# design 1

[config.mk]
export PLATFORM = sky130hd
export DESIGN_NAME = arbitro_rr_mux2x1_4b
export DESIGN_NICKNAME = d
export VERILOG_FILES = /design/src/rtl/arbitro_rr_mux2x1_4b.sv
export SDC_FILE = /design/constraint.sdc
export NUM_CORES = 1
export LEC_CHECK = 0
export CORE_MARGIN = 3
export CORE_UTILIZATION = 40
export CTS_CLUSTER_SIZE = 8
export DETAILED_ROUTE_END_ITERATION = 16
export PLACE_DENSITY = 0.57
export SYNTH_ARGS = -nofsm -noshare
export SYNTH_HDL_FRONTEND = slang
export SYNTH_SLANG_ARGS = --single-unit
[constraint.sdc]
create_clock -name clk -period 6.3 [get_ports clk]
set_clock_uncertainty 0.15 [all_clocks]
set_input_delay 0.63 -clock clk [delete_from_list [all_inputs] [get_ports clk]]
set_output_delay 0.63 -clock clk [all_outputs]
set_load 0.02 [all_outputs]
[src/rtl/arbitro_rr_mux2x1_4b.sv]
// Round-robin scheduler for two 4-bit requester FIFOs feeding one
// registered, valid-qualified output stream with ready backpressure.
module arbitro_rr_mux2x1_4b #(
  parameter int DEPTH = 4,
  parameter int AW    = 2
) (
  input  logic       clk,
  input  logic       reset,
  input  logic       push0,
  input  logic [3:0] data_in0,
  input  logic       push1,
  input  logic [3:0] data_in1,
  input  logic       ready_out,
  output logic       full0,
  output logic       full1,
  output logic       empty0,
  output logic       empty1,
  output logic [1:0] overflow,
  output logic       selector,
  output logic       valid_out,
  output logic [3:0] data_out
);

  typedef enum logic [1:0] {
    IDLE,
    S0,
    S1
  } state_t;

  localparam logic [AW-1:0] PTR_ONE = 1;
  localparam logic [AW:0]   CNT_ONE = 1;
  localparam logic [AW:0]   CNT_MAX = (AW+1)'(DEPTH);

  logic [3:0]    mem0 [DEPTH];
  logic [3:0]    mem1 [DEPTH];
  logic [AW-1:0] wp0, rp0, wp1, rp1;
  logic [AW:0]   cnt0, cnt1;
  logic          acc0, acc1;
  logic          gnt0, gnt1;
  logic          last_grant;
  state_t        state, state_nxt;

  assign full0  = (cnt0 == CNT_MAX);
  assign full1  = (cnt1 == CNT_MAX);
  assign empty0 = (cnt0 == '0);
  assign empty1 = (cnt1 == '0);
  assign acc0   = push0 && !full0;
  assign acc1   = push1 && !full1;

  assign valid_out = (state != IDLE);

  // Both busy: strict alternation against the last winner.
  always_comb begin
    gnt0      = 1'b0;
    gnt1      = 1'b0;
    state_nxt = IDLE;
    if (ready_out) begin
      if (!empty0 && !empty1) begin
        if (last_grant) gnt0 = 1'b1;
        else            gnt1 = 1'b1;
      end else if (!empty0) begin
        gnt0 = 1'b1;
      end else if (!empty1) begin
        gnt1 = 1'b1;
      end
    end
    unique case (1'b1)
      gnt0:    state_nxt = S0;
      gnt1:    state_nxt = S1;
      default: state_nxt = IDLE;
    endcase
  end

  always_ff @(posedge clk) begin
    if (acc0) mem0[wp0] <= data_in0;
    if (acc1) mem1[wp1] <= data_in1;
  end

  always_ff @(posedge clk) begin
    if (reset) begin
      wp0      <= '0;
      rp0      <= '0;
      cnt0     <= '0;
      wp1      <= '0;
      rp1      <= '0;
      cnt1     <= '0;
      overflow <= '0;
    end else begin
      if (acc0) wp0 <= wp0 + PTR_ONE;
      if (gnt0) rp0 <= rp0 + PTR_ONE;
      if (acc1) wp1 <= wp1 + PTR_ONE;
      if (gnt1) rp1 <= rp1 + PTR_ONE;
      unique case ({acc0, gnt0})
        2'b10:   cnt0 <= cnt0 + CNT_ONE;
        2'b01:   cnt0 <= cnt0 - CNT_ONE;
        default: cnt0 <= cnt0;
      endcase
      unique case ({acc1, gnt1})
        2'b10:   cnt1 <= cnt1 + CNT_ONE;
        2'b01:   cnt1 <= cnt1 - CNT_ONE;
        default: cnt1 <= cnt1;
      endcase
      if (push0 && full0) overflow[0] <= 1'b1;
      if (push1 && full1) overflow[1] <= 1'b1;
    end
  end

  always_ff @(posedge clk) begin
    if (reset) begin
      state      <= IDLE;
      selector   <= 1'b0;
      data_out   <= '0;
      last_grant <= 1'b1;
    end else begin
      state <= state_nxt;
      if (gnt0) begin
        data_out   <= mem0[rp0];
        selector   <= 1'b0;
        last_grant <= 1'b0;
      end else if (gnt1) begin
        data_out   <= mem1[rp1];
        selector   <= 1'b1;
        last_grant <= 1'b1;
      end
    end
  end

endmodule

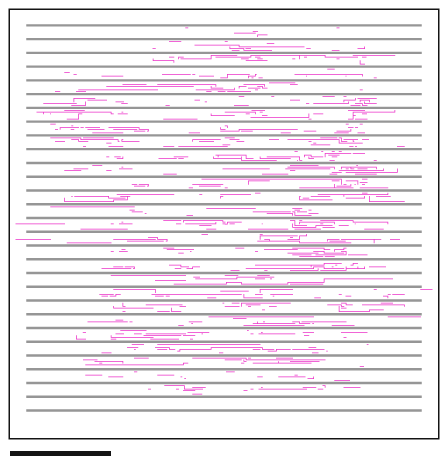
(design_1/layer_met1.png)
Scale bar: 20 microns. Supply wires on this layer in gray.
wire length on this layer	1850 microns
nets with wire on the layer	211
longest straight run	27.6 microns
main direction	horizontal
met1 GRT Util: 0.154
vias: 1426
Post-Route WL: 4260 microns

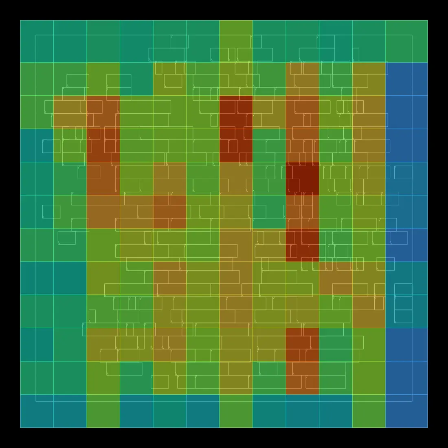
(design_1/congestion.png)
fin util: 0.499
WL per Instance: 14.6 microns
met3 track demand over resource: 0.0393
gr busiest metal: met2
met2 usage: 0.222

==> out/metrics.yaml <==
yosysMostFrequentCell: "edfxtp_1"
yosys.area_share.simple: 0.0966
drive_above_1_share: 0.124
syn_avg_cell_area_sq_um: 13.5
logic_gates: 102
aoi_share: 0.0556
gp_congestion: 0.826
synth_top_area_share: 0.388
core_sq_um: 5960
cts_buffer_depth: 2
clkPwrFrac: 0.241
p_seq_mw: 0.562
ant_nets: 0
clk_pin_slew_ns: 0.06
rr_endpoint: "cnt1[2]"
power.share.combinational: 0.339
cpMaxStageDelayCell: "clkdlybuf4s50_1"
dr.pass1.iters: 4
syn_area_sq_um: 2470
slew_viol_final: 0
insertion_delay_ns: 0.33
top_layer_used: "met4"
status: "complete, no violations"
num-nonclk-buffers: 24
p_int_mw: 0.898
pg_comb_mw: 0.453
place_ws_ns: 3.18
diodes: 0
fin_nets: 237
io_pins: 25
syn_nets: 208
crit_path_frequent_cell: "inv_1"
final_area_sq_um: 2970
mi_logic_area_sq_um: 867
cp_cell_sequence: "clkdlybuf4s50_1 > o31a_1 > o21ai_4 > inv_1 > ha_1 > inv_1 > fa_1 > xor2_1 > or3_1 > a21oi_1"

# design 2

**config.mk**
```make
export PLATFORM = sky130hd
export DESIGN_NAME = dbf_line_seq_flat
export DESIGN_NICKNAME = d
export VERILOG_FILES = /design/src/rtl/dbf_line_seq_pkg.sv /design/src/rtl/dbf_line_seq_if.sv /design/src/rtl/dbf_seq_cnt.sv /design/src/rtl/dbf_line_seq.sv /design/src/flat_wrapper.sv
export SDC_FILE = /design/constraint.sdc
export NUM_CORES = 1
export LEC_CHECK = 0
export ABC_AREA = 1
export CAP_MARGIN = 30
export CORE_UTILIZATION = 55
export CTS_CLUSTER_SIZE = 30
export DETAILED_ROUTE_END_ITERATION = 10
export PLACE_DENSITY = 0.88
export SYNTH_ARGS = -nofsm -noshare
export SYNTH_HDL_FRONTEND = slang
export SYNTH_SLANG_ARGS = --single-unit
```
**constraint.sdc**
```tcl
create_clock -name clk -period 2.5 [get_ports clk]
set_clock_uncertainty 0.2 [all_clocks]
set_input_delay 0.25 -clock clk [delete_from_list [all_inputs] [get_ports clk]]
set_output_delay 0.25 -clock clk [all_outputs]
set_load 0.01 [all_outputs]
```
**src/rtl/dbf_line_seq_pkg.sv**
```systemverilog
// dbf_line_seq_pkg
//   Shared definitions for the DBF per-line sequencer:
//     seq_state_t    - sequencer state encoding (IDLE=0, TX=1, GUARD=2, RX=3, DONE=4)
//     DBF_ADDR_WD    - default LUT address width, shared with the channel blocks
//     ZONE_LEN_MIN   - value substituted for a zone_len of 0
//     cnt_width()    - width of a down-counter that must hold max(a,b,c)-1
package dbf_line_seq_pkg;

    typedef enum logic [2:0] {
        ST_IDLE  = 3'd0,
        ST_TX    = 3'd1,
        ST_GUARD = 3'd2,
        ST_RX    = 3'd3,
        ST_DONE  = 3'd4
    } seq_state_t;

    localparam int DBF_ADDR_WD  = 7;
    localparam int ZONE_LEN_MIN = 1;

    // Counters are loaded with (length - 1) and count down to 0, so the
    // widest value ever stored is max(a,b,c) - 1.
    function automatic int cnt_width(input int a, input int b, input int c);
        int m;
        m = a;
        if (b > m) m = b;
        if (c > m) m = c;
        return (m < 2) ? 1 : $clog2(m);
    endfunction

endpackage

```
**src/rtl/dbf_line_seq_if.sv**
```systemverilog
// dbf_line_seq_if
//   Bundles the sequencer's request inputs, host LUT write port and the
//   shared channel control bus.
//     master : the sequencer (drives tx_en/start/dbf_lut_*, status pulses)
//     slave  : the controller/host side (drives line_go/abort/zone_len/host_*)
//   Optional: DBF_SEQ_AUTO_REARM_EN adds rearm_cnt (8 bits).
interface dbf_line_seq_if
    import dbf_line_seq_pkg::*;
#(
    parameter int ADDR_WD = DBF_ADDR_WD,
    parameter int ZL_WD   = 12
);
    logic               line_go;
    logic               abort;
    logic [ZL_WD-1:0]   zone_len;
    logic               host_we;
    logic [ADDR_WD-1:0] host_addr;
`ifdef DBF_SEQ_AUTO_REARM_EN
    logic [7:0]         rearm_cnt;
`endif
    logic               tx_en;
    logic               start;
    logic [ADDR_WD-1:0] dbf_lut_addr;
    logic               dbf_lut_we;
    logic               busy;
    logic               line_done;
    logic               host_wr_err;

`ifdef DBF_SEQ_AUTO_REARM_EN
    modport master (
        input  line_go, abort, zone_len, host_we, host_addr, rearm_cnt,
        output tx_en, start, dbf_lut_addr, dbf_lut_we, busy, line_done, host_wr_err
    );
    modport slave (
        output line_go, abort, zone_len, host_we, host_addr, rearm_cnt,
        input  tx_en, start, dbf_lut_addr, dbf_lut_we, busy, line_done, host_wr_err
    );
`else
    modport master (
        input  line_go, abort, zone_len, host_we, host_addr,
        output tx_en, start, dbf_lut_addr, dbf_lut_we, busy, line_done, host_wr_err
    );
    modport slave (
        output line_go, abort, zone_len, host_we, host_addr,
        input  tx_en, start, dbf_lut_addr, dbf_lut_we, busy, line_done, host_wr_err
    );
`endif

endinterface

```
**src/rtl/dbf_seq_cnt.sv**
```systemverilog
// dbf_seq_cnt
//   Loadable down-counter with terminal-count flag. Load wins over
//   decrement; the count saturates at 0.
//   Ports: clk, rst_n (sync, active-low), load, load_val[WD], dec,
//          tc (count is zero).
module dbf_seq_cnt #(
    parameter int WD = 8
) (
    input  logic          clk,
    input  logic          rst_n,
    input  logic          load,
    input  logic [WD-1:0] load_val,
    input  logic          dec,
    output logic          tc
);
    logic [WD-1:0] cnt_reg;

    always_ff @(posedge clk) begin
        if (!rst_n) begin
            cnt_reg <= '0;
        end else if (load) begin
            cnt_reg <= load_val;
        end else if (dec && (cnt_reg != '0)) begin
            cnt_reg <= cnt_reg - WD'(1);
        end
    end

    assign tc = (cnt_reg == '0);

endmodule

```
**src/rtl/dbf_line_seq.sv**
```systemverilog
// dbf_line_seq
//   Per-scan-line sequencer for the DBF channel array. Runs
//   TX (tx_en for TX_CYC) -> GUARD (GUARD_CYC dead cycles, skipped if 0) ->
//   RX (start high, LUT address stepping through NUM_ZONES zones of
//   zone_len cycles) -> DONE (line_done pulse) -> IDLE. While idle, the LUT
//   address/write-enable bus is handed to the host with one cycle latency.
//   Ports: clk, rst_n (sync, active-low), bus (dbf_line_seq_if.master):
//     in : line_go, abort, zone_len, host_we, host_addr [, rearm_cnt]
//     out: tx_en, start, dbf_lut_addr, dbf_lut_we, busy, line_done, host_wr_err
//   Optional: DBF_SEQ_AUTO_REARM_EN - DONE re-enters TX until rearm_cnt+1
//   lines have fired.
module dbf_line_seq
    import dbf_line_seq_pkg::*;
#(
    parameter int ADDR_WD   = DBF_ADDR_WD,
    parameter int NUM_ZONES = 64,
    parameter int TX_CYC    = 16,
    parameter int GUARD_CYC = 8,
    parameter int ZL_WD     = 12
) (
    input  logic            clk,
    input  logic            rst_n,
    dbf_line_seq_if.master  bus
);
    localparam int PH_WD = cnt_width(TX_CYC, GUARD_CYC, 2**ZL_WD);

    localparam logic [PH_WD-1:0]   TX_LOAD    = PH_WD'(TX_CYC - 1);
    localparam logic [PH_WD-1:0]   GUARD_LOAD = PH_WD'((GUARD_CYC > 0) ? GUARD_CYC - 1 : 0);
    localparam logic [ADDR_WD-1:0] ZONE_LOAD  = ADDR_WD'(NUM_ZONES - 1);

    seq_state_t         state_reg, state_next;
    logic [ZL_WD-1:0]   zl_reg, zl_next;
    logic [ADDR_WD-1:0] addr_reg, addr_next;
    logic               we_reg, we_next;
    logic               err_reg, err_next;
    logic               tx_en_reg, start_reg, busy_reg, done_reg;

    logic               phase_load, phase_dec, phase_tc;
    logic [PH_WD-1:0]   phase_val;
    logic               zone_load, zone_dec, zone_tc;
    logic [ZL_WD-1:0]   zl_m1;
    logic [PH_WD-1:0]   rx_load;

`ifdef DBF_SEQ_AUTO_REARM_EN
    logic [7:0]         rearm_reg, rearm_next;
`endif

    // Phase counter: TX length, guard length, then cycles within a zone.
    dbf_seq_cnt #(.WD(PH_WD)) u_phase_cnt (
        .clk      (clk),
        .rst_n    (rst_n),
        .load     (phase_load),
        .load_val (phase_val),
        .dec      (phase_dec),
        .tc       (phase_tc)
    );

    // Zone counter: zones remaining after the current one.
    dbf_seq_cnt #(.WD(ADDR_WD)) u_zone_cnt (
        .clk      (clk),
        .rst_n    (rst_n),
        .load     (zone_load),
        .load_val (ZONE_LOAD),
        .dec      (zone_dec),
        .tc       (zone_tc)
    );

    assign zl_m1   = zl_reg - ZL_WD'(1);
    assign rx_load = PH_WD'(zl_m1);

    always_comb begin
        state_next = state_reg;
        zl_next    = zl_reg;
        addr_next  = addr_reg;
        we_next    = 1'b0;
        phase_load = 1'b0;
        phase_val  = TX_LOAD;
        phase_dec  = 1'b0;
        zone_load  = 1'b0;
        zone_dec   = 1'b0;
`ifdef DBF_SEQ_AUTO_REARM_EN
        rearm_next = rearm_reg;
`endif
        // A host write is refused whenever the bus is owned by the sequencer,
        // including the cycle in which a line is accepted.
        err_next = bus.host_we &&
                   ((state_reg != ST_IDLE) || (bus.line_go && !bus.abort));

        if (bus.abort) begin
            state_next = ST_IDLE;
            addr_next  = '0;
        end else begin
            unique case (state_reg)
                ST_IDLE: begin
                    if (bus.line_go) begin
                        state_next = ST_TX;
                        zl_next    = (bus.zone_len == '0) ? ZL_WD'(ZONE_LEN_MIN)
                                                          : bus.zone_len;
                        phase_load = 1'b1;
                        phase_val  = TX_LOAD;
                        zone_load  = 1'b1;
                        // Park the channel address at zone 0 for the whole line.
                        addr_next  = '0;
`ifdef DBF_SEQ_AUTO_REARM_EN
                        rearm_next = bus.rearm_cnt;
`endif
                    end else begin
                        addr_next = bus.host_addr;
                        we_next   = bus.host_we;
                    end
                end
                ST_TX: begin
                    if (!phase_tc) begin
                        phase_dec = 1'b1;
                    end else if (GUARD_CYC > 0) begin
                        state_next = ST_GUARD;
                        phase_load = 1'b1;
                        phase_val  = GUARD_LOAD;
                    end else begin
                        state_next = ST_RX;
                        phase_load = 1'b1;
                        phase_val  = rx_load;
                        addr_next  = '0;
                    end
                end
                ST_GUARD: begin
                    if (!phase_tc) begin
                        phase_dec = 1'b1;
                    end else begin
                        state_next = ST_RX;
                        phase_load = 1'b1;
                        phase_val  = rx_load;
                        addr_next  = '0;
                    end
                end
                ST_RX: begin
                    if (!phase_tc) begin
                        phase_dec = 1'b1;
                    end else if (zone_tc) begin
                        state_next = ST_DONE;
                        addr_next  = '0;
                    end else begin
                        zone_dec   = 1'b1;
                        phase_load = 1'b1;
                        phase_val  = rx_load;
                        addr_next  = addr_reg + ADDR_WD'(1);
                    end
                end
                ST_DONE: begin
`ifdef DBF_SEQ_AUTO_REARM_EN
                    if (rearm_reg != 8'd0) begin
                        state_next = ST_TX;
                        rearm_next = rearm_reg - 8'd1;
                        phase_load = 1'b1;
                        phase_val  = TX_LOAD;
                        zone_load  = 1'b1;
                    end else begin
                        state_next = ST_IDLE;
                    end
`else
                    state_next = ST_IDLE;
`endif
                end
                default: begin
                    state_next = ST_IDLE;
                    addr_next  = '0;
                end
            endcase
        end
    end

    // Outputs are registered from the next state so that they line up with
    // state_reg in the same cycle.
    always_ff @(posedge clk) begin
        if (!rst_n) begin
            state_reg <= ST_IDLE;
            zl_reg    <= '0;
            addr_reg  <= '0;
            we_reg    <= 1'b0;
            err_reg   <= 1'b0;
            tx_en_reg <= 1'b0;
            start_reg <= 1'b0;
            busy_reg  <= 1'b0;
            done_reg  <= 1'b0;
        end else begin
            state_reg <= state_next;
            zl_reg    <= zl_next;
            addr_reg  <= addr_next;
            we_reg    <= we_next;
            err_reg   <= err_next;
            tx_en_reg <= (state_next == ST_TX);
            start_reg <= (state_next == ST_RX);
            busy_reg  <= (state_next != ST_IDLE);
            done_reg  <= (state_next == ST_DONE);
        end
    end

`ifdef DBF_SEQ_AUTO_REARM_EN
    always_ff @(posedge clk) begin
        if (!rst_n) begin
            rearm_reg <= 8'd0;
        end else begin
            rearm_reg <= rearm_next;
        end
    end
`endif

    assign bus.tx_en        = tx_en_reg;
    assign bus.start        = start_reg;
    assign bus.dbf_lut_addr = addr_reg;
    assign bus.dbf_lut_we   = we_reg;
    assign bus.busy         = busy_reg;
    assign bus.line_done    = done_reg;
    assign bus.host_wr_err  = err_reg;

endmodule

```
**src/flat_wrapper.sv**
```systemverilog
// flat-port wrapper written by rule: the top's interface ports become plain ports
module dbf_line_seq_flat import dbf_line_seq_pkg::*;
#(
    parameter int ADDR_WD   = DBF_ADDR_WD,
    parameter int NUM_ZONES = 64,
    parameter int TX_CYC    = 16,
    parameter int GUARD_CYC = 8,
    parameter int ZL_WD     = 12
)
  (clk, rst_n, bus_line_go, bus_abort, bus_zone_len, bus_host_we, bus_host_addr, bus_tx_en, bus_start, bus_dbf_lut_addr, bus_dbf_lut_we, bus_busy, bus_line_done, bus_host_wr_err);
  dbf_line_seq_if #(.ADDR_WD(ADDR_WD), .ZL_WD(ZL_WD)) bus_i ();
  input  logic clk;
  input  logic rst_n;
  input wire logic [$bits(bus_i.line_go)-1:0] bus_line_go;
  input wire logic [$bits(bus_i.abort)-1:0] bus_abort;
  input wire logic [$bits(bus_i.zone_len)-1:0] bus_zone_len;
  input wire logic [$bits(bus_i.host_we)-1:0] bus_host_we;
  input wire logic [$bits(bus_i.host_addr)-1:0] bus_host_addr;
  output wire logic [$bits(bus_i.tx_en)-1:0] bus_tx_en;
  output wire logic [$bits(bus_i.start)-1:0] bus_start;
  output wire logic [$bits(bus_i.dbf_lut_addr)-1:0] bus_dbf_lut_addr;
  output wire logic [$bits(bus_i.dbf_lut_we)-1:0] bus_dbf_lut_we;
  output wire logic [$bits(bus_i.busy)-1:0] bus_busy;
  output wire logic [$bits(bus_i.line_done)-1:0] bus_line_done;
  output wire logic [$bits(bus_i.host_wr_err)-1:0] bus_host_wr_err;
  assign bus_i.line_go = bus_line_go;
  assign bus_i.abort = bus_abort;
  assign bus_i.zone_len = bus_zone_len;
  assign bus_i.host_we = bus_host_we;
  assign bus_i.host_addr = bus_host_addr;
  assign bus_tx_en = bus_i.tx_en;
  assign bus_start = bus_i.start;
  assign bus_dbf_lut_addr = bus_i.dbf_lut_addr;
  assign bus_dbf_lut_we = bus_i.dbf_lut_we;
  assign bus_busy = bus_i.busy;
  assign bus_line_done = bus_i.line_done;
  assign bus_host_wr_err = bus_i.host_wr_err;
  dbf_line_seq #(.ADDR_WD(ADDR_WD), .NUM_ZONES(NUM_ZONES), .TX_CYC(TX_CYC), .GUARD_CYC(GUARD_CYC), .ZL_WD(ZL_WD)) u_core (.clk(clk), .rst_n(rst_n), .bus(bus_i));
endmodule
```
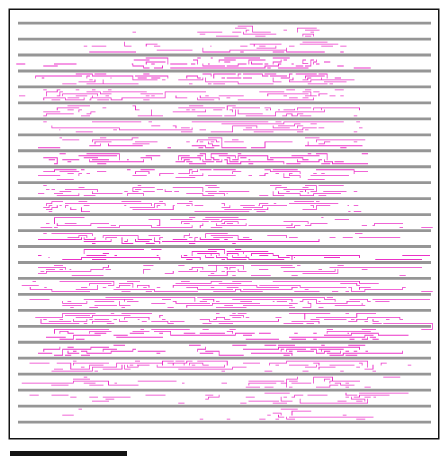
(design_2/layer_met1.png)
Scale bar: 20 microns. Supply wires on this layer in gray.
wire length on this layer	2780 microns
main direction	horizontal
Post-Route WL: 6300 microns
vias: 2729

==> out/metrics.yaml <==
synth_seq_share: 0.340
final-instance-count-excl-fill: 501
cts_tree: "built"
top_usage_layer: "met2"
insertion_delay_ns: 0.31
rr_worst_depth: 11
core_sq_um: 4790
synth.area.mux_share: 0
pwr-share-seq: 0.458
ctsHoldBuffers: 0
synth_chip_area_sq_um: 2770
top_area_cell: "dfxtp_1"
pg_comb_mw: 0.480
largest_cell_class: "logic gates"
min_period_ns: 2.11
cts.sinks: 47
wl_per_cell_microns: 12.6
rsz0062_at_grt: "false"
edf_count: 0
portBuffers: 36
status: "complete, no violations"
p_switching_mw: 0.600
crit_cells: 11

# design 3

## src/rtl/cr_unit_pkg.sv

```systemverilog
// Condition-register unit shared definitions: op encodings, field geometry,
// and compare-result bit positions inside a 4-bit field (offset 0 = MSB).
package cr_unit_pkg;

    localparam int CR_FIELD_W = 4;

    // Bit offsets inside one field, counted from the field's MSB.
    localparam int CR_LT = 0;
    localparam int CR_GT = 1;
    localparam int CR_EQ = 2;
    localparam int CR_SO = 3;

    typedef enum logic [3:0] {
        CR_OP_AND   = 4'd0,
        CR_OP_OR    = 4'd1,
        CR_OP_XOR   = 4'd2,
        CR_OP_NAND  = 4'd3,
        CR_OP_NOR   = 4'd4,
        CR_OP_EQV   = 4'd5,
        CR_OP_ANDC  = 4'd6,
        CR_OP_ORC   = 4'd7,
        CR_OP_MCRF  = 4'd8,
        CR_OP_MTCRF = 4'd9
    } cr_op_e;

    // Single-bit logic ops occupy the low half of the encoding space.
    function automatic logic is_logic_op(input logic [3:0] op);
        return (op <= 4'(CR_OP_ORC));
    endfunction

endpackage

```

## src/rtl/cr_bit_logic.sv

```systemverilog
// Combinational two-input CR bit operation selected by op code.
// Non-logic op codes produce 0; the caller never writes in that case.
module cr_bit_logic
    import cr_unit_pkg::*;
(
    input  logic [3:0] op,
    input  logic       a,
    input  logic       b,
    output logic       y
);

    // Evaluate the selected boolean function of the two source bits.
    always_comb begin
        y = 1'b0;
        case (op)
            CR_OP_AND:  y = a & b;
            CR_OP_OR:   y = a | b;
            CR_OP_XOR:  y = a ^ b;
            CR_OP_NAND: y = ~(a & b);
            CR_OP_NOR:  y = ~(a | b);
            CR_OP_EQV:  y = ~(a ^ b);
            CR_OP_ANDC: y = a & ~b;
            CR_OP_ORC:  y = a | ~b;
            default:    y = 1'b0;
        endcase
    end

endmodule

```

## src/rtl/cr_field_unit.sv

```systemverilog
// Condition-register unit: NFIELD x 4-bit CR with a one-stage op pipeline
// (bit logic, mcrf, mtcrf) and an independent compare-result field port.
// Bit numbering is big-endian: CR bit 0 is cr[CRW-1], field f is the nibble
// starting at cr[CRW-1-4f]. Out-of-range indices read 0 and never write.
//
// Handshake: a request transfers on a clk edge where req_valid && req_ready.
// req_valid may drop at any time; req_ready never depends on req_valid.
//
// Build option: define CR_FWD_EN to capture operands from the CR value that
// will exist after the current edge (S1 result > cmp write > CR), which lets
// the unit take a request every cycle. Without it, req_ready is held low
// while an op is in S1 or a compare write is being presented.
module cr_field_unit
    import cr_unit_pkg::*;
#(
    parameter int NFIELD = 8,
    parameter int IDX_W  = 5,
    parameter int FLD_W  = 3
) (
    input  logic                clk,
    input  logic                rst_n,
    input  logic                req_valid,
    output logic                req_ready,
    input  logic [3:0]          req_op,
    input  logic [IDX_W-1:0]    req_bt,
    input  logic [IDX_W-1:0]    req_ba,
    input  logic [IDX_W-1:0]    req_bb,
    input  logic [NFIELD-1:0]   req_fxm,
    input  logic [4*NFIELD-1:0] req_wd,
    input  logic                cmp_valid,
    input  logic [FLD_W-1:0]    cmp_bf,
    input  logic [3:0]          cmp_val,
    output logic [4*NFIELD-1:0] rd,
    output logic                done
);

    localparam int CRW = 4 * NFIELD;
    localparam logic [CRW-1:0] TOP_BIT = {1'b1, {(CRW-1){1'b0}}};
    localparam logic [CRW-1:0] TOP_FLD = {{CR_FIELD_W{1'b1}}, {(CRW-CR_FIELD_W){1'b0}}};

    // One-hot mask of CR bit idx; zero when idx is out of range.
    function automatic logic [CRW-1:0] bit_mask(input logic [IDX_W-1:0] idx);
        logic [CRW-1:0] m;
        m = '0;
        for (int i = 0; i < CRW; i++) begin
            if (idx == IDX_W'(i)) m = TOP_BIT >> i;
        end
        return m;
    endfunction

    // Four-bit mask covering field f; zero when f is out of range.
    function automatic logic [CRW-1:0] field_mask(input logic [IDX_W-1:0] f);
        logic [CRW-1:0] m;
        m = '0;
        for (int i = 0; i < NFIELD; i++) begin
            if (f == IDX_W'(i)) m = TOP_FLD >> (4 * i);
        end
        return m;
    endfunction

    function automatic logic get_bit(input logic [CRW-1:0] v, input logic [IDX_W-1:0] idx);
        return |(v & bit_mask(idx));
    endfunction

    function automatic logic [3:0] get_field(input logic [CRW-1:0] v, input logic [IDX_W-1:0] f);
        logic [CRW-1:0] t;
        logic [3:0]     r;
        r = 4'h0;
        for (int i = 0; i < NFIELD; i++) begin
            if (f == IDX_W'(i)) begin
                t = v << (4 * i);
                r = t[CRW-1 -: 4];
            end
        end
        return r;
    endfunction

    logic [CRW-1:0]    cr;
    logic [CRW-1:0]    cr_next;
    logic [CRW-1:0]    op_view;
    logic [CRW-1:0]    cmp_mask;
    logic [CRW-1:0]    cmp_data;
    logic [CRW-1:0]    s1_mask;
    logic [CRW-1:0]    s1_data;
    logic              accept;

    // S1 holds the operands captured at accept time.
    logic              s1_valid;
    logic [3:0]        s1_op;
    logic              s1_a;
    logic              s1_b;
    logic [3:0]        s1_src;
    logic [IDX_W-1:0]  s1_bt;
    logic [NFIELD-1:0] s1_fxm;
    logic [CRW-1:0]    s1_wd;
    logic              s1_y;

    assign rd     = cr;
    assign accept = req_valid & req_ready;

    cr_bit_logic u_bit_logic (
        .op (s1_op),
        .a  (s1_a),
        .b  (s1_b),
        .y  (s1_y)
    );

    // Compare-result write: whole target field replaced with cmp_val.
    always_comb begin
        cmp_mask = '0;
        cmp_data = '0;
        if (cmp_valid) begin
            cmp_mask = field_mask(IDX_W'(cmp_bf));
            cmp_data = {NFIELD{cmp_val}} & cmp_mask;
        end
    end

    // S1 result: which CR bits the pending op writes and with what values.
    always_comb begin
        s1_mask = '0;
        s1_data = '0;
        if (s1_valid) begin
            if (is_logic_op(s1_op)) begin
                s1_mask = bit_mask(s1_bt);
                s1_data = {CRW{s1_y}} & s1_mask;
            end else if (s1_op == 4'(CR_OP_MCRF)) begin
                s1_mask = field_mask(IDX_W'(s1_bt[IDX_W-1:2]));
                s1_data = {NFIELD{s1_src}} & s1_mask;
            end else if (s1_op == 4'(CR_OP_MTCRF)) begin
                for (int i = 0; i < NFIELD; i++) begin
                    if (s1_fxm[i]) s1_mask = s1_mask | (TOP_FLD >> (4 * i));
                end
                s1_data = s1_wd & s1_mask;
            end
        end
    end

    // Merge both write sources; S1 is younger and wins on overlapping bits.
    always_comb begin
        cr_next = (cr & ~cmp_mask & ~s1_mask) | (cmp_data & ~s1_mask) | s1_data;
    end

`ifdef CR_FWD_EN
    // Operands see this edge's writes, so the unit never has to stall.
    always_comb begin
        op_view   = cr_next;
        req_ready = 1'b1;
    end
`else
    // Operands come straight from CR, so wait until no write is in flight.
    always_comb begin
        op_view   = cr;
        req_ready = ~s1_valid & ~cmp_valid;
    end
`endif

    // CR register and result-written pulse.
    always_ff @(posedge clk or negedge rst_n) begin
        if (!rst_n) begin
            cr   <= '0;
            done <= 1'b0;
        end else begin
            cr   <= cr_next;
            done <= s1_valid;
        end
    end

    // S1 capture register: operands are resolved to values at accept time.
    always_ff @(posedge clk or negedge rst_n) begin
        if (!rst_n) begin
            s1_valid <= 1'b0;
            s1_op    <= 4'h0;
            s1_a     <= 1'b0;
            s1_b     <= 1'b0;
            s1_src   <= 4'h0;
            s1_bt    <= '0;
            s1_fxm   <= '0;
            s1_wd    <= '0;
        end else begin
            s1_valid <= accept;
            if (accept) begin
                s1_op  <= req_op;
                s1_a   <= get_bit(op_view, req_ba);
                s1_b   <= get_bit(op_view, req_bb);
                s1_src <= get_field(op_view, IDX_W'(req_ba[IDX_W-1:2]));
                s1_bt  <= req_bt;
                s1_fxm <= req_fxm;
                s1_wd  <= req_wd;
            end
        end
    end

endmodule
```

## config.mk

```make
export PLATFORM = sky130hd
export DESIGN_NAME = cr_field_unit
export DESIGN_NICKNAME = d
export VERILOG_FILES = /design/src/rtl/cr_unit_pkg.sv /design/src/rtl/cr_bit_logic.sv /design/src/rtl/cr_field_unit.sv
export SDC_FILE = /design/constraint.sdc
export NUM_CORES = 1
export LEC_CHECK = 0
export CAP_MARGIN = 20
export CORE_MARGIN = 2
export CORE_UTILIZATION = 34
export CTS_CLUSTER_SIZE = 40
export DETAILED_ROUTE_END_ITERATION = 16
export SYNTH_ARGS = -nofsm -noshare
export SYNTH_HDL_FRONTEND = slang
export SYNTH_HIERARCHICAL = 1
export SYNTH_SLANG_ARGS = --single-unit
export TNS_END_PERCENT = 5
```

## constraint.sdc

```tcl
create_clock -name clk -period 2.25 [get_ports clk]
set_clock_uncertainty 0.15 [all_clocks]
set_input_delay 0.225 -clock clk [delete_from_list [all_inputs] [get_ports clk]]
set_output_delay 0.225 -clock clk [all_outputs]
set_load 0.01 [all_outputs]
```

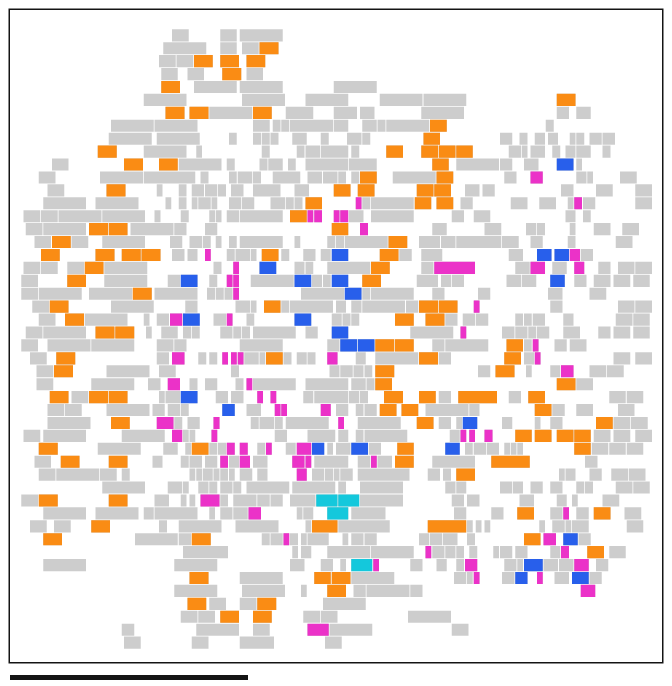
(design_3/logic_types.png)
Scale bar: 50 microns.
family	color	cells	most used
adder and majority cells	cyan	4	ha_1
AND-OR and OR-AND gates	blue	25	a221o_1
NOR gates	magenta	68	nor2_1
multiplexers	orange	113	mux2_2

==> out/metrics.yaml <==
yosysUniqueCellTypes: 69
crit_family: "AND-OR/OR-AND gates"
edf_count: 0
mostFrequentLayoutCell: "clkdlybuf4s50_1"
final-instance-count-excl-fill: 1025
diodes: 0
finish.utilization: 0.482
violations: "negative setup slack"
clk-power_mw: 1.73
regArea_sq_um: 2230
remaining_drc_errors: 0
tapCellCount: 225
grt_pass1_vias: 5807
met1_length_microns: 10200
fin_nets: 869
finalSetupViolCount: 19
drt_iter0_markers: 446
setup_slack_ns: -0.0919
hold_viol: 0
gp_congestion: 0.952
status: "finished, violations left"
max_slew_margin: 0.637
clkCellAreaFrac: 0.0411
place_ws_ns: -0.251
cpMaxStageDelayCell: "dfrtp_2"
min_period_ns: 2.34
rr_worst_depth: 10
yosysMostFrequentCell: "dfrtp_1"
cts_tree: "built"
fp_util: 0.348
syn_nets: 702

# design 4

## src/rtl/if_prefetch_pkg.sv

```systemverilog
// Shared definitions for the instruction-fetch stage and the memory controller
// fetch port: request opcodes, access length, stall encoding and IF FSM states.
package if_prefetch_pkg;

   // Memory controller request opcodes
   localparam logic [1:0] MEM_NOP   = 2'b00;
   localparam logic [1:0] MEM_LOAD  = 2'b01;
   localparam logic [1:0] MEM_STORE = 2'b10;

   // Memory access length: byte=0, half=1, word=2
   localparam logic [1:0] MEM_WORD  = 2'b10;

   // Stall indication towards the rest of the pipeline
   localparam logic CHIP_STALL     = 1'b1;
   localparam logic CHIP_NOT_STALL = 1'b0;

   // Fetch FSM states
   typedef enum logic [1:0] {
      IF_IDLE = 2'd0,   // may issue a request
      IF_WAIT = 2'd1,   // request outstanding, data will be kept
      IF_DROP = 2'd2    // request outstanding, data will be discarded
   } if_state_e;

endpackage

```

## src/rtl/if_prefetch_queue.sv

```systemverilog
// Circular FIFO holding fetched {pc, instruction} pairs. Pointers wrap modulo
// DEPTH (a power of two); flush empties the queue and wins over push/pop.
module if_queue #(
   parameter int DEPTH = 4,
   parameter int WIDTH = 64
) (
   input  logic                       clk_i,
   input  logic                       rst_i,
   input  logic                       push_i,
   input  logic                       pop_i,
   input  logic                       flush_i,
   input  logic [WIDTH-1:0]           data_i,
   output logic [WIDTH-1:0]           data_o,
   output logic [$clog2(DEPTH):0]     count_o
);

   localparam int PW = $clog2(DEPTH);
   localparam int CW = PW + 1;
   localparam logic [CW-1:0] DEPTH_C = CW'(DEPTH);

   logic [WIDTH-1:0] mem_q [DEPTH];
   logic [PW-1:0]    wr_ptr_q, wr_ptr_d;
   logic [PW-1:0]    rd_ptr_q, rd_ptr_d;
   logic [CW-1:0]    count_q, count_d;
   logic             push_ok, pop_ok;

   // Never write into a full queue nor read from an empty one
   assign push_ok = push_i && (count_q != DEPTH_C);
   assign pop_ok  = pop_i  && (count_q != '0);

   // Next pointer and occupancy; a simultaneous push and pop keeps the count
   always_comb begin
      wr_ptr_d = wr_ptr_q;
      rd_ptr_d = rd_ptr_q;
      count_d  = count_q;
      if (flush_i) begin
         wr_ptr_d = '0;
         rd_ptr_d = '0;
         count_d  = '0;
      end else begin
         if (push_ok) wr_ptr_d = wr_ptr_q + PW'(1);
         if (pop_ok)  rd_ptr_d = rd_ptr_q + PW'(1);
         if (push_ok && !pop_ok)      count_d = count_q + CW'(1);
         else if (pop_ok && !push_ok) count_d = count_q - CW'(1);
      end
   end

   // Pointer and count registers
   always_ff @(posedge clk_i) begin
      if (rst_i) begin
         wr_ptr_q <= '0;
         rd_ptr_q <= '0;
         count_q  <= '0;
      end else begin
         wr_ptr_q <= wr_ptr_d;
         rd_ptr_q <= rd_ptr_d;
         count_q  <= count_d;
      end
   end

   // Entry storage; data needs no reset because count gates its visibility
   always_ff @(posedge clk_i) begin
      if (push_ok && !flush_i) mem_q[wr_ptr_q] <= data_i;
   end

   assign data_o  = mem_q[rd_ptr_q];
   assign count_o = count_q;

endmodule

```

## src/rtl/if_prefetch.sv

```systemverilog
// Instruction-fetch stage with prefetch queue. Issues one aligned word request
// at a time to the memory controller, buffers results in if_queue and hands
// the head to decode via valid/ready. A jump flushes the queue; a request that
// is in flight when the jump arrives completes with its data discarded.
//
// Handshake: an entry transfers to decode in a cycle where out_valid and
// out_ready are both high, rdy_in is high and jump_en is low; out_valid never
// depends on out_ready.
module if_prefetch
   import if_prefetch_pkg::*;
#(
   parameter int                    DEPTH      = 4,
   parameter int                    ADDR_WIDTH = 32,
   parameter int                    INST_WIDTH = 32,
   parameter logic [ADDR_WIDTH-1:0] RESET_PC   = '0
) (
   input  logic                  clk_in,
   input  logic                  rst_in,
   input  logic                  rdy_in,
   output logic [1:0]            memctl_op,
   output logic [1:0]            memctl_len,
   output logic [ADDR_WIDTH-1:0] memctl_addr,
   input  logic                  memctl_rdy,
   input  logic [INST_WIDTH-1:0] memctl_out,
   input  logic                  jump_en,
   input  logic [ADDR_WIDTH-1:0] jump_pc,
   output logic                  out_valid,
   input  logic                  out_ready,
   output logic [ADDR_WIDTH-1:0] out_pc,
   output logic [INST_WIDTH-1:0] out_ins,
   output logic                  stall,
   output logic [1:0]            dbg_state
);

   localparam int CW = $clog2(DEPTH) + 1;
   localparam logic [CW-1:0] DEPTH_C = CW'(DEPTH);
   localparam int QW = ADDR_WIDTH + INST_WIDTH;

   if_state_e             state_q, state_d;
   logic [ADDR_WIDTH-1:0] fetch_pc_q, fetch_pc_d;
   logic [ADDR_WIDTH-1:0] req_addr_q, req_addr_d;
   logic                  push_d;
   logic                  q_push, q_pop, q_flush;
   logic [QW-1:0]         q_head;
   logic [CW-1:0]         q_count;
   logic                  unused_jump_lsb;

   // Target is word aligned; the low bits of jump_pc are intentionally dropped
   assign unused_jump_lsb = ^jump_pc[1:0];

   // Next-state logic: issue, completion, and jump redirect
   always_comb begin
      state_d    = state_q;
      fetch_pc_d = fetch_pc_q;
      req_addr_d = req_addr_q;
      push_d     = 1'b0;
      unique case (state_q)
         IF_IDLE: begin
            if (!jump_en && (q_count < DEPTH_C)) begin
               req_addr_d = fetch_pc_q;
               state_d    = IF_WAIT;
            end
         end
         IF_WAIT: begin
            if (jump_en) begin
               state_d = memctl_rdy ? IF_IDLE : IF_DROP;
            end else if (memctl_rdy) begin
               push_d     = 1'b1;
               fetch_pc_d = req_addr_q + ADDR_WIDTH'(4);
               state_d    = IF_IDLE;
            end
         end
         IF_DROP: begin
            if (memctl_rdy) state_d = IF_IDLE;
         end
         default: state_d = IF_IDLE;
      endcase
      if (jump_en) fetch_pc_d = {jump_pc[ADDR_WIDTH-1:2], 2'b00};
   end

   // State, PC and request address registers; rdy_in low freezes everything
   always_ff @(posedge clk_in) begin
      if (rst_in) begin
         state_q    <= IF_IDLE;
         fetch_pc_q <= RESET_PC;
         req_addr_q <= RESET_PC;
      end else if (rdy_in) begin
         state_q    <= state_d;
         fetch_pc_q <= fetch_pc_d;
         req_addr_q <= req_addr_d;
      end
   end

   assign out_valid = (q_count != '0);
   assign q_push    = rdy_in && push_d;
   assign q_flush   = rdy_in && jump_en;
   assign q_pop     = rdy_in && out_valid && out_ready && !jump_en;

   if_queue #(
      .DEPTH (DEPTH),
      .WIDTH (QW)
   ) u_queue (
      .clk_i   (clk_in),
      .rst_i   (rst_in),
      .push_i  (q_push),
      .pop_i   (q_pop),
      .flush_i (q_flush),
      .data_i  ({req_addr_q, memctl_out}),
      .data_o  (q_head),
      .count_o (q_count)
   );

   // Memory port decoded from registered state only
   assign memctl_op   = (state_q == IF_IDLE) ? MEM_NOP : MEM_LOAD;
   assign memctl_len  = MEM_WORD;
   assign memctl_addr = req_addr_q;

   // Head presentation; zeros when the queue is empty
   assign out_pc    = out_valid ? q_head[QW-1:INST_WIDTH] : '0;
   assign out_ins   = out_valid ? q_head[INST_WIDTH-1:0]  : '0;
   assign stall     = out_valid ? CHIP_NOT_STALL : CHIP_STALL;
   assign dbg_state = state_q;

endmodule

```

## config.mk

```make
export PLATFORM = sky130hd
export DESIGN_NAME = if_prefetch
export DESIGN_NICKNAME = d
export VERILOG_FILES = /design/src/rtl/if_prefetch_pkg.sv /design/src/rtl/if_prefetch_queue.sv /design/src/rtl/if_prefetch.sv
export SDC_FILE = /design/constraint.sdc
export NUM_CORES = 1
export LEC_CHECK = 0
export CORE_MARGIN = 2
export CORE_UTILIZATION = 38
export CTS_CLUSTER_DIAMETER = 80
export DETAILED_ROUTE_END_ITERATION = 16
export GPL_TIMING_DRIVEN = 0
export SYNTH_ARGS = -nofsm -noshare
export SYNTH_HDL_FRONTEND = slang
export SYNTH_SLANG_ARGS = --single-unit
```

## constraint.sdc

```tcl
create_clock -name clk_in -period 8.4 [get_ports clk_in]
set_clock_uncertainty 0.05 [all_clocks]
set_input_delay 0.84 -clock clk_in [delete_from_list [all_inputs] [get_ports clk_in]]
set_output_delay 0.84 -clock clk_in [all_outputs]
set_load 0.05 [all_outputs]
```

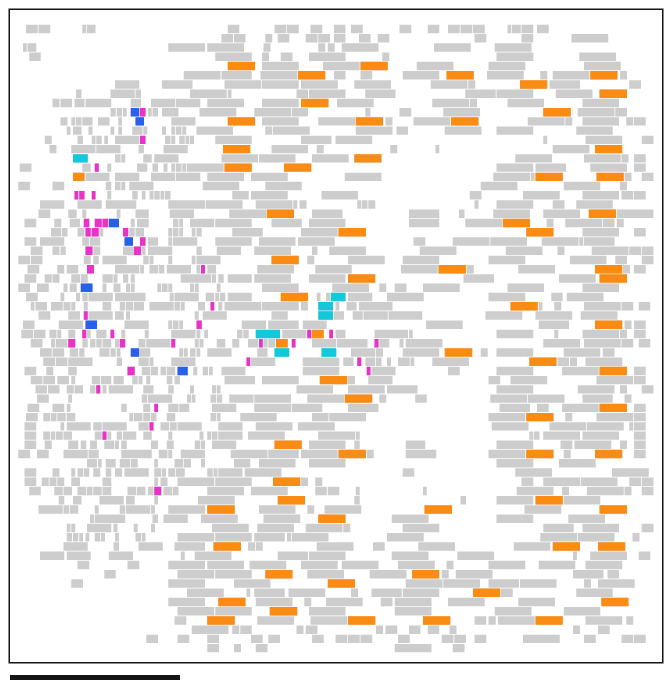
(design_4/logic_types.png)
Scale bar: 50 microns.
family	color	cells	most used
AND-OR and OR-AND gates	blue	8	o21a_1
multiplexers	orange	67	mux4_2
NOR gates	magenta	39	nor2_1
adder and majority cells	cyan	7	ha_1

==> out/metrics.yaml <==
top_layer_used: "met4"
yosys.area_share.simple: 0.110
dp.cells: 1514
clkPwrFrac: 0.462
area_leaders: "edfxtp_1 (57%), dfxtp_1 (11%), mux4_2 (11%), and2_1 (3.2%), nand2_1 (2.4%)"
finish.utilization: 0.493
pg_comb_mw: 0.188
cp_cell_sequence: "clkbuf_1 > buf_2 > mux4_2 > and2_1 > clkdlybuf4s50_1"
regArea_sq_um: 9190
min-delay-start: "fetch_pc_q[6]"
tns_ns: 0
core_sq_um: 34600
rr_worst_depth: 8
slew_viol_final: 0
rsz0062_at_grt: "false"
syn_avg_cell_area_sq_um: 15.1
h-tree-depth: 2
post_cts_buffers: 0
p_seq_mw: 1.78
yosysMostFrequentCell: "edfxtp_1"
xor_share: 0.00849
path_class: "reg -> out"
grt_max_degree: 43
met1_length_microns: 13900
status: "complete, no violations"
num-nonclk-buffers: 230
clk-power_mw: 1.69
use_met2: 0.299
overflow: 0
p_per_area_nw_per_um2: 215
track_usage: 0.177
die_h_microns: 192
drive_above_1_share: 0.130
adder_share: 0.00709
top_area_cell: "edfxtp_1"

# design 5

<file path="src/rtl/calc_pkg.sv">
// Shared types for the calculator datapath: ALU opcodes and FSM states.
package calc_pkg;

  typedef enum logic [1:0] {
    OP_ADD = 2'b00,
    OP_SUB = 2'b01,
    OP_MUL = 2'b10,
    OP_AND = 2'b11
  } op_t;

  // Encodings are exported on state_o for the display mux, so keep them fixed.
  typedef enum logic [2:0] {
    ST_ENTER_A = 3'd0,
    ST_ENTER_B = 3'd1,
    ST_EXEC    = 3'd2,
    ST_DONE    = 3'd3
  } state_t;

endpackage

</file>
<file path="src/rtl/calc_mul_seq.sv">
// Sequential shift-add multiplier: one multiplier bit per cycle, LSB first.
// o_done is asserted combinationally during the final step so the caller can
// register o_product on the same edge that retires the last partial product.
module calc_mul_seq #(
  parameter int IN_W  = 4,
  parameter int RES_W = 8
) (
  input  logic                  clk,
  input  logic                  reset_n,
  input  logic                  i_clear,
  input  logic                  i_start,
  input  logic [RES_W-1:0]      i_a,
  input  logic [IN_W-1:0]       i_b,
  output logic                  o_done,
  output logic [RES_W+IN_W-1:0] o_product
);

  localparam int PW = RES_W + IN_W;
  localparam logic [IN_W-1:0] LAST = IN_W[IN_W-1:0] - 1'b1;

  logic [PW-1:0]   r_acc, r_mcand;
  logic [IN_W-1:0] r_mplr, r_cnt;
  logic            r_run;
  logic [PW-1:0]   w_addend, w_sum;

  assign w_addend  = r_mplr[0] ? r_mcand : '0;
  assign w_sum     = r_acc + w_addend;
  assign o_done    = r_run && (r_cnt == LAST);
  assign o_product = w_sum;

  // Load operands on start, then accumulate one shifted multiplicand per cycle.
  always_ff @(posedge clk or negedge reset_n) begin
    if (!reset_n) begin
      r_acc   <= '0;
      r_mcand <= '0;
      r_mplr  <= '0;
      r_cnt   <= '0;
      r_run   <= 1'b0;
    end else if (i_clear) begin
      r_acc   <= '0;
      r_mcand <= '0;
      r_mplr  <= '0;
      r_cnt   <= '0;
      r_run   <= 1'b0;
    end else if (i_start) begin
      r_acc   <= '0;
      r_mcand <= {{IN_W{1'b0}}, i_a};
      r_mplr  <= i_b;
      r_cnt   <= '0;
      r_run   <= 1'b1;
    end else if (r_run) begin
      r_acc   <= w_sum;
      r_mcand <= r_mcand << 1;
      r_mplr  <= r_mplr >> 1;
      r_cnt   <= r_cnt + 1'b1;
      if (o_done) r_run <= 1'b0;
    end
  end

endmodule

</file>
<file path="src/rtl/calc_core.sv">
// Calculator datapath: operand entry FSM, registered ALU and status flags.
// MUL is delegated to calc_mul_seq; the other ops complete in one EXEC cycle.
module calc_core
  import calc_pkg::*;
#(
  parameter int IN_W  = 4,
  parameter int RES_W = 8,
  parameter int CHAIN = 1
) (
  input  logic             clk,
  input  logic             reset_n,
  input  logic             clear,
  input  logic             progress,
  input  logic [1:0]       op,
  input  logic [IN_W-1:0]  switch_in,
  output logic [RES_W-1:0] result,
  output logic             result_valid,
  output logic             negative,
  output logic             overflow,
  output logic             busy,
  output logic [2:0]       state_o
);

  state_t           r_state, w_next;
  op_t              r_op;
  logic [RES_W-1:0] r_a, r_result;
  logic [IN_W-1:0]  r_b;
  logic             r_neg, r_ovf;

  logic                  w_mul_start, w_mul_done, w_exec_done;
  logic [RES_W+IN_W-1:0] w_mul_prod;
  logic [RES_W-1:0]      w_b_ext, w_alu_res;
  logic [RES_W:0]        w_add;
  logic                  w_alu_neg, w_alu_ovf;

  assign w_b_ext     = {{(RES_W-IN_W){1'b0}}, r_b};
  assign w_add       = {1'b0, r_a} + {1'b0, w_b_ext};
  assign w_mul_start = (r_state == ST_ENTER_B) && progress && !clear &&
                       (op_t'(op) == OP_MUL);
  assign w_exec_done = (r_state == ST_EXEC) && ((r_op != OP_MUL) || w_mul_done);

  calc_mul_seq #(.IN_W(IN_W), .RES_W(RES_W)) u_mul (
    .clk       (clk),
    .reset_n   (reset_n),
    .i_clear   (clear),
    .i_start   (w_mul_start),
    .i_a       (r_a),
    .i_b       (switch_in),
    .o_done    (w_mul_done),
    .o_product (w_mul_prod)
  );

  // ALU result and flags for the latched op, consumed on the EXEC->DONE edge.
  always_comb begin
    w_alu_res = '0;
    w_alu_neg = 1'b0;
    w_alu_ovf = 1'b0;
    case (r_op)
      OP_ADD: begin
        w_alu_res = w_add[RES_W-1:0];
        w_alu_ovf = w_add[RES_W];
      end
      OP_SUB: begin
        w_alu_res = r_a - w_b_ext;
        w_alu_neg = (r_a < w_b_ext);
      end
      OP_MUL: begin
        w_alu_res = w_mul_prod[RES_W-1:0];
        w_alu_ovf = |w_mul_prod[RES_W+IN_W-1:RES_W];
      end
      default: w_alu_res = r_a & w_b_ext;
    endcase
  end

  // Next-state logic; clear overrides any simultaneous progress.
  always_comb begin
    w_next = r_state;
    case (r_state)
      ST_ENTER_A: if (progress) w_next = ST_ENTER_B;
      ST_ENTER_B: if (progress) w_next = ST_EXEC;
      ST_EXEC:    if (w_exec_done) w_next = ST_DONE;
      ST_DONE:    if (progress) w_next = (CHAIN != 0) ? ST_ENTER_B : ST_ENTER_A;
      default:    w_next = ST_ENTER_A;
    endcase
    if (clear) w_next = ST_ENTER_A;
  end

  // State register.
  always_ff @(posedge clk or negedge reset_n) begin
    if (!reset_n) r_state <= ST_ENTER_A;
    else          r_state <= w_next;
  end

  // Operand latches and registered result/flags.
  always_ff @(posedge clk or negedge reset_n) begin
    if (!reset_n) begin
      r_a      <= '0;
      r_b      <= '0;
      r_op     <= OP_ADD;
      r_result <= '0;
      r_neg    <= 1'b0;
      r_ovf    <= 1'b0;
    end else if (clear) begin
      r_a      <= '0;
      r_b      <= '0;
      r_op     <= OP_ADD;
      r_result <= '0;
      r_neg    <= 1'b0;
      r_ovf    <= 1'b0;
    end else begin
      if ((r_state == ST_ENTER_A) && progress)
        r_a <= {{(RES_W-IN_W){1'b0}}, switch_in};
      if ((r_state == ST_ENTER_B) && progress) begin
        r_b  <= switch_in;
        r_op <= op_t'(op);
      end
      if (w_exec_done) begin
        r_result <= w_alu_res;
        r_neg    <= w_alu_neg;
        r_ovf    <= w_alu_ovf;
      end
      if ((r_state == ST_DONE) && progress && (CHAIN != 0))
        r_a <= r_result;
    end
  end

  assign result       = r_result;
  assign negative     = r_neg;
  assign overflow     = r_ovf;
  assign busy         = (r_state == ST_EXEC);
  assign result_valid = (r_state == ST_DONE);
  assign state_o      = r_state;

endmodule

</file>
<file path="config.mk">
export PLATFORM = sky130hd
export DESIGN_NAME = calc_core
export DESIGN_NICKNAME = d
export VERILOG_FILES = /design/src/rtl/calc_pkg.sv /design/src/rtl/calc_mul_seq.sv /design/src/rtl/calc_core.sv
export SDC_FILE = /design/constraint.sdc
export NUM_CORES = 1
export LEC_CHECK = 0
export CORE_ASPECT_RATIO = 1.75
export CORE_MARGIN = 2
export CORE_UTILIZATION = 29
export DETAILED_ROUTE_END_ITERATION = 12
export PLACE_DENSITY = 0.46
export SYNTH_ARGS = -nofsm -noshare
export SYNTH_HDL_FRONTEND = slang
export SYNTH_SLANG_ARGS = --single-unit
</file>
<file path="constraint.sdc">
create_clock -name clk -period 2.7 [get_ports clk]
set_input_delay 0.405 -clock clk [delete_from_list [all_inputs] [get_ports clk]]
set_output_delay 0.405 -clock clk [all_outputs]
set_load 0.01 [all_outputs]
</file>
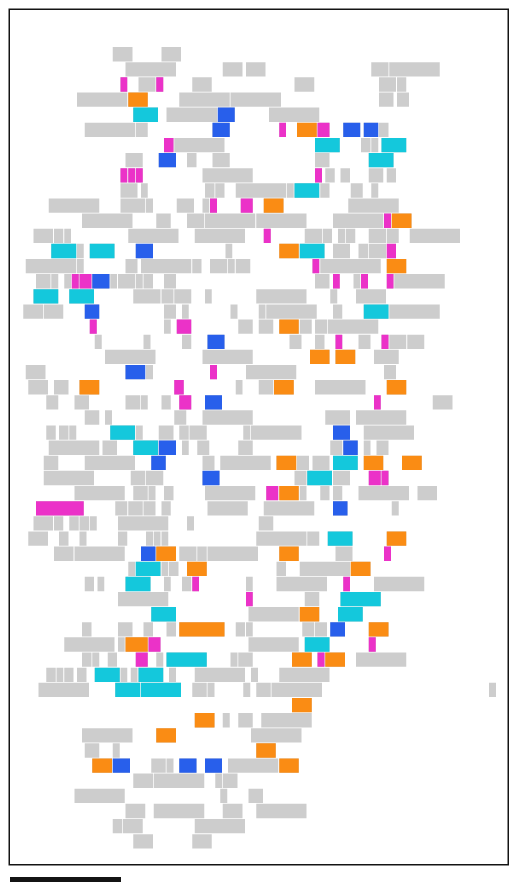
(design_5/logic_types.png)
Scale bar: 20 microns.
family	color	cells	most used
AND-OR and OR-AND gates	blue	22	a22o_1
adder and majority cells	cyan	27	ha_1
multiplexers	orange	33	mux2i_1
NOR gates	magenta	40	nor2_1

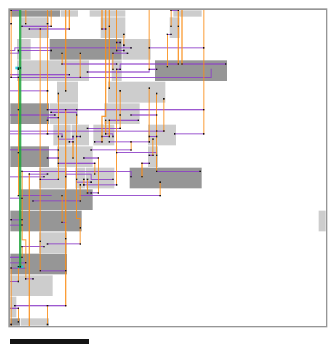
(design_5/detail.png)
Scale bar: 10 microns. Window x 47 to 87, y 18 to 58 microns. Cells in gray, sequential cells in the stronger gray; small squares are vias.
layer	color
metal 1	purple
metal 4	green
metal 2	orange
metal 3	cyan
sequential cells in the window	8
netlist names of flops here include	u_mul.r_mcand (4), u_mul.r_acc (3)
most frequent	dfrtp_1 (8), mux2i_1 (7), nor2_1 (4)
cells with their middle in the window	31

==> out/metrics.yaml <==
status: "complete, no violations"
fmax_mhz: 403
cp-end-kind: "flop"
yosysMostFrequentCell: "dfrtp_1"
logic_gates: 288
h-tree-depth: 3
clkbuf_count: 11
clkPwrFrac: 0.421
pwr-share-seq: 0.365
power_leader: "the clock network"
ys_cells: 385
postPlaceCellArea_sq_um: 4130
yosysUniqueCellTypes: 54
setup_slack_ns: 0.216
xor_share: 0.0402
log.warning_count: 33
slowest_delay_ns: 0.39
hp-class: "in -> async"
logic_family: "AND-OR/OR-AND gates"
dr.pass1.iters: 4
io_pins: 25
async_reset_ff_frac: 1.00
fp_util: 0.296

# design 6

===== config.mk =====
export PLATFORM = sky130hd
export DESIGN_NAME = uart_tx_fifo
export DESIGN_NICKNAME = d
export VERILOG_FILES = /design/src/rtl/uart_tx_fifo.sv
export SDC_FILE = /design/constraint.sdc
export NUM_CORES = 1
export LEC_CHECK = 0
export CAP_MARGIN = 20
export CORE_MARGIN = 3
export CORE_UTILIZATION = 55
export CTS_BUF_LIST = sky130_fd_sc_hd__clkbuf_4 sky130_fd_sc_hd__clkbuf_8
export DETAILED_ROUTE_END_ITERATION = 8
export GPL_TIMING_DRIVEN = 0
export PLACE_DENSITY = 0.82
export SLEW_MARGIN = 0
export SYNTH_ARGS = -nofsm -noshare
export SYNTH_HDL_FRONTEND = slang
export SYNTH_SLANG_ARGS = --single-unit

===== constraint.sdc =====
create_clock -name clk -period 3.1 [get_ports clk]
set_clock_uncertainty 0.05 [all_clocks]
set_input_delay 0.62 -clock clk [delete_from_list [all_inputs] [get_ports clk]]
set_output_delay 0.62 -clock clk [all_outputs]
set_load 0.02 [all_outputs]

===== src/rtl/uart_tx_fifo.sv =====
`default_nettype none
// ============================================================================
// Module   : uart_tx_fifo
// Brief    : 8N1 UART transmitter fed by a small byte FIFO; frames are sent
//            back-to-back with one idle clock between them. Defining
//            UART_TX_PARITY_EN adds an even-parity bit (8E1 framing).
// Revision : 1.0 - initial release
// ============================================================================
module uart_tx_fifo #(
    parameter int baud_rate    = 19200,
    parameter int sys_clk_freq = 100000000,
    parameter int FIFO_DEPTH   = 4
) (
    input  logic       clk,
    input  logic       rst_n,
    input  logic       transmit,
    input  logic [7:0] tx_byte,
    output logic       tx,
    output logic       is_transmitting,
    output logic       fifo_full,
    output logic       fifo_empty,
    output logic       overflow
);

    localparam int c_CLKS_PER_BIT = sys_clk_freq / baud_rate;
    localparam int c_BAUD_W       = (c_CLKS_PER_BIT > 1) ? $clog2(c_CLKS_PER_BIT) : 1;
    localparam logic [c_BAUD_W-1:0] c_BAUD_LAST = c_BAUD_W'(c_CLKS_PER_BIT - 1);
    localparam int c_PTR_W        = (FIFO_DEPTH > 1) ? $clog2(FIFO_DEPTH) : 1;
    localparam int c_CNT_W        = c_PTR_W + 1;
    localparam logic [c_CNT_W-1:0] c_FULL_CNT = c_CNT_W'(FIFO_DEPTH);

`ifdef UART_TX_PARITY_EN
    typedef enum logic [2:0] {
        S_IDLE   = 3'd0,
        S_START  = 3'd1,
        S_DATA   = 3'd2,
        S_PARITY = 3'd3,
        S_STOP   = 3'd4
    } state_t;
`else
    typedef enum logic [1:0] {
        S_IDLE  = 2'd0,
        S_START = 2'd1,
        S_DATA  = 2'd2,
        S_STOP  = 2'd3
    } state_t;
`endif

    state_t               r_state;
    state_t               w_state_next;

    logic [7:0]           r_mem [FIFO_DEPTH];
    logic [c_PTR_W-1:0]   r_wr_ptr;
    logic [c_PTR_W-1:0]   r_rd_ptr;
    logic [c_CNT_W-1:0]   r_count;

    logic [7:0]           r_data;
    logic [2:0]           r_bit_idx;
    logic [c_BAUD_W-1:0]  r_baud_cnt;
    logic                 r_tx;
    logic                 r_busy;
    logic                 r_overflow;

    logic                 w_full;
    logic                 w_empty;
    logic                 w_push;
    logic                 w_drop;
    logic                 w_pop;
    logic                 w_baud_done;
    logic                 w_tx_next;
    logic                 w_busy_next;

    // Fullness is judged on the registered count, before any same-cycle pop.
    assign w_full      = (r_count == c_FULL_CNT);
    assign w_empty     = (r_count == '0);
    assign w_push      = transmit & ~w_full;
    assign w_drop      = transmit & w_full;
    assign w_baud_done = (r_baud_cnt == c_BAUD_LAST);

    assign tx              = r_tx;
    assign is_transmitting = r_busy;
    assign fifo_full       = w_full;
    assign fifo_empty      = w_empty;
    assign overflow        = r_overflow;

    // Storage needs no reset: pointers and count define what is valid.
    always_ff @(posedge clk) begin
        if (w_push) begin
            r_mem[r_wr_ptr] <= tx_byte;
        end
    end

    always_ff @(posedge clk or negedge rst_n) begin
        if (!rst_n) begin
            r_wr_ptr   <= '0;
            r_rd_ptr   <= '0;
            r_count    <= '0;
            r_overflow <= 1'b0;
        end else begin
            r_overflow <= w_drop;
            if (w_push) begin
                r_wr_ptr <= r_wr_ptr + c_PTR_W'(1);
            end
            if (w_pop) begin
                r_rd_ptr <= r_rd_ptr + c_PTR_W'(1);
            end
            case ({w_push, w_pop})
                2'b10:   r_count <= r_count + c_CNT_W'(1);
                2'b01:   r_count <= r_count - c_CNT_W'(1);
                default: r_count <= r_count;
            endcase
        end
    end

    always_ff @(posedge clk or negedge rst_n) begin
        if (!rst_n) begin
            r_state    <= S_IDLE;
            r_data     <= '0;
            r_bit_idx  <= '0;
            r_baud_cnt <= '0;
            r_tx       <= 1'b1;
            r_busy     <= 1'b0;
        end else begin
            r_state <= w_state_next;
            r_tx    <= w_tx_next;
            r_busy  <= w_busy_next;
            if (w_pop) begin
                r_data <= r_mem[r_rd_ptr];
            end
            if ((r_state == S_IDLE) || w_baud_done) begin
                r_baud_cnt <= '0;
            end else begin
                r_baud_cnt <= r_baud_cnt + c_BAUD_W'(1);
            end
            if (r_state != S_DATA) begin
                r_bit_idx <= '0;
            end else if (w_baud_done) begin
                r_bit_idx <= r_bit_idx + 3'd1;
            end
        end
    end

    // Line level is decided from the current state and registered, so tx
    // trails the state by one clock and never glitches.
    always_comb begin
        w_state_next = r_state;
        w_pop        = 1'b0;
        w_tx_next    = 1'b1;
        w_busy_next  = 1'b0;
        case (r_state)
            S_IDLE: begin
                if (!w_empty) begin
                    w_pop        = 1'b1;
                    w_state_next = S_START;
                end
            end
            S_START: begin
                w_tx_next   = 1'b0;
                w_busy_next = 1'b1;
                if (w_baud_done) begin
                    w_state_next = S_DATA;
                end
            end
            S_DATA: begin
                w_tx_next   = r_data[r_bit_idx];
                w_busy_next = 1'b1;
                if (w_baud_done && (r_bit_idx == 3'd7)) begin
`ifdef UART_TX_PARITY_EN
                    w_state_next = S_PARITY;
`else
                    w_state_next = S_STOP;
`endif
                end
            end
`ifdef UART_TX_PARITY_EN
            S_PARITY: begin
                w_tx_next   = ^r_data;
                w_busy_next = 1'b1;
                if (w_baud_done) begin
                    w_state_next = S_STOP;
                end
            end
`endif
            S_STOP: begin
                w_tx_next   = 1'b1;
                w_busy_next = 1'b1;
                if (w_baud_done) begin
                    w_state_next = S_IDLE;
                end
            end
            default: begin
                w_state_next = S_IDLE;
            end
        endcase
    end

endmodule
`default_nettype wire


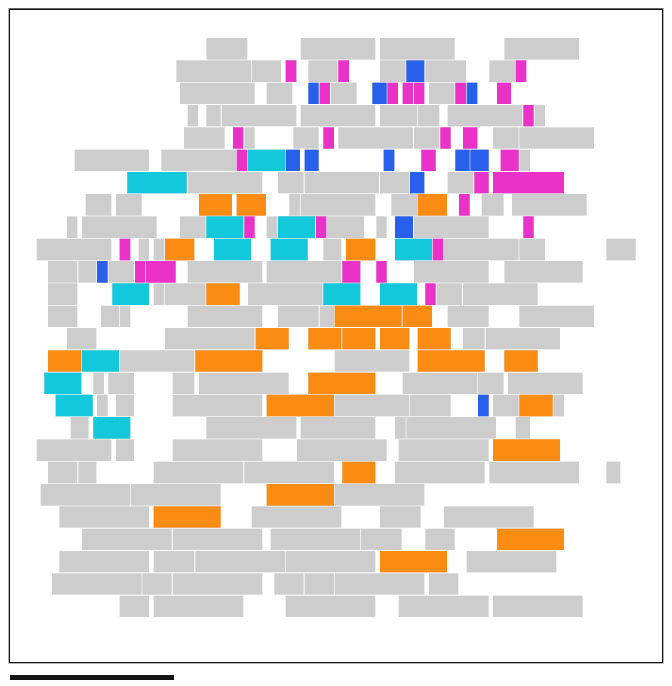
(design_6/logic_types.png)
Scale bar: 20 microns.
family	color	cells
adder and majority cells	cyan	14
NOR gates	magenta	30
multiplexers	orange	26
NAND gates	blue	13

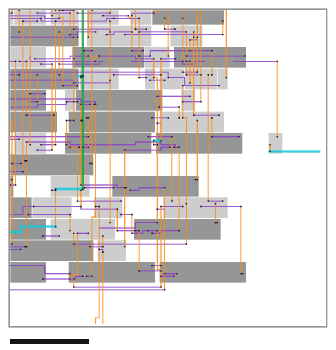
(design_6/detail.png)
Scale bar: 10 microns. Window x 40 to 80, y 0 to 40 microns. Cells in gray, sequential cells in the stronger gray; small squares are vias.
layer	color
metal 2	orange
metal 1	purple
metal 3	cyan
metal 4	green
sequential cells in the window	17
netlist names of flops here include	r_mem (11), r_data (6)
most frequent	edfxtp_1 (11), dfrtp_1 (6)
cells with their middle in the window	41

==> out/metrics.yaml <==
dr.pass1.iters: 4
post_cts_buffers: 0
drv_cap: 0
dp.cells: 283
flops: 68
ys_warn_count: 0
hp-class: "in -> async"
lay_top_cells: "dfrtp_1 (35), edfxtp_1 (32), nor2_1 (22), inv_1 (14), clkdlybuf4s50_1 (14)"
p_leak_nw: 1.34
critPathArrivalTime_ns: 2.68
portBuffers: 15
vdd_drop_max_mv: 0.451
clk_pin_slew_ns: 0.07
crit_family: "adder cells"
dieWidth_microns: 79.5
drt_iter0_markers: 50
syn_area_sq_um: 2970
min_period_ns: 2.47
cts_buffer_depth: 2
status: "complete, no violations"
top_usage_layer: "met2"
syn_avg_cell_area_sq_um: 15.0
ys_cells: 198
clkCellAreaFrac: 0.0525
flop_cell: "dfrtp_1"
yosysMostFrequentCell: "dfrtp_1"
dr_wl_met2_microns: 2190
cp_max_fo: 10
cp-startpoint: "r_state[0]"
vias_per_cell: 5.26
pwr-share-seq: 0.550
p_int_mw: 1.51
met1_usage: 0.233
pg_comb_mw: 0.290
swShare: 0.267
start_kind: "flop"
max_slew_margin: 0.469
xor_share: 0.0530
hold_viol: 0
grt_antenna_before_repair: 0
slowest_delay_ns: 0.40
insertion_delay_ns: 0.34

# design 7

File: src/rtl/sevensegmentdecoder.sv
// sevensegmentdecoder: recovers the hex digit, blank, error and blink status from an
// asynchronous active-low seven-segment bus. Define SEVSEG_DEC_ALTGLYPH_EN to accept the alternate 7/9 glyphs.
module sevensegmentdecoder #(
    parameter logic [31:0] stableCycles = 32'd1000,
    parameter logic [31:0] blinkTimeout = 32'd60_000_000
) (
    input  logic       iClk,
    input  logic       nRst,
    input  logic [6:0] iSeg,
    output logic [3:0] oNum,
    output logic       oValid,
    output logic       oBlank,
    output logic       oErr,
    output logic       oBlinking,
    output logic       oStrobe
);

    localparam logic [6:0] SEG_BLANK = 7'h7F;

    // Returns {is_digit, is_blank, digit}; neither flag set means an illegal pattern.
    function automatic logic [5:0] decode_seg(input logic [6:0] seg);
        case (seg)
            7'h40:   decode_seg = {2'b10, 4'h0};
            7'h79:   decode_seg = {2'b10, 4'h1};
            7'h24:   decode_seg = {2'b10, 4'h2};
            7'h30:   decode_seg = {2'b10, 4'h3};
            7'h19:   decode_seg = {2'b10, 4'h4};
            7'h12:   decode_seg = {2'b10, 4'h5};
            7'h02:   decode_seg = {2'b10, 4'h6};
            7'h78:   decode_seg = {2'b10, 4'h7};
            7'h00:   decode_seg = {2'b10, 4'h8};
            7'h18:   decode_seg = {2'b10, 4'h9};
            7'h08:   decode_seg = {2'b10, 4'hA};
            7'h03:   decode_seg = {2'b10, 4'hB};
            7'h46:   decode_seg = {2'b10, 4'hC};
            7'h21:   decode_seg = {2'b10, 4'hD};
            7'h06:   decode_seg = {2'b10, 4'hE};
            7'h0E:   decode_seg = {2'b10, 4'hF};
`ifdef SEVSEG_DEC_ALTGLYPH_EN
            7'h58:   decode_seg = {2'b10, 4'h7};
            7'h10:   decode_seg = {2'b10, 4'h9};
`endif
            7'h7F:   decode_seg = {2'b01, 4'h0};
            default: decode_seg = {2'b00, 4'h0};
        endcase
    endfunction

    logic [6:0]  sync1_q, sync2_q;
    logic [6:0]  cand_q, cand_d;
    logic [6:0]  acc_q, acc_d;
    logic [31:0] cnt_q, cnt_d;
    logic [31:0] gap_q, gap_d;
    logic [1:0]  hits_q, hits_d;
    logic [3:0]  num_q, num_d;
    logic        valid_q, valid_d;
    logic        blank_q, blank_d;
    logic        err_q, err_d;
    logic        blink_q, blink_d;
    logic        strobe_q, strobe_d;

    logic        accept_s;
    logic        transition_s;
    logic        err_accept_s;
    logic [5:0]  new_dec_s;
    logic [5:0]  old_dec_s;

    // Filter, blink detector and status next-state logic.
    always_comb begin
        cand_d       = cand_q;
        cnt_d        = cnt_q;
        acc_d        = acc_q;
        num_d        = num_q;
        valid_d      = valid_q;
        blank_d      = blank_q;
        err_d        = err_q;
        hits_d       = hits_q;
        accept_s     = 1'b0;
        transition_s = 1'b0;
        err_accept_s = 1'b0;
        new_dec_s    = decode_seg(cand_q);
        old_dec_s    = decode_seg(acc_q);

        if (sync2_q != cand_q) begin
            cand_d = sync2_q;
            cnt_d  = 32'd0;
        end else if (cnt_q >= stableCycles) begin
            cnt_d = cnt_q;
        end else begin
            cnt_d = cnt_q + 32'd1;
        end

        // Qualification is judged on the next count so the status registers the same edge it qualifies.
        if ((sync2_q == cand_q) && (cnt_d == stableCycles) && (cand_q != acc_q)) begin
            accept_s     = 1'b1;
            acc_d        = cand_q;
            transition_s = (old_dec_s[4] && new_dec_s[5]) || (old_dec_s[5] && new_dec_s[4]);
            err_accept_s = !new_dec_s[5] && !new_dec_s[4];
            valid_d      = new_dec_s[5];
            blank_d      = new_dec_s[4];
            err_d        = err_accept_s;
            if (new_dec_s[5]) begin
                num_d = new_dec_s[3:0];
            end else begin
                num_d = num_q;
            end
        end else begin
            accept_s = 1'b0;
        end

        if (transition_s) begin
            gap_d = 32'd0;
        end else if (gap_q == 32'hFFFF_FFFF) begin
            gap_d = gap_q;
        end else begin
            gap_d = gap_q + 32'd1;
        end

        // A transition is judged against the gap before it clears, so it wins over a coincident timeout.
        if (transition_s) begin
            if (gap_q <= blinkTimeout) begin
                hits_d = (hits_q == 2'd2) ? 2'd2 : hits_q + 2'd1;
            end else begin
                hits_d = 2'd1;
            end
        end else if (err_accept_s || (gap_q > blinkTimeout)) begin
            hits_d = 2'd0;
        end else begin
            hits_d = hits_q;
        end

        blink_d  = (hits_d == 2'd2);
        strobe_d = accept_s;
    end

    // State and output registers.
    always_ff @(posedge iClk or negedge nRst) begin
        if (!nRst) begin
            sync1_q  <= SEG_BLANK;
            sync2_q  <= SEG_BLANK;
            cand_q   <= SEG_BLANK;
            acc_q    <= SEG_BLANK;
            cnt_q    <= 32'd0;
            gap_q    <= 32'd0;
            hits_q   <= 2'd0;
            num_q    <= 4'h0;
            valid_q  <= 1'b0;
            blank_q  <= 1'b1;
            err_q    <= 1'b0;
            blink_q  <= 1'b0;
            strobe_q <= 1'b0;
        end else begin
            sync1_q  <= iSeg;
            sync2_q  <= sync1_q;
            cand_q   <= cand_d;
            acc_q    <= acc_d;
            cnt_q    <= cnt_d;
            gap_q    <= gap_d;
            hits_q   <= hits_d;
            num_q    <= num_d;
            valid_q  <= valid_d;
            blank_q  <= blank_d;
            err_q    <= err_d;
            blink_q  <= blink_d;
            strobe_q <= strobe_d;
        end
    end

    assign oNum      = num_q;
    assign oValid    = valid_q;
    assign oBlank    = blank_q;
    assign oErr      = err_q;
    assign oBlinking = blink_q;
    assign oStrobe   = strobe_q;

endmodule

File: config.mk
export PLATFORM = sky130hd
export DESIGN_NAME = sevensegmentdecoder
export DESIGN_NICKNAME = d
export VERILOG_FILES = /design/src/rtl/sevensegmentdecoder.sv
export SDC_FILE = /design/constraint.sdc
export NUM_CORES = 1
export LEC_CHECK = 0
export ABC_CLOCK_PERIOD_IN_PS = 2700
export CORE_UTILIZATION = 55
export DETAILED_ROUTE_END_ITERATION = 7
export PLACE_DENSITY = 0.74
export SYNTH_ARGS = -nofsm -noshare
export SYNTH_HDL_FRONTEND = slang
export SYNTH_SLANG_ARGS = --single-unit
File: constraint.sdc
create_clock -name iClk -period 2.7 [get_ports iClk]
set_clock_uncertainty 0.05 [all_clocks]
set_input_delay 0.27 -clock iClk [delete_from_list [all_inputs] [get_ports iClk]]
set_output_delay 0.27 -clock iClk [all_outputs]
set_load 0.005 [all_outputs]
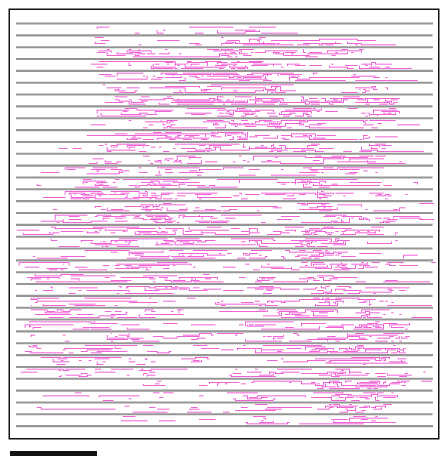
(design_7/layer_met1.png)
Scale bar: 20 microns. Supply wires on this layer in gray.
nets with wire on the layer	550
longest straight run	23.0 microns
wire length on this layer	4940 microns
main direction	horizontal

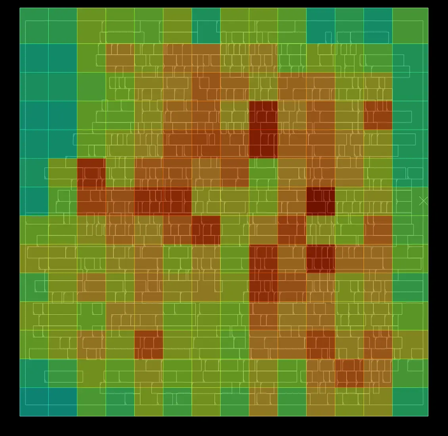
(design_7/congestion.png)
overall routing resource usage: 0.242
met3 track demand over resource: 0.0444
fin util: 0.687
gr busiest metal: met2

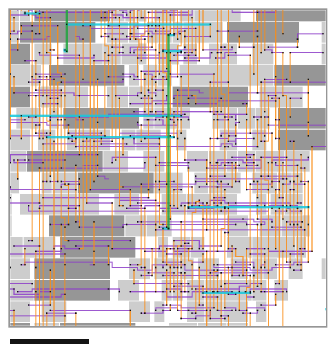
(design_7/detail.png)
Scale bar: 10 microns. Window x 54 to 94, y 5 to 45 microns. Cells in gray, sequential cells in the stronger gray; small squares are vias.
layer	color
metal 4	green
metal 1	purple
metal 2	orange
metal 3	cyan
cells with their middle in the window	137
most frequent	nand2_1 (17), dfstp_2 (12), buf_4 (11)
sequential cells in the window	16
netlist names of flops here include	acc_q (6), oNum (4), cand_q (3)

==> out/metrics.yaml <==
finalSetupViolCount: 50
cp-startpoint: "cnt_q[15]"
setup_slack_ns: -0.402
netlist_instances: 529
remaining_drc_errors: 1
drt_wl_total_microns: 10900
violations: "design-rule violations, negative setup slack"
seq_area_frac: 0.430
rsz0062_at_grt: "true"
power_leader: "registers"
cts_repair_resize_count: 22
min-delay-start: "iSeg[2]"
hold_depth: 1
crit_family: "simple AND/OR/NAND/NOR gates"
rr_worst_depth: 7
h-tree-depth: 3
largest_cell_class: "flip-flops and latches"
status: "finished, violations left"
synth_top_area_share: 0.363
cp_cell_sequence: "nor4_2 > nand4_1 > or4b_4 > a221o_1 > or4b_4 > or2_4 > mux2_4"
area_leaders: "dfrtp_1 (36%), dfstp_2 (15%), xor2_1 (4.8%), nor2_1 (4.6%), xnor2_1 (3.9%)"
top_layer_used: "met4"
cts_tree: "built"
post_cts_buffers: 5
cp.required_ns: 2.90
hp-class: "in -> reg"
ys_warn_count: 0
place_ws_ns: -0.468
ys_cells: 529
fin_hold_ws_ns: 0.242
wl_met3_microns: 447
fmax_mhz: 322
p_per_area_nw_per_um2: 449
clkCellAreaFrac: 0.0350
insertion_delay_ns: 0.38
dieWidth_microns: 98.3
tapCellCount: 108
cts.sinks: 103
vias: 4062

# design 8

[config.mk]
export PLATFORM = sky130hd
export DESIGN_NAME = mem_ctrl_mp
export DESIGN_NICKNAME = d
export VERILOG_FILES = /design/src/rtl/mem_ctrl_mp.sv
export SDC_FILE = /design/constraint.sdc
export NUM_CORES = 1
export LEC_CHECK = 0
export CORE_AREA = 3 3 148 150
export DETAILED_ROUTE_END_ITERATION = 12
export DIE_AREA = 0 0 151 153
export SETUP_SLACK_MARGIN = 0.5
export SKIP_LAST_GASP = 1
export SYNTH_ARGS = -nofsm -noshare
export SYNTH_HDL_FRONTEND = slang
export SYNTH_SLANG_ARGS = --single-unit
[constraint.sdc]
create_clock -name clk -period 4.8 [get_ports clk]
set_clock_uncertainty 0.15 [all_clocks]
set_input_delay 0.96 -clock clk [delete_from_list [all_inputs] [get_ports clk]]
set_output_delay 0.96 -clock clk [all_outputs]
set_load 0.01 [all_outputs]
[src/rtl/mem_ctrl_mp.sv]
// mem_ctrl_mp: multi-port byte-serial memory controller.
//   Arbitrates NPORT requesters onto a single 8-bit RAM port and turns each
//   byte/half/word access into N byte cycles (little-endian).
//   The RAM returns read data two edges after its address is driven.
// Ports:
//   clk, rst       clock, synchronous active-low reset
//   req_*          per-port request bundles, port p in slice p
//   ram_*          byte-wide RAM interface
//   done           one-cycle completion pulse, one bit per port
//   rdata          last completed read, extended to 32 bits
//   busy           transaction in progress
module mem_ctrl_mp #(
  parameter int NPORT  = 2,
  parameter int ADDR_W = 17,
  parameter int RR_EN  = 1
) (
  input  logic                    clk,
  input  logic                    rst,
  input  logic [NPORT-1:0]        req_valid,
  input  logic [NPORT-1:0]        req_we,
  input  logic [2*NPORT-1:0]      req_size,
  input  logic [NPORT-1:0]        req_sext,
  input  logic [ADDR_W*NPORT-1:0] req_addr,
  input  logic [32*NPORT-1:0]     req_wdata,
  input  logic [7:0]              ram_din,
  output logic                    ram_we,
  output logic [ADDR_W-1:0]       ram_addr,
  output logic [7:0]              ram_dout,
  output logic [NPORT-1:0]        done,
  output logic [31:0]             rdata,
  output logic                    busy
);

  localparam int PW = (NPORT > 1) ? $clog2(NPORT) : 1;

  typedef enum logic [1:0] {IDLE = 2'd0, RD = 2'd1, WR = 2'd2} state_t;

  state_t            state, state_nx;
  logic [PW-1:0]     last_grant, gnt, sel;
  logic              sel_vld;
  logic [ADDR_W-1:0] la;        // latched start address
  logic [2:0]        len;       // latched byte count N
  logic [2:0]        cnt;       // edges since accept, minus one
  logic              sext;
  logic [31:0]       wdat;
  logic [23:0]       res;       // bytes captured before the final one
  logic [ADDR_W-1:0] sel_addr, cur_addr;
  logic [1:0]        sel_size;
  logic [2:0]        sel_len;
  logic              cur_valid;
  logic [31:0]       rd_ext;

  // Arbiter: scan from last_grant+1 (round-robin) or from port 0 (fixed).
  always_comb begin
    int idx;
    sel     = '0;
    sel_vld = 1'b0;
    idx     = 0;
    for (int i = 0; i < NPORT; i++) begin
      idx = (RR_EN != 0) ? int'(last_grant) + 1 + i : i;
      if (idx >= NPORT) idx = idx - NPORT;
      if (!sel_vld && req_valid[PW'(idx)]) begin
        sel_vld = 1'b1;
        sel     = PW'(idx);
      end
    end
  end

  assign sel_addr  = req_addr[int'(sel)*ADDR_W +: ADDR_W];
  assign sel_size  = req_size[int'(sel)*2 +: 2];
  assign cur_addr  = req_addr[int'(gnt)*ADDR_W +: ADDR_W];
  assign cur_valid = req_valid[gnt];
  assign busy      = (state != IDLE);

  always_comb begin
    case (sel_size)
      2'd0:    sel_len = 3'd1;
      2'd1:    sel_len = 3'd2;
      default: sel_len = 3'd4;
    endcase
  end

  // Final read byte arrives in the completion cycle; merge it directly.
  always_comb begin
    case (len)
      3'd1:    rd_ext = sext ? {{24{ram_din[7]}}, ram_din} : {24'h0, ram_din};
      3'd2:    rd_ext = sext ? {{16{ram_din[7]}}, ram_din, res[7:0]}
                             : {16'h0, ram_din, res[7:0]};
      default: rd_ext = {ram_din, res[23:0]};
    endcase
  end

  // Next state. A read aborts if its requester drops valid or moves its
  // address before the completion edge; writes always run to completion.
  always_comb begin
    state_nx = state;
    case (state)
      IDLE: if (sel_vld) state_nx = req_we[sel] ? WR : RD;
      RD: begin
        if (cnt == len)                          state_nx = IDLE;
        else if (!cur_valid || cur_addr != la)   state_nx = IDLE;
      end
      WR:      if (cnt == len) state_nx = IDLE;
      default: state_nx = IDLE;
    endcase
  end

  always_ff @(posedge clk) begin
    if (!rst) state <= IDLE;
    else      state <= state_nx;
  end

  always_ff @(posedge clk) begin
    if (!rst) begin
      last_grant <= PW'(NPORT - 1);
      gnt        <= '0;
      la         <= '0;
      len        <= '0;
      cnt        <= '0;
      sext       <= 1'b0;
      wdat       <= '0;
      res        <= '0;
      ram_we     <= 1'b0;
      ram_addr   <= '0;
      ram_dout   <= '0;
      done       <= '0;
      rdata      <= '0;
    end else begin
      done   <= '0;
      ram_we <= 1'b0;
      case (state)
        IDLE: if (sel_vld) begin
          gnt        <= sel;
          last_grant <= sel;
          la         <= sel_addr;
          len        <= sel_len;
          sext       <= req_sext[sel];
          wdat       <= req_wdata[int'(sel)*32 +: 32];
          cnt        <= '0;
          res        <= '0;
          ram_addr   <= sel_addr;  // first read address goes out on accept
        end
        RD: begin
          if (state_nx == RD) begin
            cnt <= cnt + 3'd1;
            if (cnt < len - 3'd1) ram_addr <= la + ADDR_W'(cnt + 3'd1);
            // byte driven at edge k lands two edges later
            case (cnt)
              3'd1:    res[7:0]   <= ram_din;
              3'd2:    res[15:8]  <= ram_din;
              3'd3:    res[23:16] <= ram_din;
              default: ;
            endcase
          end else if (cnt == len) begin
            rdata     <= rd_ext;
            done[gnt] <= 1'b1;
          end
        end
        WR: begin
          if (cnt < len) begin
            ram_we   <= 1'b1;
            ram_addr <= la + ADDR_W'(cnt);
            ram_dout <= wdat[int'(cnt[1:0])*8 +: 8];
            cnt      <= cnt + 3'd1;
          end else begin
            done[gnt] <= 1'b1;
          end
        end
        default: ;
      endcase
    end
  end

endmodule
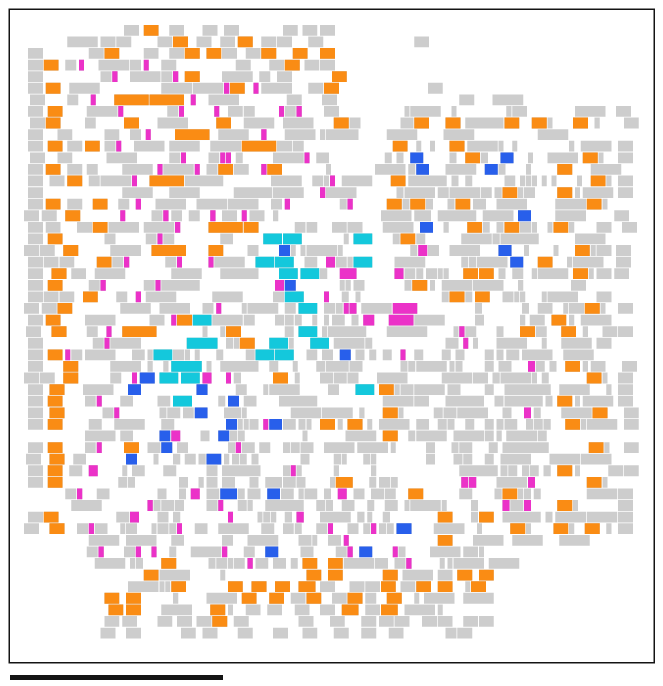
(design_8/logic_types.png)
Scale bar: 50 microns.
family	color	cells	most used
multiplexers	orange	156	mux2i_1
NOR gates	magenta	99	nor2_1
adder and majority cells	cyan	23	ha_1
AND-OR and OR-AND gates	blue	28	a22o_1
multi-input combinational area share: 0.459
Top cell excl fill/tap: clkdlybuf4s50_1
final std cells w/o fill: 1368

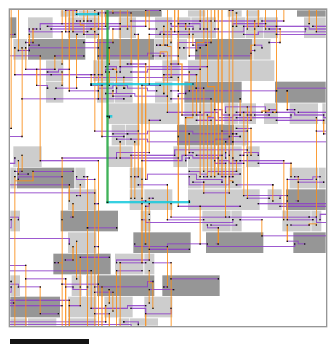
(design_8/detail.png)
Scale bar: 10 microns. Window x 93 to 133, y 18 to 58 microns. Cells in gray, sequential cells in the stronger gray; small squares are vias.
layer	color
metal 2	orange
metal 4	green
metal 1	purple
metal 3	cyan
cells with their middle in the window	84
netlist names of flops here include	rdata (6), ram_addr (5), res (4)
sequential cells in the window	16
most frequent	dfxtp_1 (16), mux2i_1 (12)

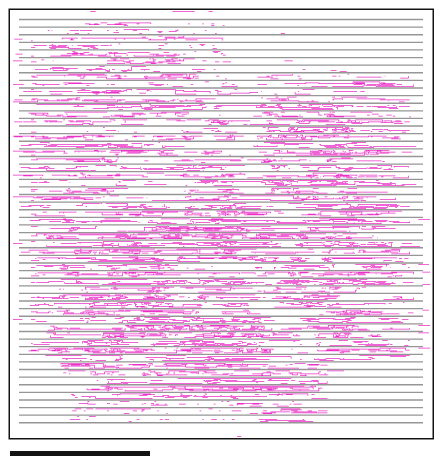
(design_8/layer_met1.png)
Scale bar: 50 microns. Supply wires on this layer in gray.
longest straight run	48.3 microns
wire length on this layer	10700 microns
nets with wire on the layer	1100
met1 GRT Util: 0.277
vias: 7385
Post-Route WL: 22900 microns

==> out/metrics.yaml <==
log.warning_count: 39
start_kind: "flop"
mi_logic_area_sq_um: 4950
p_leak_nw: 4.35
swShare: 0.309
p_switching_mw: 1.11
ant_nets: 0
synth_top_area_share: 0.349
rows: 53
vias_per_cell: 5.40
p_seq_mw: 1.37
slew_viol_final: 0
logic_gates: 695
wl_per_cell_microns: 16.7
insertion_delay_ns: 0.43
fin_hold_ws_ns: 0.305
dp.cells: 1336
status: "complete, no violations"
grt_max_degree: 102
use_met2: 0.313
finish.utilization: 0.518
rr_endpoint: "rdata[9]"
cp-endpoint: "rdata[9]"
critPathBufInv: 2
top_layer_used: "met4"
path_class: "reg -> reg"
cp.required_ns: 5.00
final_area_sq_um: 10800
ys_warn_count: 0
cts_buffer_depth: 2
syn_nets: 1088
power_leader: "registers"
met1_length_microns: 10700

# design 9

==> design_9/layer_met3.png <==
Scale bar: 20 microns. Cells faint in the background.
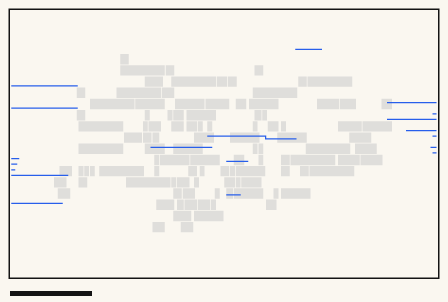
==> src/rtl/add_pkg.sv <==
// rtl/add_pkg.sv - shared opcodes and saturation limits for the pipelined adder
package add_pkg;

  localparam logic OP_ADD = 1'b0;
  localparam logic OP_SUB = 1'b1;

  // Clamp value in the low w bits: most negative when neg, else most positive.
  function automatic logic [63:0] sat_limit(input int w, input logic neg);
    logic [63:0] msb;
    msb = 64'd1 << (w - 1);
    return neg ? msb : msb - 64'd1;
  endfunction

endpackage

==> src/rtl/add_seg.sv <==
// rtl/add_seg.sv - one registered carry segment of the adder pipeline
module add_seg
  import add_pkg::*;
#(
  parameter int SW = 3
) (
  input  logic          clk,
  input  logic          rst,
  input  logic          en,
  input  logic [SW-1:0] a,
  input  logic [SW-1:0] b,
  input  logic          cin,
  output logic [SW-1:0] sum,
  output logic          cout,
  output logic          ctop
);

  logic [SW:0] full;

  assign full = {1'b0, a} + {1'b0, b} + {{SW{1'b0}}, cin};

  always_ff @(posedge clk) begin
    if (rst) begin
      sum  <= '0;
      cout <= 1'b0;
      ctop <= 1'b0;
    end else if (en) begin
      sum  <= full[SW-1:0];
      cout <= full[SW];
      // carry into the top bit, recovered from that bit's sum
      ctop <= full[SW-1] ^ a[SW-1] ^ b[SW-1];
    end
  end

endmodule

==> src/rtl/add_pipe.sv <==
// rtl/add_pipe.sv - segmented-carry pipelined signed add/sub with saturation and valid/ready
module add_pipe
  import add_pkg::*;
#(
  parameter int WIDTH = 6,
  parameter int SEGS  = 2
) (
  input  logic             clk,
  input  logic             rst,
  input  logic             in_valid,
  output logic             in_ready,
  input  logic [WIDTH-1:0] a,
  input  logic [WIDTH-1:0] b,
  input  logic             cin,
  input  logic             op,
  input  logic             sat,
  output logic             out_valid,
  input  logic             out_ready,
  output logic [WIDTH-1:0] sum,
  output logic             overflow
);

  localparam int SW   = WIDTH / SEGS;
  localparam int LAST = SEGS - 1;

  if (WIDTH % SEGS != 0) begin : g_bad_split
    $error("add_pipe: WIDTH must be a multiple of SEGS");
  end

  logic             adv;
  logic [WIDTH-1:0] b_eff;
  logic             c_eff;
  logic [WIDTH-1:0] a_q   [SEGS];
  logic [WIDTH-1:0] b_q   [SEGS];
  logic [WIDTH-1:0] lo_q  [SEGS];
  logic             v_q   [SEGS];
  logic             sat_q [SEGS];
  logic [SW-1:0]    s_seg [SEGS];
  logic             c_seg [SEGS];
  logic             ct_seg[SEGS];
  logic [WIDTH-1:0] raw;
  logic             unused_bits;

  assign in_ready = !out_valid || out_ready;
  assign adv      = in_ready;

  // subtraction folds into addition: a + ~b + !cin
  assign b_eff = (op == OP_SUB) ? ~b : b;
  assign c_eff = (op == OP_SUB) ? ~cin : cin;

  for (genvar k = 0; k < SEGS; k++) begin : g_seg
    logic [SW-1:0] sa;
    logic [SW-1:0] sb;
    logic          sc;
    if (k == 0) begin : g_head
      assign sa = a[SW-1:0];
      assign sb = b_eff[SW-1:0];
      assign sc = c_eff;
    end else begin : g_tail
      assign sa = a_q[k-1][k*SW +: SW];
      assign sb = b_q[k-1][k*SW +: SW];
      assign sc = c_seg[k-1];
    end
    add_seg #(.SW(SW)) u_seg (
      .clk  (clk),
      .rst  (rst),
      .en   (adv),
      .a    (sa),
      .b    (sb),
      .cin  (sc),
      .sum  (s_seg[k]),
      .cout (c_seg[k]),
      .ctop (ct_seg[k])
    );
  end

  // operands ride ahead of their slice; finished low slices ride behind
  always_ff @(posedge clk) begin
    if (rst) begin
      for (int k = 0; k < SEGS; k++) begin
        v_q[k]   <= 1'b0;
        sat_q[k] <= 1'b0;
        a_q[k]   <= '0;
        b_q[k]   <= '0;
        lo_q[k]  <= '0;
      end
    end else if (adv) begin
      v_q[0]   <= in_valid;
      sat_q[0] <= sat;
      a_q[0]   <= a;
      b_q[0]   <= b_eff;
      lo_q[0]  <= '0;
      for (int k = 1; k < SEGS; k++) begin
        v_q[k]   <= v_q[k-1];
        sat_q[k] <= sat_q[k-1];
        a_q[k]   <= a_q[k-1];
        b_q[k]   <= b_q[k-1];
        lo_q[k]  <= lo_q[k-1] | (WIDTH'(s_seg[k-1]) << ((k - 1) * SW));
      end
    end
  end

  assign raw       = lo_q[LAST] | (WIDTH'(s_seg[LAST]) << (LAST * SW));
  assign out_valid = v_q[LAST];
  assign overflow  = ct_seg[LAST] ^ c_seg[LAST];

  // on overflow the wrapped sign is the inverse of the true sign
  always_comb begin
    sum = raw;
    if (sat_q[LAST] && overflow) begin
      sum = WIDTH'(sat_limit(WIDTH, !raw[WIDTH-1]));
    end
  end

  assign unused_bits = ^{a_q[LAST], b_q[LAST]};

endmodule
==> config.mk <==
export PLATFORM = sky130hd
export DESIGN_NAME = add_pipe
export DESIGN_NICKNAME = d
export VERILOG_FILES = /design/src/rtl/add_pkg.sv /design/src/rtl/add_seg.sv /design/src/rtl/add_pipe.sv
export SDC_FILE = /design/constraint.sdc
export NUM_CORES = 1
export LEC_CHECK = 0
export CORE_AREA = 10 10 94 55
export DETAILED_ROUTE_END_ITERATION = 8
export DIE_AREA = 0 0 104 65
export DONT_BUFFER_PORTS = 1
export HOLD_SLACK_MARGIN = 0.02
export PLACE_DENSITY = 0.48
export SLEW_MARGIN = 20
export SYNTH_ARGS = -nofsm -noshare
export SYNTH_HDL_FRONTEND = slang
export SYNTH_SLANG_ARGS = --single-unit
==> constraint.sdc <==
create_clock -name clk -period 2.3 [get_ports clk]
set_clock_uncertainty 0.05 [all_clocks]
set_input_delay 0.46 -clock clk [delete_from_list [all_inputs] [get_ports clk]]
set_output_delay 0.46 -clock clk [all_outputs]
set_load 0.05 [all_outputs]
==> out/metrics.yaml <==
status: "complete, no violations"
max_flop_register: "g_seg.u_seg.sum"
aoi_share: 0.0618
final-instance-count-excl-fill: 160
grt_pass1_wl_microns: 3520
cts_repair_resize_count: 0
min-delay-start: "rst"
place_ws_ns: 0.450
h-tree-depth: 1
pwr-share-seq: 0.483
ant_nets: 0
start_kind: "flop"
postPlaceCellArea_sq_um: 1280
async_reset_ff_frac: 0
p_total_mw: 1.03
flops: 22
synth_flops: 22
fin_nets: 134
path_class: "reg -> out"
p_leak_nw: 0.558
clkPwrFrac: 0.232
track_usage: 0.0674
grt_use_met3: 0.0335
p_seq_mw: 0.495
buf_share: 0.0321
Notes on design_9/layer_met3.png above:
nets with wire on the layer	17
main direction	horizontal
longest straight run	15.9 microns
share of all routed wire	6.7%
wire length on this layer	146 microns


# design 10

==> design_10/congestion.png <==
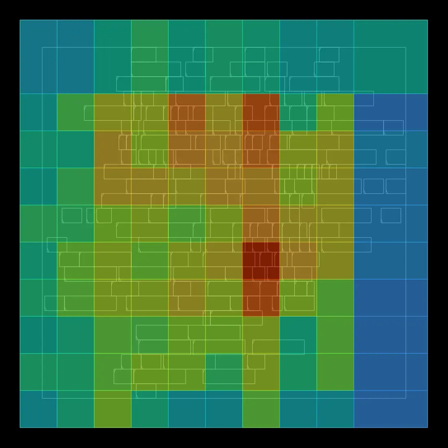
==> design_10/layer_met1.png <==
Scale bar: 20 microns. Supply wires on this layer in gray.
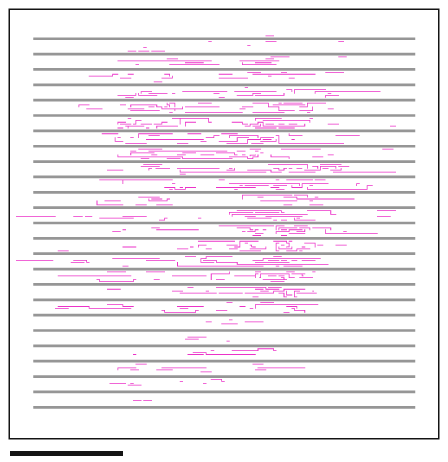
$ cat config.mk
export PLATFORM = sky130hd
export DESIGN_NAME = seg7_reader_flat
export DESIGN_NICKNAME = d
export VERILOG_FILES = /design/src/rtl/seg7_pkg.sv /design/src/rtl/seg7_if.sv /design/src/rtl/seg7_lookup.sv /design/src/rtl/seg7_reader.sv /design/src/flat_wrapper.sv
export SDC_FILE = /design/constraint.sdc
export NUM_CORES = 1
export LEC_CHECK = 0
export ABC_CLOCK_PERIOD_IN_PS = 2400
export CAP_MARGIN = 20
export CORE_MARGIN = 4
export CORE_UTILIZATION = 40
export DETAILED_ROUTE_END_ITERATION = 16
export PLACE_DENSITY = 0.71
export SYNTH_ARGS = -nofsm -noshare
export SYNTH_HDL_FRONTEND = slang
export SYNTH_SLANG_ARGS = --single-unit
$ cat constraint.sdc
create_clock -name Clock -period 2.4 [get_ports Clock]
set_input_delay 0.72 -clock Clock [delete_from_list [all_inputs] [get_ports Clock]]
set_output_delay 0.72 -clock Clock [all_outputs]
set_load 0.01 [all_outputs]
$ cat src/rtl/seg7_pkg.sv
// Shared constants and types for the seven-segment pattern reader.
package seg7_pkg;

  // Active-low segment patterns, bit i drives segment i (0=a ... 6=g).
  localparam logic [6:0] Seg0     = 7'b1000000;
  localparam logic [6:0] Seg1     = 7'b1111001;
  localparam logic [6:0] Seg2     = 7'b0100100;
  localparam logic [6:0] Seg3     = 7'b0110000;
  localparam logic [6:0] Seg4     = 7'b0011001;
  localparam logic [6:0] Seg5     = 7'b0010010;
  localparam logic [6:0] Seg6     = 7'b0000010;
  localparam logic [6:0] Seg7     = 7'b1111000;
  localparam logic [6:0] SegBlank = 7'b1111111;

  typedef enum logic [1:0] {
    StIdle,
    StSettle,
    StLocked
  } state_e;

  // The display-side decoder; the reader's lookup is defined as its inverse.
  function automatic logic [6:0] seg7_encode(input logic [2:0] code);
    logic [6:0] seg;
    case (code)
      3'd0:    seg = Seg0;
      3'd1:    seg = Seg1;
      3'd2:    seg = Seg2;
      3'd3:    seg = Seg3;
      3'd4:    seg = Seg4;
      3'd5:    seg = Seg5;
      3'd6:    seg = Seg6;
      default: seg = Seg7;
    endcase
    return seg;
  endfunction

endpackage

$ cat src/rtl/seg7_if.sv
// Segment input and decoded-result bundle between the display side and the reader.
interface seg7_if;
  logic [6:0] S;
  logic [2:0] Digit;
  logic       Valid;
  logic       Error;
  logic       Blank;
  logic [7:0] Count;

  modport master (output S, input Digit, input Valid, input Error, input Blank, input Count);
  modport slave  (input S, output Digit, output Valid, output Error, output Blank, output Count);
endinterface

$ cat src/rtl/seg7_lookup.sv
// Combinational pattern-to-code lookup; exact inverse of seg7_encode.
module seg7_lookup
  import seg7_pkg::*;
(
  input  logic [6:0] pattern,
  output logic [2:0] code,
  output logic       hit,
  output logic       is_blank
);

  // Match the pattern against every encoded digit.
  always_comb begin
    code     = 3'd0;
    hit      = 1'b0;
    is_blank = (pattern == SegBlank);
    for (int unsigned i = 0; i < 8; i++) begin
      if (pattern == seg7_encode(3'(i))) begin
        code = 3'(i);
        hit  = 1'b1;
      end
    end
  end

endmodule

$ cat src/rtl/seg7_reader.sv
// Debounced reader of an asynchronous active-low seven-segment bus.
module seg7_reader
  import seg7_pkg::*;
#(
  parameter int unsigned STABLE = 4  // legal 1..15
) (
  input logic  Clock,
  input logic  Reset,
  seg7_if.slave bus
);

  localparam logic [3:0] StableM1 = 4'(STABLE - 1);

  logic [6:0] sync1_q, sample_q;
  logic [6:0] cand_q, cand_d;
  state_e     state_q, state_d;
  logic [3:0] cnt_q, cnt_d;
  logic [2:0] digit_q, digit_d;
  logic       valid_q, valid_d;
  logic       error_q, error_d;
  logic       blank_q, blank_d;
  logic [7:0] count_q, count_d;

  logic [2:0] lk_code;
  logic       lk_hit;
  logic       lk_blank;

  seg7_lookup u_lookup (
    .pattern  (cand_q),
    .code     (lk_code),
    .hit      (lk_hit),
    .is_blank (lk_blank)
  );

  // Two-flop synchronizer for the asynchronous segment lines.
  always_ff @(posedge Clock or posedge Reset) begin
    if (Reset) begin
      sync1_q  <= SegBlank;
      sample_q <= SegBlank;
    end else begin
      sync1_q  <= bus.S;
      sample_q <= sync1_q;
    end
  end

  // FSM and output registers.
  always_ff @(posedge Clock or posedge Reset) begin
    if (Reset) begin
      state_q <= StIdle;
      cand_q  <= SegBlank;
      cnt_q   <= 4'd0;
      digit_q <= 3'd0;
      valid_q <= 1'b0;
      error_q <= 1'b0;
      blank_q <= 1'b1;
      count_q <= 8'd0;
    end else begin
      state_q <= state_d;
      cand_q  <= cand_d;
      cnt_q   <= cnt_d;
      digit_q <= digit_d;
      valid_q <= valid_d;
      error_q <= error_d;
      blank_q <= blank_d;
      count_q <= count_d;
    end
  end

  // Next-state: any change restarts settling; a full stable run accepts the candidate.
  always_comb begin
    state_d = state_q;
    cand_d  = cand_q;
    cnt_d   = cnt_q;
    digit_d = digit_q;
    valid_d = 1'b0;
    error_d = 1'b0;
    blank_d = blank_q;
    count_d = count_q;

    if (sample_q != cand_q) begin
      cand_d  = sample_q;
      cnt_d   = 4'd0;
      state_d = StSettle;
    end else begin
      unique case (state_q)
        StIdle, StLocked: ;
        StSettle: begin
          if (cnt_q == StableM1) begin
            state_d = StLocked;
            cnt_d   = 4'd0;
            if (lk_hit) begin
              digit_d = lk_code;
              valid_d = 1'b1;
              count_d = count_q + 8'd1;
              blank_d = 1'b0;
            end else if (lk_blank) begin
              blank_d = 1'b1;
            end else begin
              error_d = 1'b1;
              blank_d = 1'b0;
            end
          end else begin
            cnt_d = cnt_q + 4'd1;
          end
        end
        default: state_d = StIdle;
      endcase
    end
  end

  assign bus.Digit = digit_q;
  assign bus.Valid = valid_q;
  assign bus.Error = error_q;
  assign bus.Blank = blank_q;
  assign bus.Count = count_q;

endmodule

$ cat src/flat_wrapper.sv
// flat-port wrapper written by rule: the top's interface ports become plain ports
module seg7_reader_flat import seg7_pkg::*;
#(
  parameter int unsigned STABLE = 4                
)
  (Clock, Reset, bus_S, bus_Digit, bus_Valid, bus_Error, bus_Blank, bus_Count);
  seg7_if bus_i ();
  input logic Clock;
  input logic Reset;
  input wire logic [$bits(bus_i.S)-1:0] bus_S;
  output wire logic [$bits(bus_i.Digit)-1:0] bus_Digit;
  output wire logic [$bits(bus_i.Valid)-1:0] bus_Valid;
  output wire logic [$bits(bus_i.Error)-1:0] bus_Error;
  output wire logic [$bits(bus_i.Blank)-1:0] bus_Blank;
  output wire logic [$bits(bus_i.Count)-1:0] bus_Count;
  assign bus_i.S = bus_S;
  assign bus_Digit = bus_i.Digit;
  assign bus_Valid = bus_i.Valid;
  assign bus_Error = bus_i.Error;
  assign bus_Blank = bus_i.Blank;
  assign bus_Count = bus_i.Count;
  seg7_reader #(.STABLE(STABLE)) u_core (.Clock(Clock), .Reset(Reset), .bus(bus_i));
endmodule
==> out/metrics.yaml <==
status: "complete, no violations"
wl_per_cell_microns: 13.8
max_slew_margin: 0.558
insertion_delay_ns: 0.29
critPathBufInv: 0
setup_slack_ns: 0.266
remaining_drc_errors: 0
grt_pass1_vias: 1116
crit_cells: 5
ant_nets: 0
dp.cells: 214
cts_repair_resize_count: 0
drt_iter0_markers: 135
clk-power_mw: 0.422
num-nonclk-buffers: 23
drive_above_1_share: 0.235
pg_comb_mw: 0.0626
inverters: 3
largest_reg_flops: 8
num-fill-cells: 382
power_leader: "registers"
worstMarginPinSlew_ns: 0.661
slew_viol_final: 0
clkCellAreaFrac: 0.0388
area_leaders: "dfstp_2 (31%), dfrtp_1 (26%), xnor2_1 (6.7%), nand2_1 (2.7%), a21oi_1 (1.9%)"
cp-startpoint: "u_core.cand_q[4]"
About design_10/congestion.png:
met1 GRT Util: 0.150
met3 track demand over resource: 0.0356
overall routing resource usage: 0.121

About design_10/layer_met1.png:
longest straight run	16.6 microns
nets with wire on the layer	159
main direction	horizontal
share of all routed wire	42%
Post-Route WL: 3050 microns
vias: 1168


# design 11

==> design_11/layer_met1.png <==
Scale bar: 20 microns. Supply wires on this layer in gray.
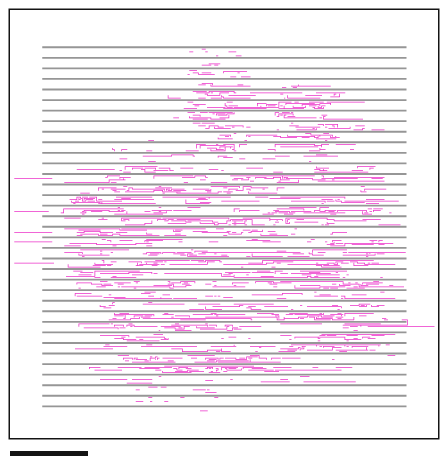
==> design_11/logic_types.png <==
Scale bar: 20 microns.
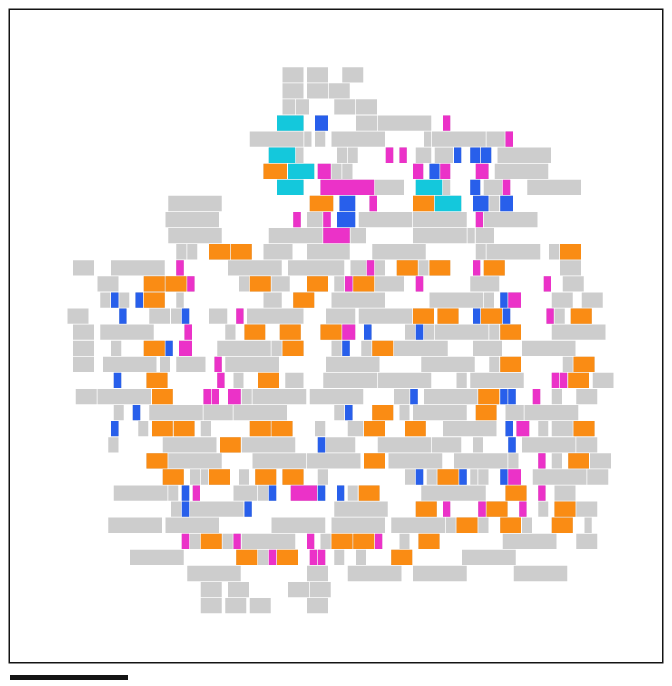
==> design_11/congestion.png <==
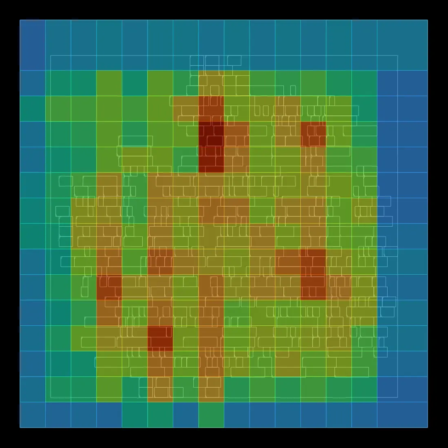
`src/rtl/msk_rnd_pkg.sv`:
```
// Shared types and LFSR constants for the masked-gadget randomness bank.
// Pure declarations, no latency; no handshake.
// Backpressure: not applicable.
package msk_rnd_pkg;

    typedef enum logic [1:0] {
        SEED = 2'd0,
        WARM = 2'd1,
        RUN  = 2'd2
    } state_e;

    localparam int LANE_W = 31;
    localparam int TAP_HI = 30;
    localparam int TAP_LO = 27;

    localparam logic [LANE_W-1:0] ZERO_SEED_SUB = 31'h1;

    // x^31 + x^28 + 1, shifting toward the MSB with feedback into bit 0
    function automatic logic [LANE_W-1:0] lfsr_next(input logic [LANE_W-1:0] s);
        return {s[LANE_W-2:0], s[TAP_HI] ^ s[TAP_LO]};
    endfunction

endpackage

```
`src/rtl/msk_lfsr31.sv`:
```
// One 31-bit Fibonacci LFSR lane with synchronous load and step enables.
// Latency: load/step take effect on the next rising edge; bit_o is registered.
// Backpressure: none; the lane only advances when step is asserted.
module msk_lfsr31
    import msk_rnd_pkg::*;
(
    input  logic              clk,
    input  logic              rst,
    input  logic              load,
    input  logic [LANE_W-1:0] load_val,
    input  logic              step,
    output logic              bit_o
);

    logic [LANE_W-1:0] lane_q;
    logic [LANE_W-1:0] lane_d;

    always_comb begin
        lane_d = lane_q;
        if (load) begin
            lane_d = load_val;
        end else if (step) begin
            lane_d = lfsr_next(lane_q);
        end
    end

    always_ff @(posedge clk or posedge rst) begin
        if (rst) begin
            lane_q <= ZERO_SEED_SUB;
        end else begin
            lane_q <= lane_d;
        end
    end

    assign bit_o = lane_q[0];

endmodule

```
`src/rtl/msk_rnd_lfsr_bank.sv`:
```
// Bank of NRND LFSR lanes feeding fresh randomness to masked gadgets.
// Latency: valid 1+WARMUP cycles after the last seed word; one transfer per cycle after that.
// Backpressure: lanes hold (no step) while rnd_valid & !rnd_ready, so no bit is delivered twice.
module msk_rnd_lfsr_bank
    import msk_rnd_pkg::*;
#(
    parameter int NRND   = 2,
    parameter int WARMUP = 64
) (
    input  logic            clk,
    input  logic            rst,
    input  logic [31:0]     seed_in,
    input  logic            seed_valid,
    output logic            seed_ready,
    input  logic            reseed,
    output logic [NRND-1:0] rnd_out,
    output logic            rnd_valid,
    input  logic            rnd_ready
);

    localparam int IDX_W = (NRND > 1) ? $clog2(NRND) : 1;
    localparam int CNT_W = (WARMUP > 0) ? $clog2(WARMUP + 1) : 1;
    localparam logic [IDX_W-1:0] IDX_LAST  = IDX_W'(NRND - 1);
    localparam logic [CNT_W-1:0] WARM_MAX  = CNT_W'(WARMUP);
    localparam logic [CNT_W-1:0] WARM_LAST = CNT_W'(WARMUP - 1);

    state_e            state_q, state_d;
    logic [IDX_W-1:0]  idx_q, idx_d;
    logic [CNT_W-1:0]  cnt_q, cnt_d;
    logic [NRND-1:0]   load_en;
    logic [NRND-1:0]   lane_bit;
    logic              step_all;
    logic              seed_acc;
    logic [LANE_W-1:0] load_val;
    logic              unused_seed_msb;

    assign unused_seed_msb = seed_in[31];
    assign load_val = (seed_in[LANE_W-1:0] == '0) ? ZERO_SEED_SUB : seed_in[LANE_W-1:0];

    always_comb begin
        state_d    = state_q;
        idx_d      = idx_q;
        cnt_d      = '0;
        step_all   = 1'b0;
        seed_acc   = 1'b0;
        seed_ready = 1'b0;
        rnd_valid  = 1'b0;
        case (state_q)
            SEED: begin
                seed_ready = 1'b1;
                if (reseed) begin
                    // a word arriving alongside reseed is dropped, not loaded
                    idx_d = '0;
                end else if (seed_valid) begin
                    seed_acc = 1'b1;
                    if (idx_q == IDX_LAST) begin
                        idx_d   = '0;
                        state_d = (WARMUP > 0) ? WARM : RUN;
                    end else begin
                        idx_d = idx_q + IDX_W'(1);
                    end
                end
            end
            WARM: begin
                if (reseed) begin
                    state_d = SEED;
                    idx_d   = '0;
                end else begin
                    step_all = 1'b1;
                    cnt_d    = (cnt_q == WARM_MAX) ? cnt_q : cnt_q + CNT_W'(1);
                    if (cnt_q == WARM_LAST) begin
                        state_d = RUN;
                    end
                end
            end
            RUN: begin
                rnd_valid = 1'b1;
                if (reseed) begin
                    state_d = SEED;
                    idx_d   = '0;
                end else if (rnd_ready) begin
                    step_all = 1'b1;
                end
            end
            default: begin
                state_d = SEED;
                idx_d   = '0;
            end
        endcase
    end

    always_comb begin
        load_en = '0;
        for (int i = 0; i < NRND; i++) begin
            load_en[i] = seed_acc && (idx_q == IDX_W'(i));
        end
    end

    always_ff @(posedge clk or posedge rst) begin
        if (rst) begin
            state_q <= SEED;
            idx_q   <= '0;
            cnt_q   <= '0;
        end else begin
            state_q <= state_d;
            idx_q   <= idx_d;
            cnt_q   <= cnt_d;
        end
    end

    for (genvar g = 0; g < NRND; g++) begin : g_lane
        msk_lfsr31 u_lane (
            .clk      (clk),
            .rst      (rst),
            .load     (load_en[g]),
            .load_val (load_val),
            .step     (step_all),
            .bit_o    (lane_bit[g])
        );
    end

    // lanes reset to 1, so gate the output to keep it zero until a stream is released
    assign rnd_out = (state_q == RUN) ? lane_bit : '0;

endmodule

```
`config.mk`:
```
export PLATFORM = sky130hd
export DESIGN_NAME = msk_rnd_lfsr_bank
export DESIGN_NICKNAME = d
export VERILOG_FILES = /design/src/rtl/msk_rnd_pkg.sv /design/src/rtl/msk_lfsr31.sv /design/src/rtl/msk_rnd_lfsr_bank.sv
export SDC_FILE = /design/constraint.sdc
export NUM_CORES = 1
export LEC_CHECK = 0
export CORE_MARGIN = 8
export CORE_UTILIZATION = 40
export DETAILED_ROUTE_END_ITERATION = 8
export GPL_TIMING_DRIVEN = 1
export HOLD_SLACK_MARGIN = 0.05
export PLACE_DENSITY = 0.69
export SYNTH_ARGS = -nofsm -noshare
export SYNTH_HDL_FRONTEND = slang
export SYNTH_SLANG_ARGS = --single-unit
```
`constraint.sdc`:
```
create_clock -name clk -period 3.9 [get_ports clk]
set_input_delay 0.585 -clock clk [delete_from_list [all_inputs] [get_ports clk]]
set_output_delay 0.585 -clock clk [all_outputs]
set_load 0.02 [all_outputs]
```
==> out/metrics.yaml <==
finalSetupViolCount: 0
grt_antenna_before_repair: 0
numCtsBuffers: 9
adder_share: 0.0211
fp_util: 0.409
cp.required_ns: 3.31
yosysMostFrequentCell: "dfrtp_1"
slowest_delay_ns: 0.60
xor_share: 0.0148
pwr-share-seq: 0.469
start_kind: "flop"
p_int_mw: 1.81
io_pins: 41
status: "complete, no violations"
cts_root_buf: "clkbuf_8"
flop_cell: "dfrtp_1"
cp_cell_sequence: "inv_1 > ha_1 > and2_1 > clkdlybuf4s50_1"
## Picture notes: design_11/layer_met1.png
main direction	horizontal
longest straight run	28.5 microns
share of all routed wire	48%
nets with wire on the layer	373

## Picture notes: design_11/logic_types.png
family	color	cells	most used
NAND gates	blue	40	nand2_1
multiplexers	orange	67	mux2i_1
NOR gates	magenta	52	nor2_1
adder and majority cells	cyan	6	ha_1
Top cell excl fill/tap: dfrtp_1
final std cells w/o fill: 489
multi-input combinational area share: 0.384

## Picture notes: design_11/congestion.png
met3 track demand over resource: 0.0413
fin util: 0.485
met2 usage: 0.194


# design 12

==> design_12/layer_met1.png <==
Scale bar: 20 microns. Supply wires on this layer in gray.
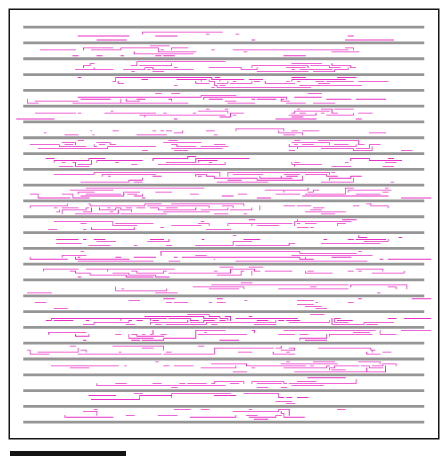
==> design_12/layer_met3.png <==
Scale bar: 20 microns. Cells faint in the background.
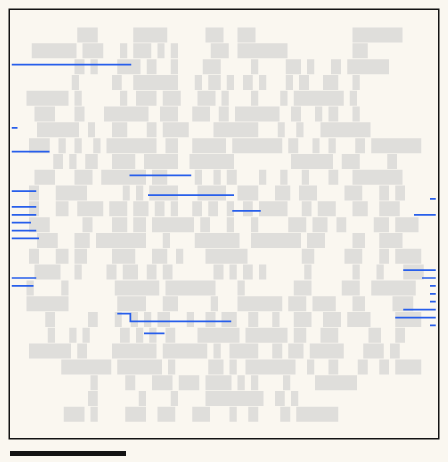
--- config.mk ---
export PLATFORM = sky130hd
export DESIGN_NAME = pipe_hazard_ctrl
export DESIGN_NICKNAME = d
export VERILOG_FILES = /design/src/rtl/pipe_hazard_ctrl.sv
export SDC_FILE = /design/constraint.sdc
export NUM_CORES = 1
export LEC_CHECK = 0
export CAP_MARGIN = 15
export CELL_PAD_IN_SITES_DETAIL_PLACEMENT = 1
export CELL_PAD_IN_SITES_GLOBAL_PLACEMENT = 1
export CORE_MARGIN = 2
export CORE_UTILIZATION = 34
export CTS_BUF_LIST = sky130_fd_sc_hd__clkbuf_4 sky130_fd_sc_hd__clkbuf_8
export CTS_CLUSTER_SIZE = 20
export DETAILED_ROUTE_END_ITERATION = 8
export GPL_TIMING_DRIVEN = 0
export MAX_ROUTING_LAYER = met4
export PLACE_DENSITY_LB_ADDON = 0.15
export SLEW_MARGIN = 30
export SYNTH_ARGS = -nofsm -noshare
export SYNTH_HDL_FRONTEND = slang
export SYNTH_SLANG_ARGS = --single-unit
export TNS_END_PERCENT = 50
--- constraint.sdc ---
create_clock -name clk -period 1.4 [get_ports clk]
set_input_delay 0.14 -clock clk [delete_from_list [all_inputs] [get_ports clk]]
set_output_delay 0.14 -clock clk [all_outputs]
set_load 0.01 [all_outputs]
--- src/rtl/pipe_hazard_ctrl.sv ---
// rtl/pipe_hazard_ctrl.sv - pipeline sequencer: forwarding selects, load-use stall, load freeze, branch flush, halt drain
module pipe_hazard_ctrl #(
  parameter int REG_AW   = 4,
  parameter int LOAD_LAT = 1,
  parameter bit ZERO_REG = 1
) (
  input  logic              clk,
  input  logic              rst,
  input  logic              id_valid,
  input  logic [REG_AW-1:0] id_rs,
  input  logic              id_rs_used,
  input  logic [REG_AW-1:0] id_rt,
  input  logic              id_rt_used,
  input  logic [REG_AW-1:0] id_rd,
  input  logic              id_we,
  input  logic              id_load,
  input  logic              id_hlt,
  input  logic              br_taken,
  output logic              pc_hold,
  output logic              ifid_flush,
  output logic              idex_bubble,
  output logic [1:0]        fwd_a,
  output logic [1:0]        fwd_b,
  output logic              ex_valid,
  output logic              mem_valid,
  output logic              wb_valid,
  output logic [REG_AW-1:0] wb_rd,
  output logic              wb_we,
  output logic              hlt
);

  localparam int CW = (LOAD_LAT > 1) ? $clog2(LOAD_LAT) : 1;
  localparam logic [CW-1:0] FRZ_INIT = CW'(LOAD_LAT - 1);

  typedef enum logic [1:0] {S_RUN, S_DRAIN, S_HALTED} state_t;

  state_t            r_state;
  logic [CW-1:0]     r_frz_cnt;
  logic              r_hlt;

  logic              r_ex_valid, r_ex_rs_used, r_ex_rt_used, r_ex_we, r_ex_load, r_ex_hlt;
  logic [REG_AW-1:0] r_ex_rs, r_ex_rt, r_ex_rd;
  logic              r_mem_valid, r_mem_we, r_mem_load, r_mem_hlt;
  logic [REG_AW-1:0] r_mem_rd;
  logic              r_wb_valid, r_wb_we, r_wb_hlt;
  logic [REG_AW-1:0] r_wb_rd;

  logic w_freeze, w_halted, w_branch, w_ld_use, w_hlt_accept;
  logic w_pc_hold, w_ifid_flush, w_idex_bubble;

  function automatic logic f_match(input logic [REG_AW-1:0] x, input logic v,
                                   input logic we, input logic [REG_AW-1:0] rd);
    return v && we && (rd == x) && !(ZERO_REG && (x == '0));
  endfunction

  assign w_freeze = (r_frz_cnt != '0);
  assign w_halted = (r_state == S_HALTED);
  assign w_branch = br_taken && !w_freeze && !w_halted;
  assign w_ld_use = id_valid && r_ex_load &&
                    ((id_rs_used && f_match(id_rs, r_ex_valid, r_ex_we, r_ex_rd)) ||
                     (id_rt_used && f_match(id_rt, r_ex_valid, r_ex_we, r_ex_rd)));

  // Priority: halted > load freeze > branch flush > drain / load-use stall
  always_comb begin
    w_pc_hold     = 1'b0;
    w_ifid_flush  = 1'b0;
    w_idex_bubble = 1'b0;
    if (w_halted) begin
      w_pc_hold     = 1'b1;
      w_idex_bubble = 1'b1;
    end else if (w_freeze) begin
      w_pc_hold     = 1'b1;
    end else if (w_branch) begin
      w_ifid_flush  = 1'b1;
      w_idex_bubble = 1'b1;
    end else if ((r_state == S_DRAIN) || w_ld_use) begin
      w_pc_hold     = 1'b1;
      w_idex_bubble = 1'b1;
    end
  end

  assign w_hlt_accept = (r_state == S_RUN) && id_valid && id_hlt && !w_freeze && !w_idex_bubble;

  always_comb begin
    fwd_a = 2'b00;
    fwd_b = 2'b00;
    if (r_ex_valid && r_ex_rs_used) begin
      if (f_match(r_ex_rs, r_mem_valid, r_mem_we, r_mem_rd) && !r_mem_load) fwd_a = 2'b01;
      else if (f_match(r_ex_rs, r_wb_valid, r_wb_we, r_wb_rd))             fwd_a = 2'b10;
    end
    if (r_ex_valid && r_ex_rt_used) begin
      if (f_match(r_ex_rt, r_mem_valid, r_mem_we, r_mem_rd) && !r_mem_load) fwd_b = 2'b01;
      else if (f_match(r_ex_rt, r_wb_valid, r_wb_we, r_wb_rd))             fwd_b = 2'b10;
    end
  end

  always_ff @(posedge clk) begin
    if (rst) begin
      r_state      <= S_RUN;
      r_frz_cnt    <= '0;
      r_hlt        <= 1'b0;
      r_ex_valid   <= 1'b0;
      r_ex_rs      <= '0;
      r_ex_rs_used <= 1'b0;
      r_ex_rt      <= '0;
      r_ex_rt_used <= 1'b0;
      r_ex_rd      <= '0;
      r_ex_we      <= 1'b0;
      r_ex_load    <= 1'b0;
      r_ex_hlt     <= 1'b0;
      r_mem_valid  <= 1'b0;
      r_mem_rd     <= '0;
      r_mem_we     <= 1'b0;
      r_mem_load   <= 1'b0;
      r_mem_hlt    <= 1'b0;
      r_wb_valid   <= 1'b0;
      r_wb_rd      <= '0;
      r_wb_we      <= 1'b0;
      r_wb_hlt     <= 1'b0;
    end else begin
      if (w_halted) begin
        r_ex_valid  <= 1'b0;
        r_mem_valid <= 1'b0;
        r_wb_valid  <= 1'b0;
      end else if (w_freeze) begin
        // Load still waiting on memory: EX and MEM hold, WB sees a bubble
        r_wb_valid <= 1'b0;
        r_frz_cnt  <= r_frz_cnt - CW'(1);
      end else begin
        r_wb_valid   <= r_mem_valid;
        r_wb_rd      <= r_mem_rd;
        r_wb_we      <= r_mem_we;
        r_wb_hlt     <= r_mem_hlt;
        r_mem_valid  <= r_ex_valid;
        r_mem_rd     <= r_ex_rd;
        r_mem_we     <= r_ex_we;
        r_mem_load   <= r_ex_load;
        r_mem_hlt    <= r_ex_hlt;
        r_frz_cnt    <= (r_ex_valid && r_ex_load) ? FRZ_INIT : '0;
        r_ex_valid   <= id_valid && !w_idex_bubble;
        r_ex_rs      <= id_rs;
        r_ex_rs_used <= id_rs_used;
        r_ex_rt      <= id_rt;
        r_ex_rt_used <= id_rt_used;
        r_ex_rd      <= id_rd;
        r_ex_we      <= id_we;
        r_ex_load    <= id_load;
        r_ex_hlt     <= id_hlt;
      end
      case (r_state)
        S_RUN:   if (w_hlt_accept) r_state <= S_DRAIN;
        S_DRAIN: if (r_wb_valid && r_wb_hlt) begin
          r_state <= S_HALTED;
          r_hlt   <= 1'b1;
        end
        default: ;
      endcase
    end
  end

  assign pc_hold     = w_pc_hold;
  assign ifid_flush  = w_ifid_flush;
  assign idex_bubble = w_idex_bubble;
  assign ex_valid    = r_ex_valid;
  assign mem_valid   = r_mem_valid;
  assign wb_valid    = r_wb_valid;
  assign wb_rd       = r_wb_rd;
  assign wb_we       = r_wb_valid && r_wb_we && !(ZERO_REG && (r_wb_rd == '0));
  assign hlt         = r_hlt;

endmodule
==> out/metrics.yaml <==
overflow: 0
status: "finished, violations left"
violations: "negative setup slack"
slowest_delay_ns: 0.43
top_layer_used: "met4"
rr_endpoint: "r_state[0]"
min-delay-start: "id_valid"
max_slew_margin: 0.654
finish.utilization: 0.517
setup_slack_ns: -0.538
yosysMostFrequentCell: "nand2_1"
lay_top_cells: "nand2_1 (65), a21oi_1 (33), clkdlybuf4s50_1 (15), xor2_1 (14), dfxtp_4 (13)"
post_cts_buffers: 9
synth.area.mux_share: 0
drive_above_1_share: 0.284
cts_repair_resize_count: 80
gp_congestion: 0.836
rows: 25
async_reset_ff_frac: 0
critPathBufInv: 2
cpMaxStageDelayCell: "dfxtp_4"
rr_worst_depth: 7
power_leader: "registers"
fin_hold_ws_ns: 0.210
final-instance-count-excl-fill: 322
regToRegSetupSlack_ns: -0.13
finalCritPeriodShare: 1.38
fin_nets: 289
logic_gates: 165
fmax_mhz: 516
diodes: 0
final_area_sq_um: 2430
worstMarginPinSlew_ns: 0.519
tns_ns: -3.06
h-tree-depth: 2
finalSetupViolCount: 8
logic_family: "simple AND/OR/NAND/NOR gates"
p_per_area_nw_per_um2: 862
About design_12/layer_met1.png:
share of all routed wire	46%
wire length on this layer	2360 microns
main direction	horizontal

About design_12/layer_met3.png:
wire length on this layer	137 microns
nets with wire on the layer	23
longest straight run	20.2 microns
share of all routed wire	2.7%
vias: 1657
met3 track demand over resource: 0.0412
Post-Route WL: 5160 microns



==> gallery <==
Selected gate families.
Scale bar: 20 microns.
Plate I
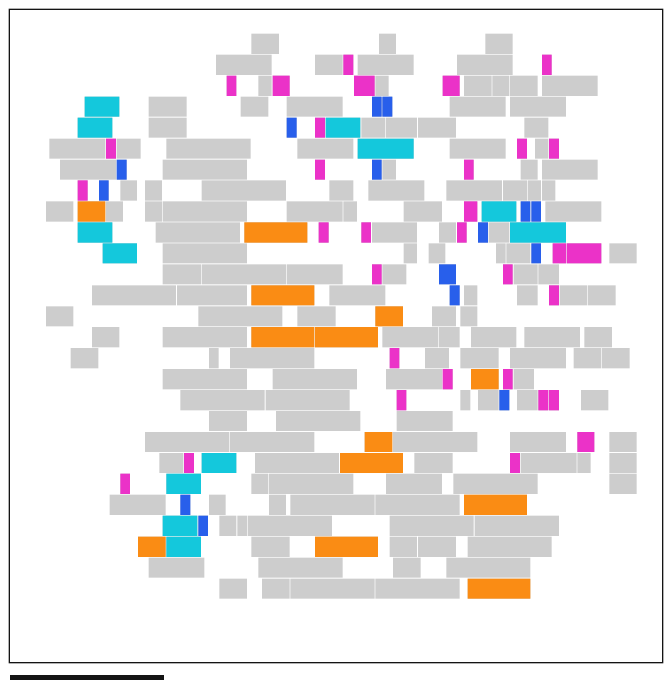
Plate II
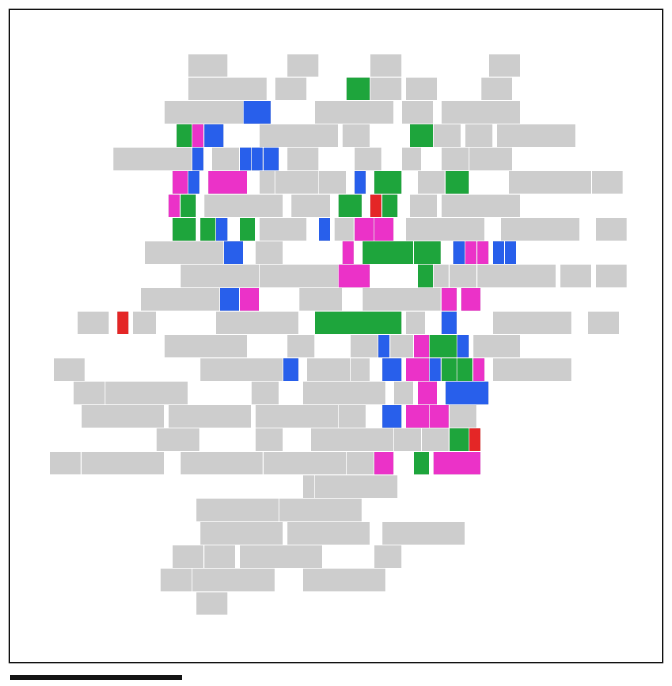
Plate III
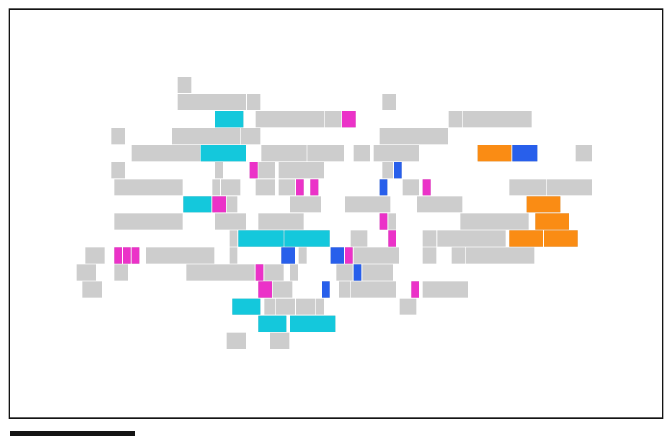
Plate IV
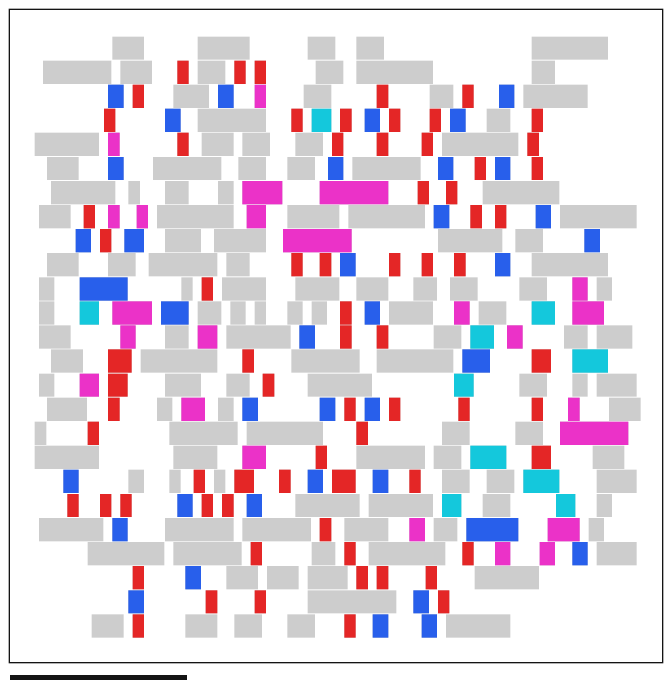
Plate V
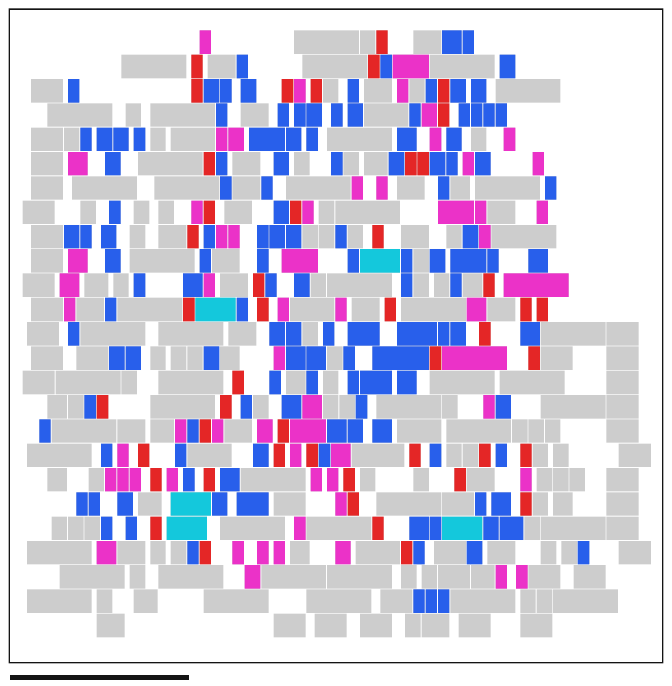
Plate VI
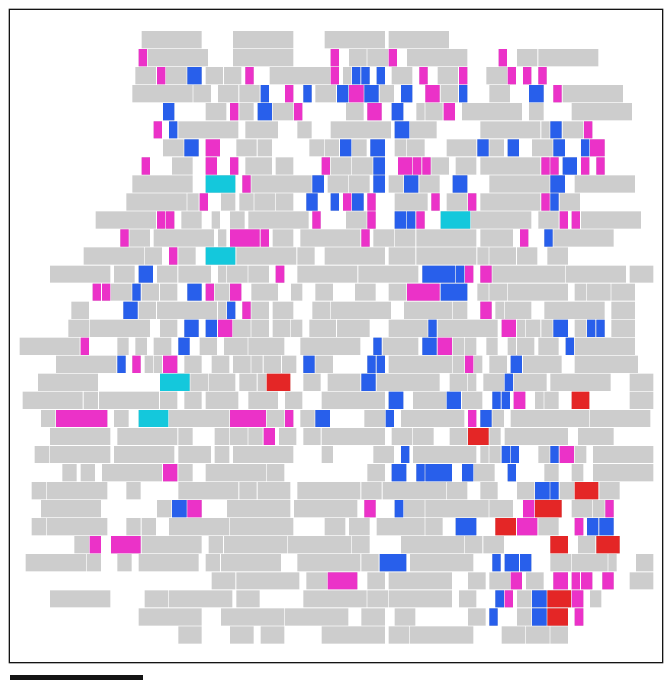
For design 12, see Plate IV.
For design 10, see Plate II.
For design 1, see Plate I.
For design 9, see Plate III.
For design 2, see Plate V.
For design 7, see Plate VI.
Of these, fewest cells: Plate III
Of these, largest die: Plate VI

Key to Plate I:
family	color	cells	most used
multiplexers	orange	13	mux4_2
adder and majority cells	cyan	12	ha_1
NOR gates	magenta	32	nor2_1
inverters	blue	15	inv_1


## Gallery

Layout detail.
picture 1
Scale bar: 10 microns. Window x 63 to 103, y 8 to 48 microns. Cells in gray, sequential cells in the stronger gray; small squares are vias.
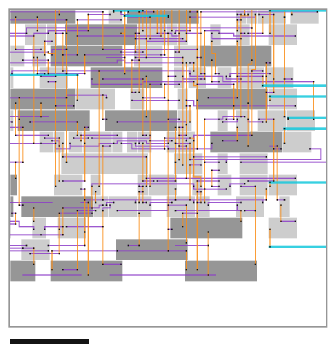
picture 2
Scale bar: 10 microns. Window x 58 to 98, y 0 to 40 microns. Cells in gray, sequential cells in the stronger gray; small squares are vias.
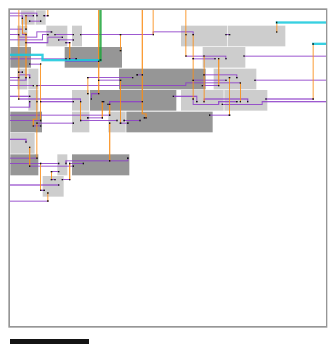
picture 3
Scale bar: 10 microns. Window x 124 to 164, y 28 to 68 microns. Cells in gray, sequential cells in the stronger gray; small squares are vias.
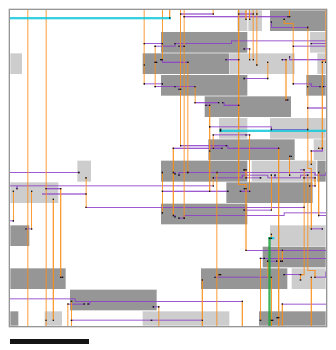
picture 4
Scale bar: 10 microns. Window x 36 to 76, y 0 to 40 microns. Cells in gray, sequential cells in the stronger gray; small squares are vias.
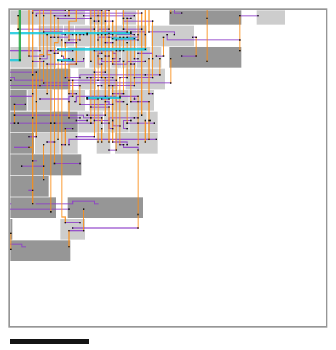
picture 5
Scale bar: 10 microns. Window x 33 to 73, y 0 to 40 microns. Cells in gray, sequential cells in the stronger gray; small squares are vias.
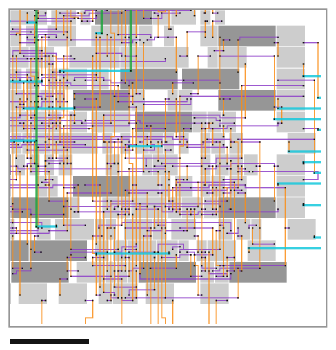
picture 6
Scale bar: 10 microns. Window x 34 to 74, y 0 to 40 microns. Cells in gray, sequential cells in the stronger gray; small squares are vias.
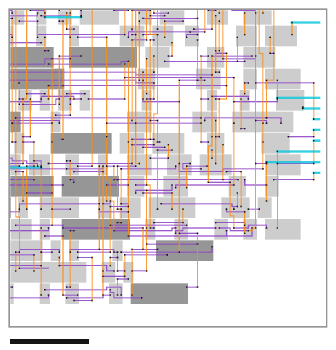
Picture 3 comes from design 4.
Picture 5 comes from design 2.
Picture 6 comes from design 12.
Picture 1 comes from design 11.
Picture 4 comes from design 10.
Picture 2 comes from design 9.

Power figures rest on the tool's default switching activity, not on a simulated workload.
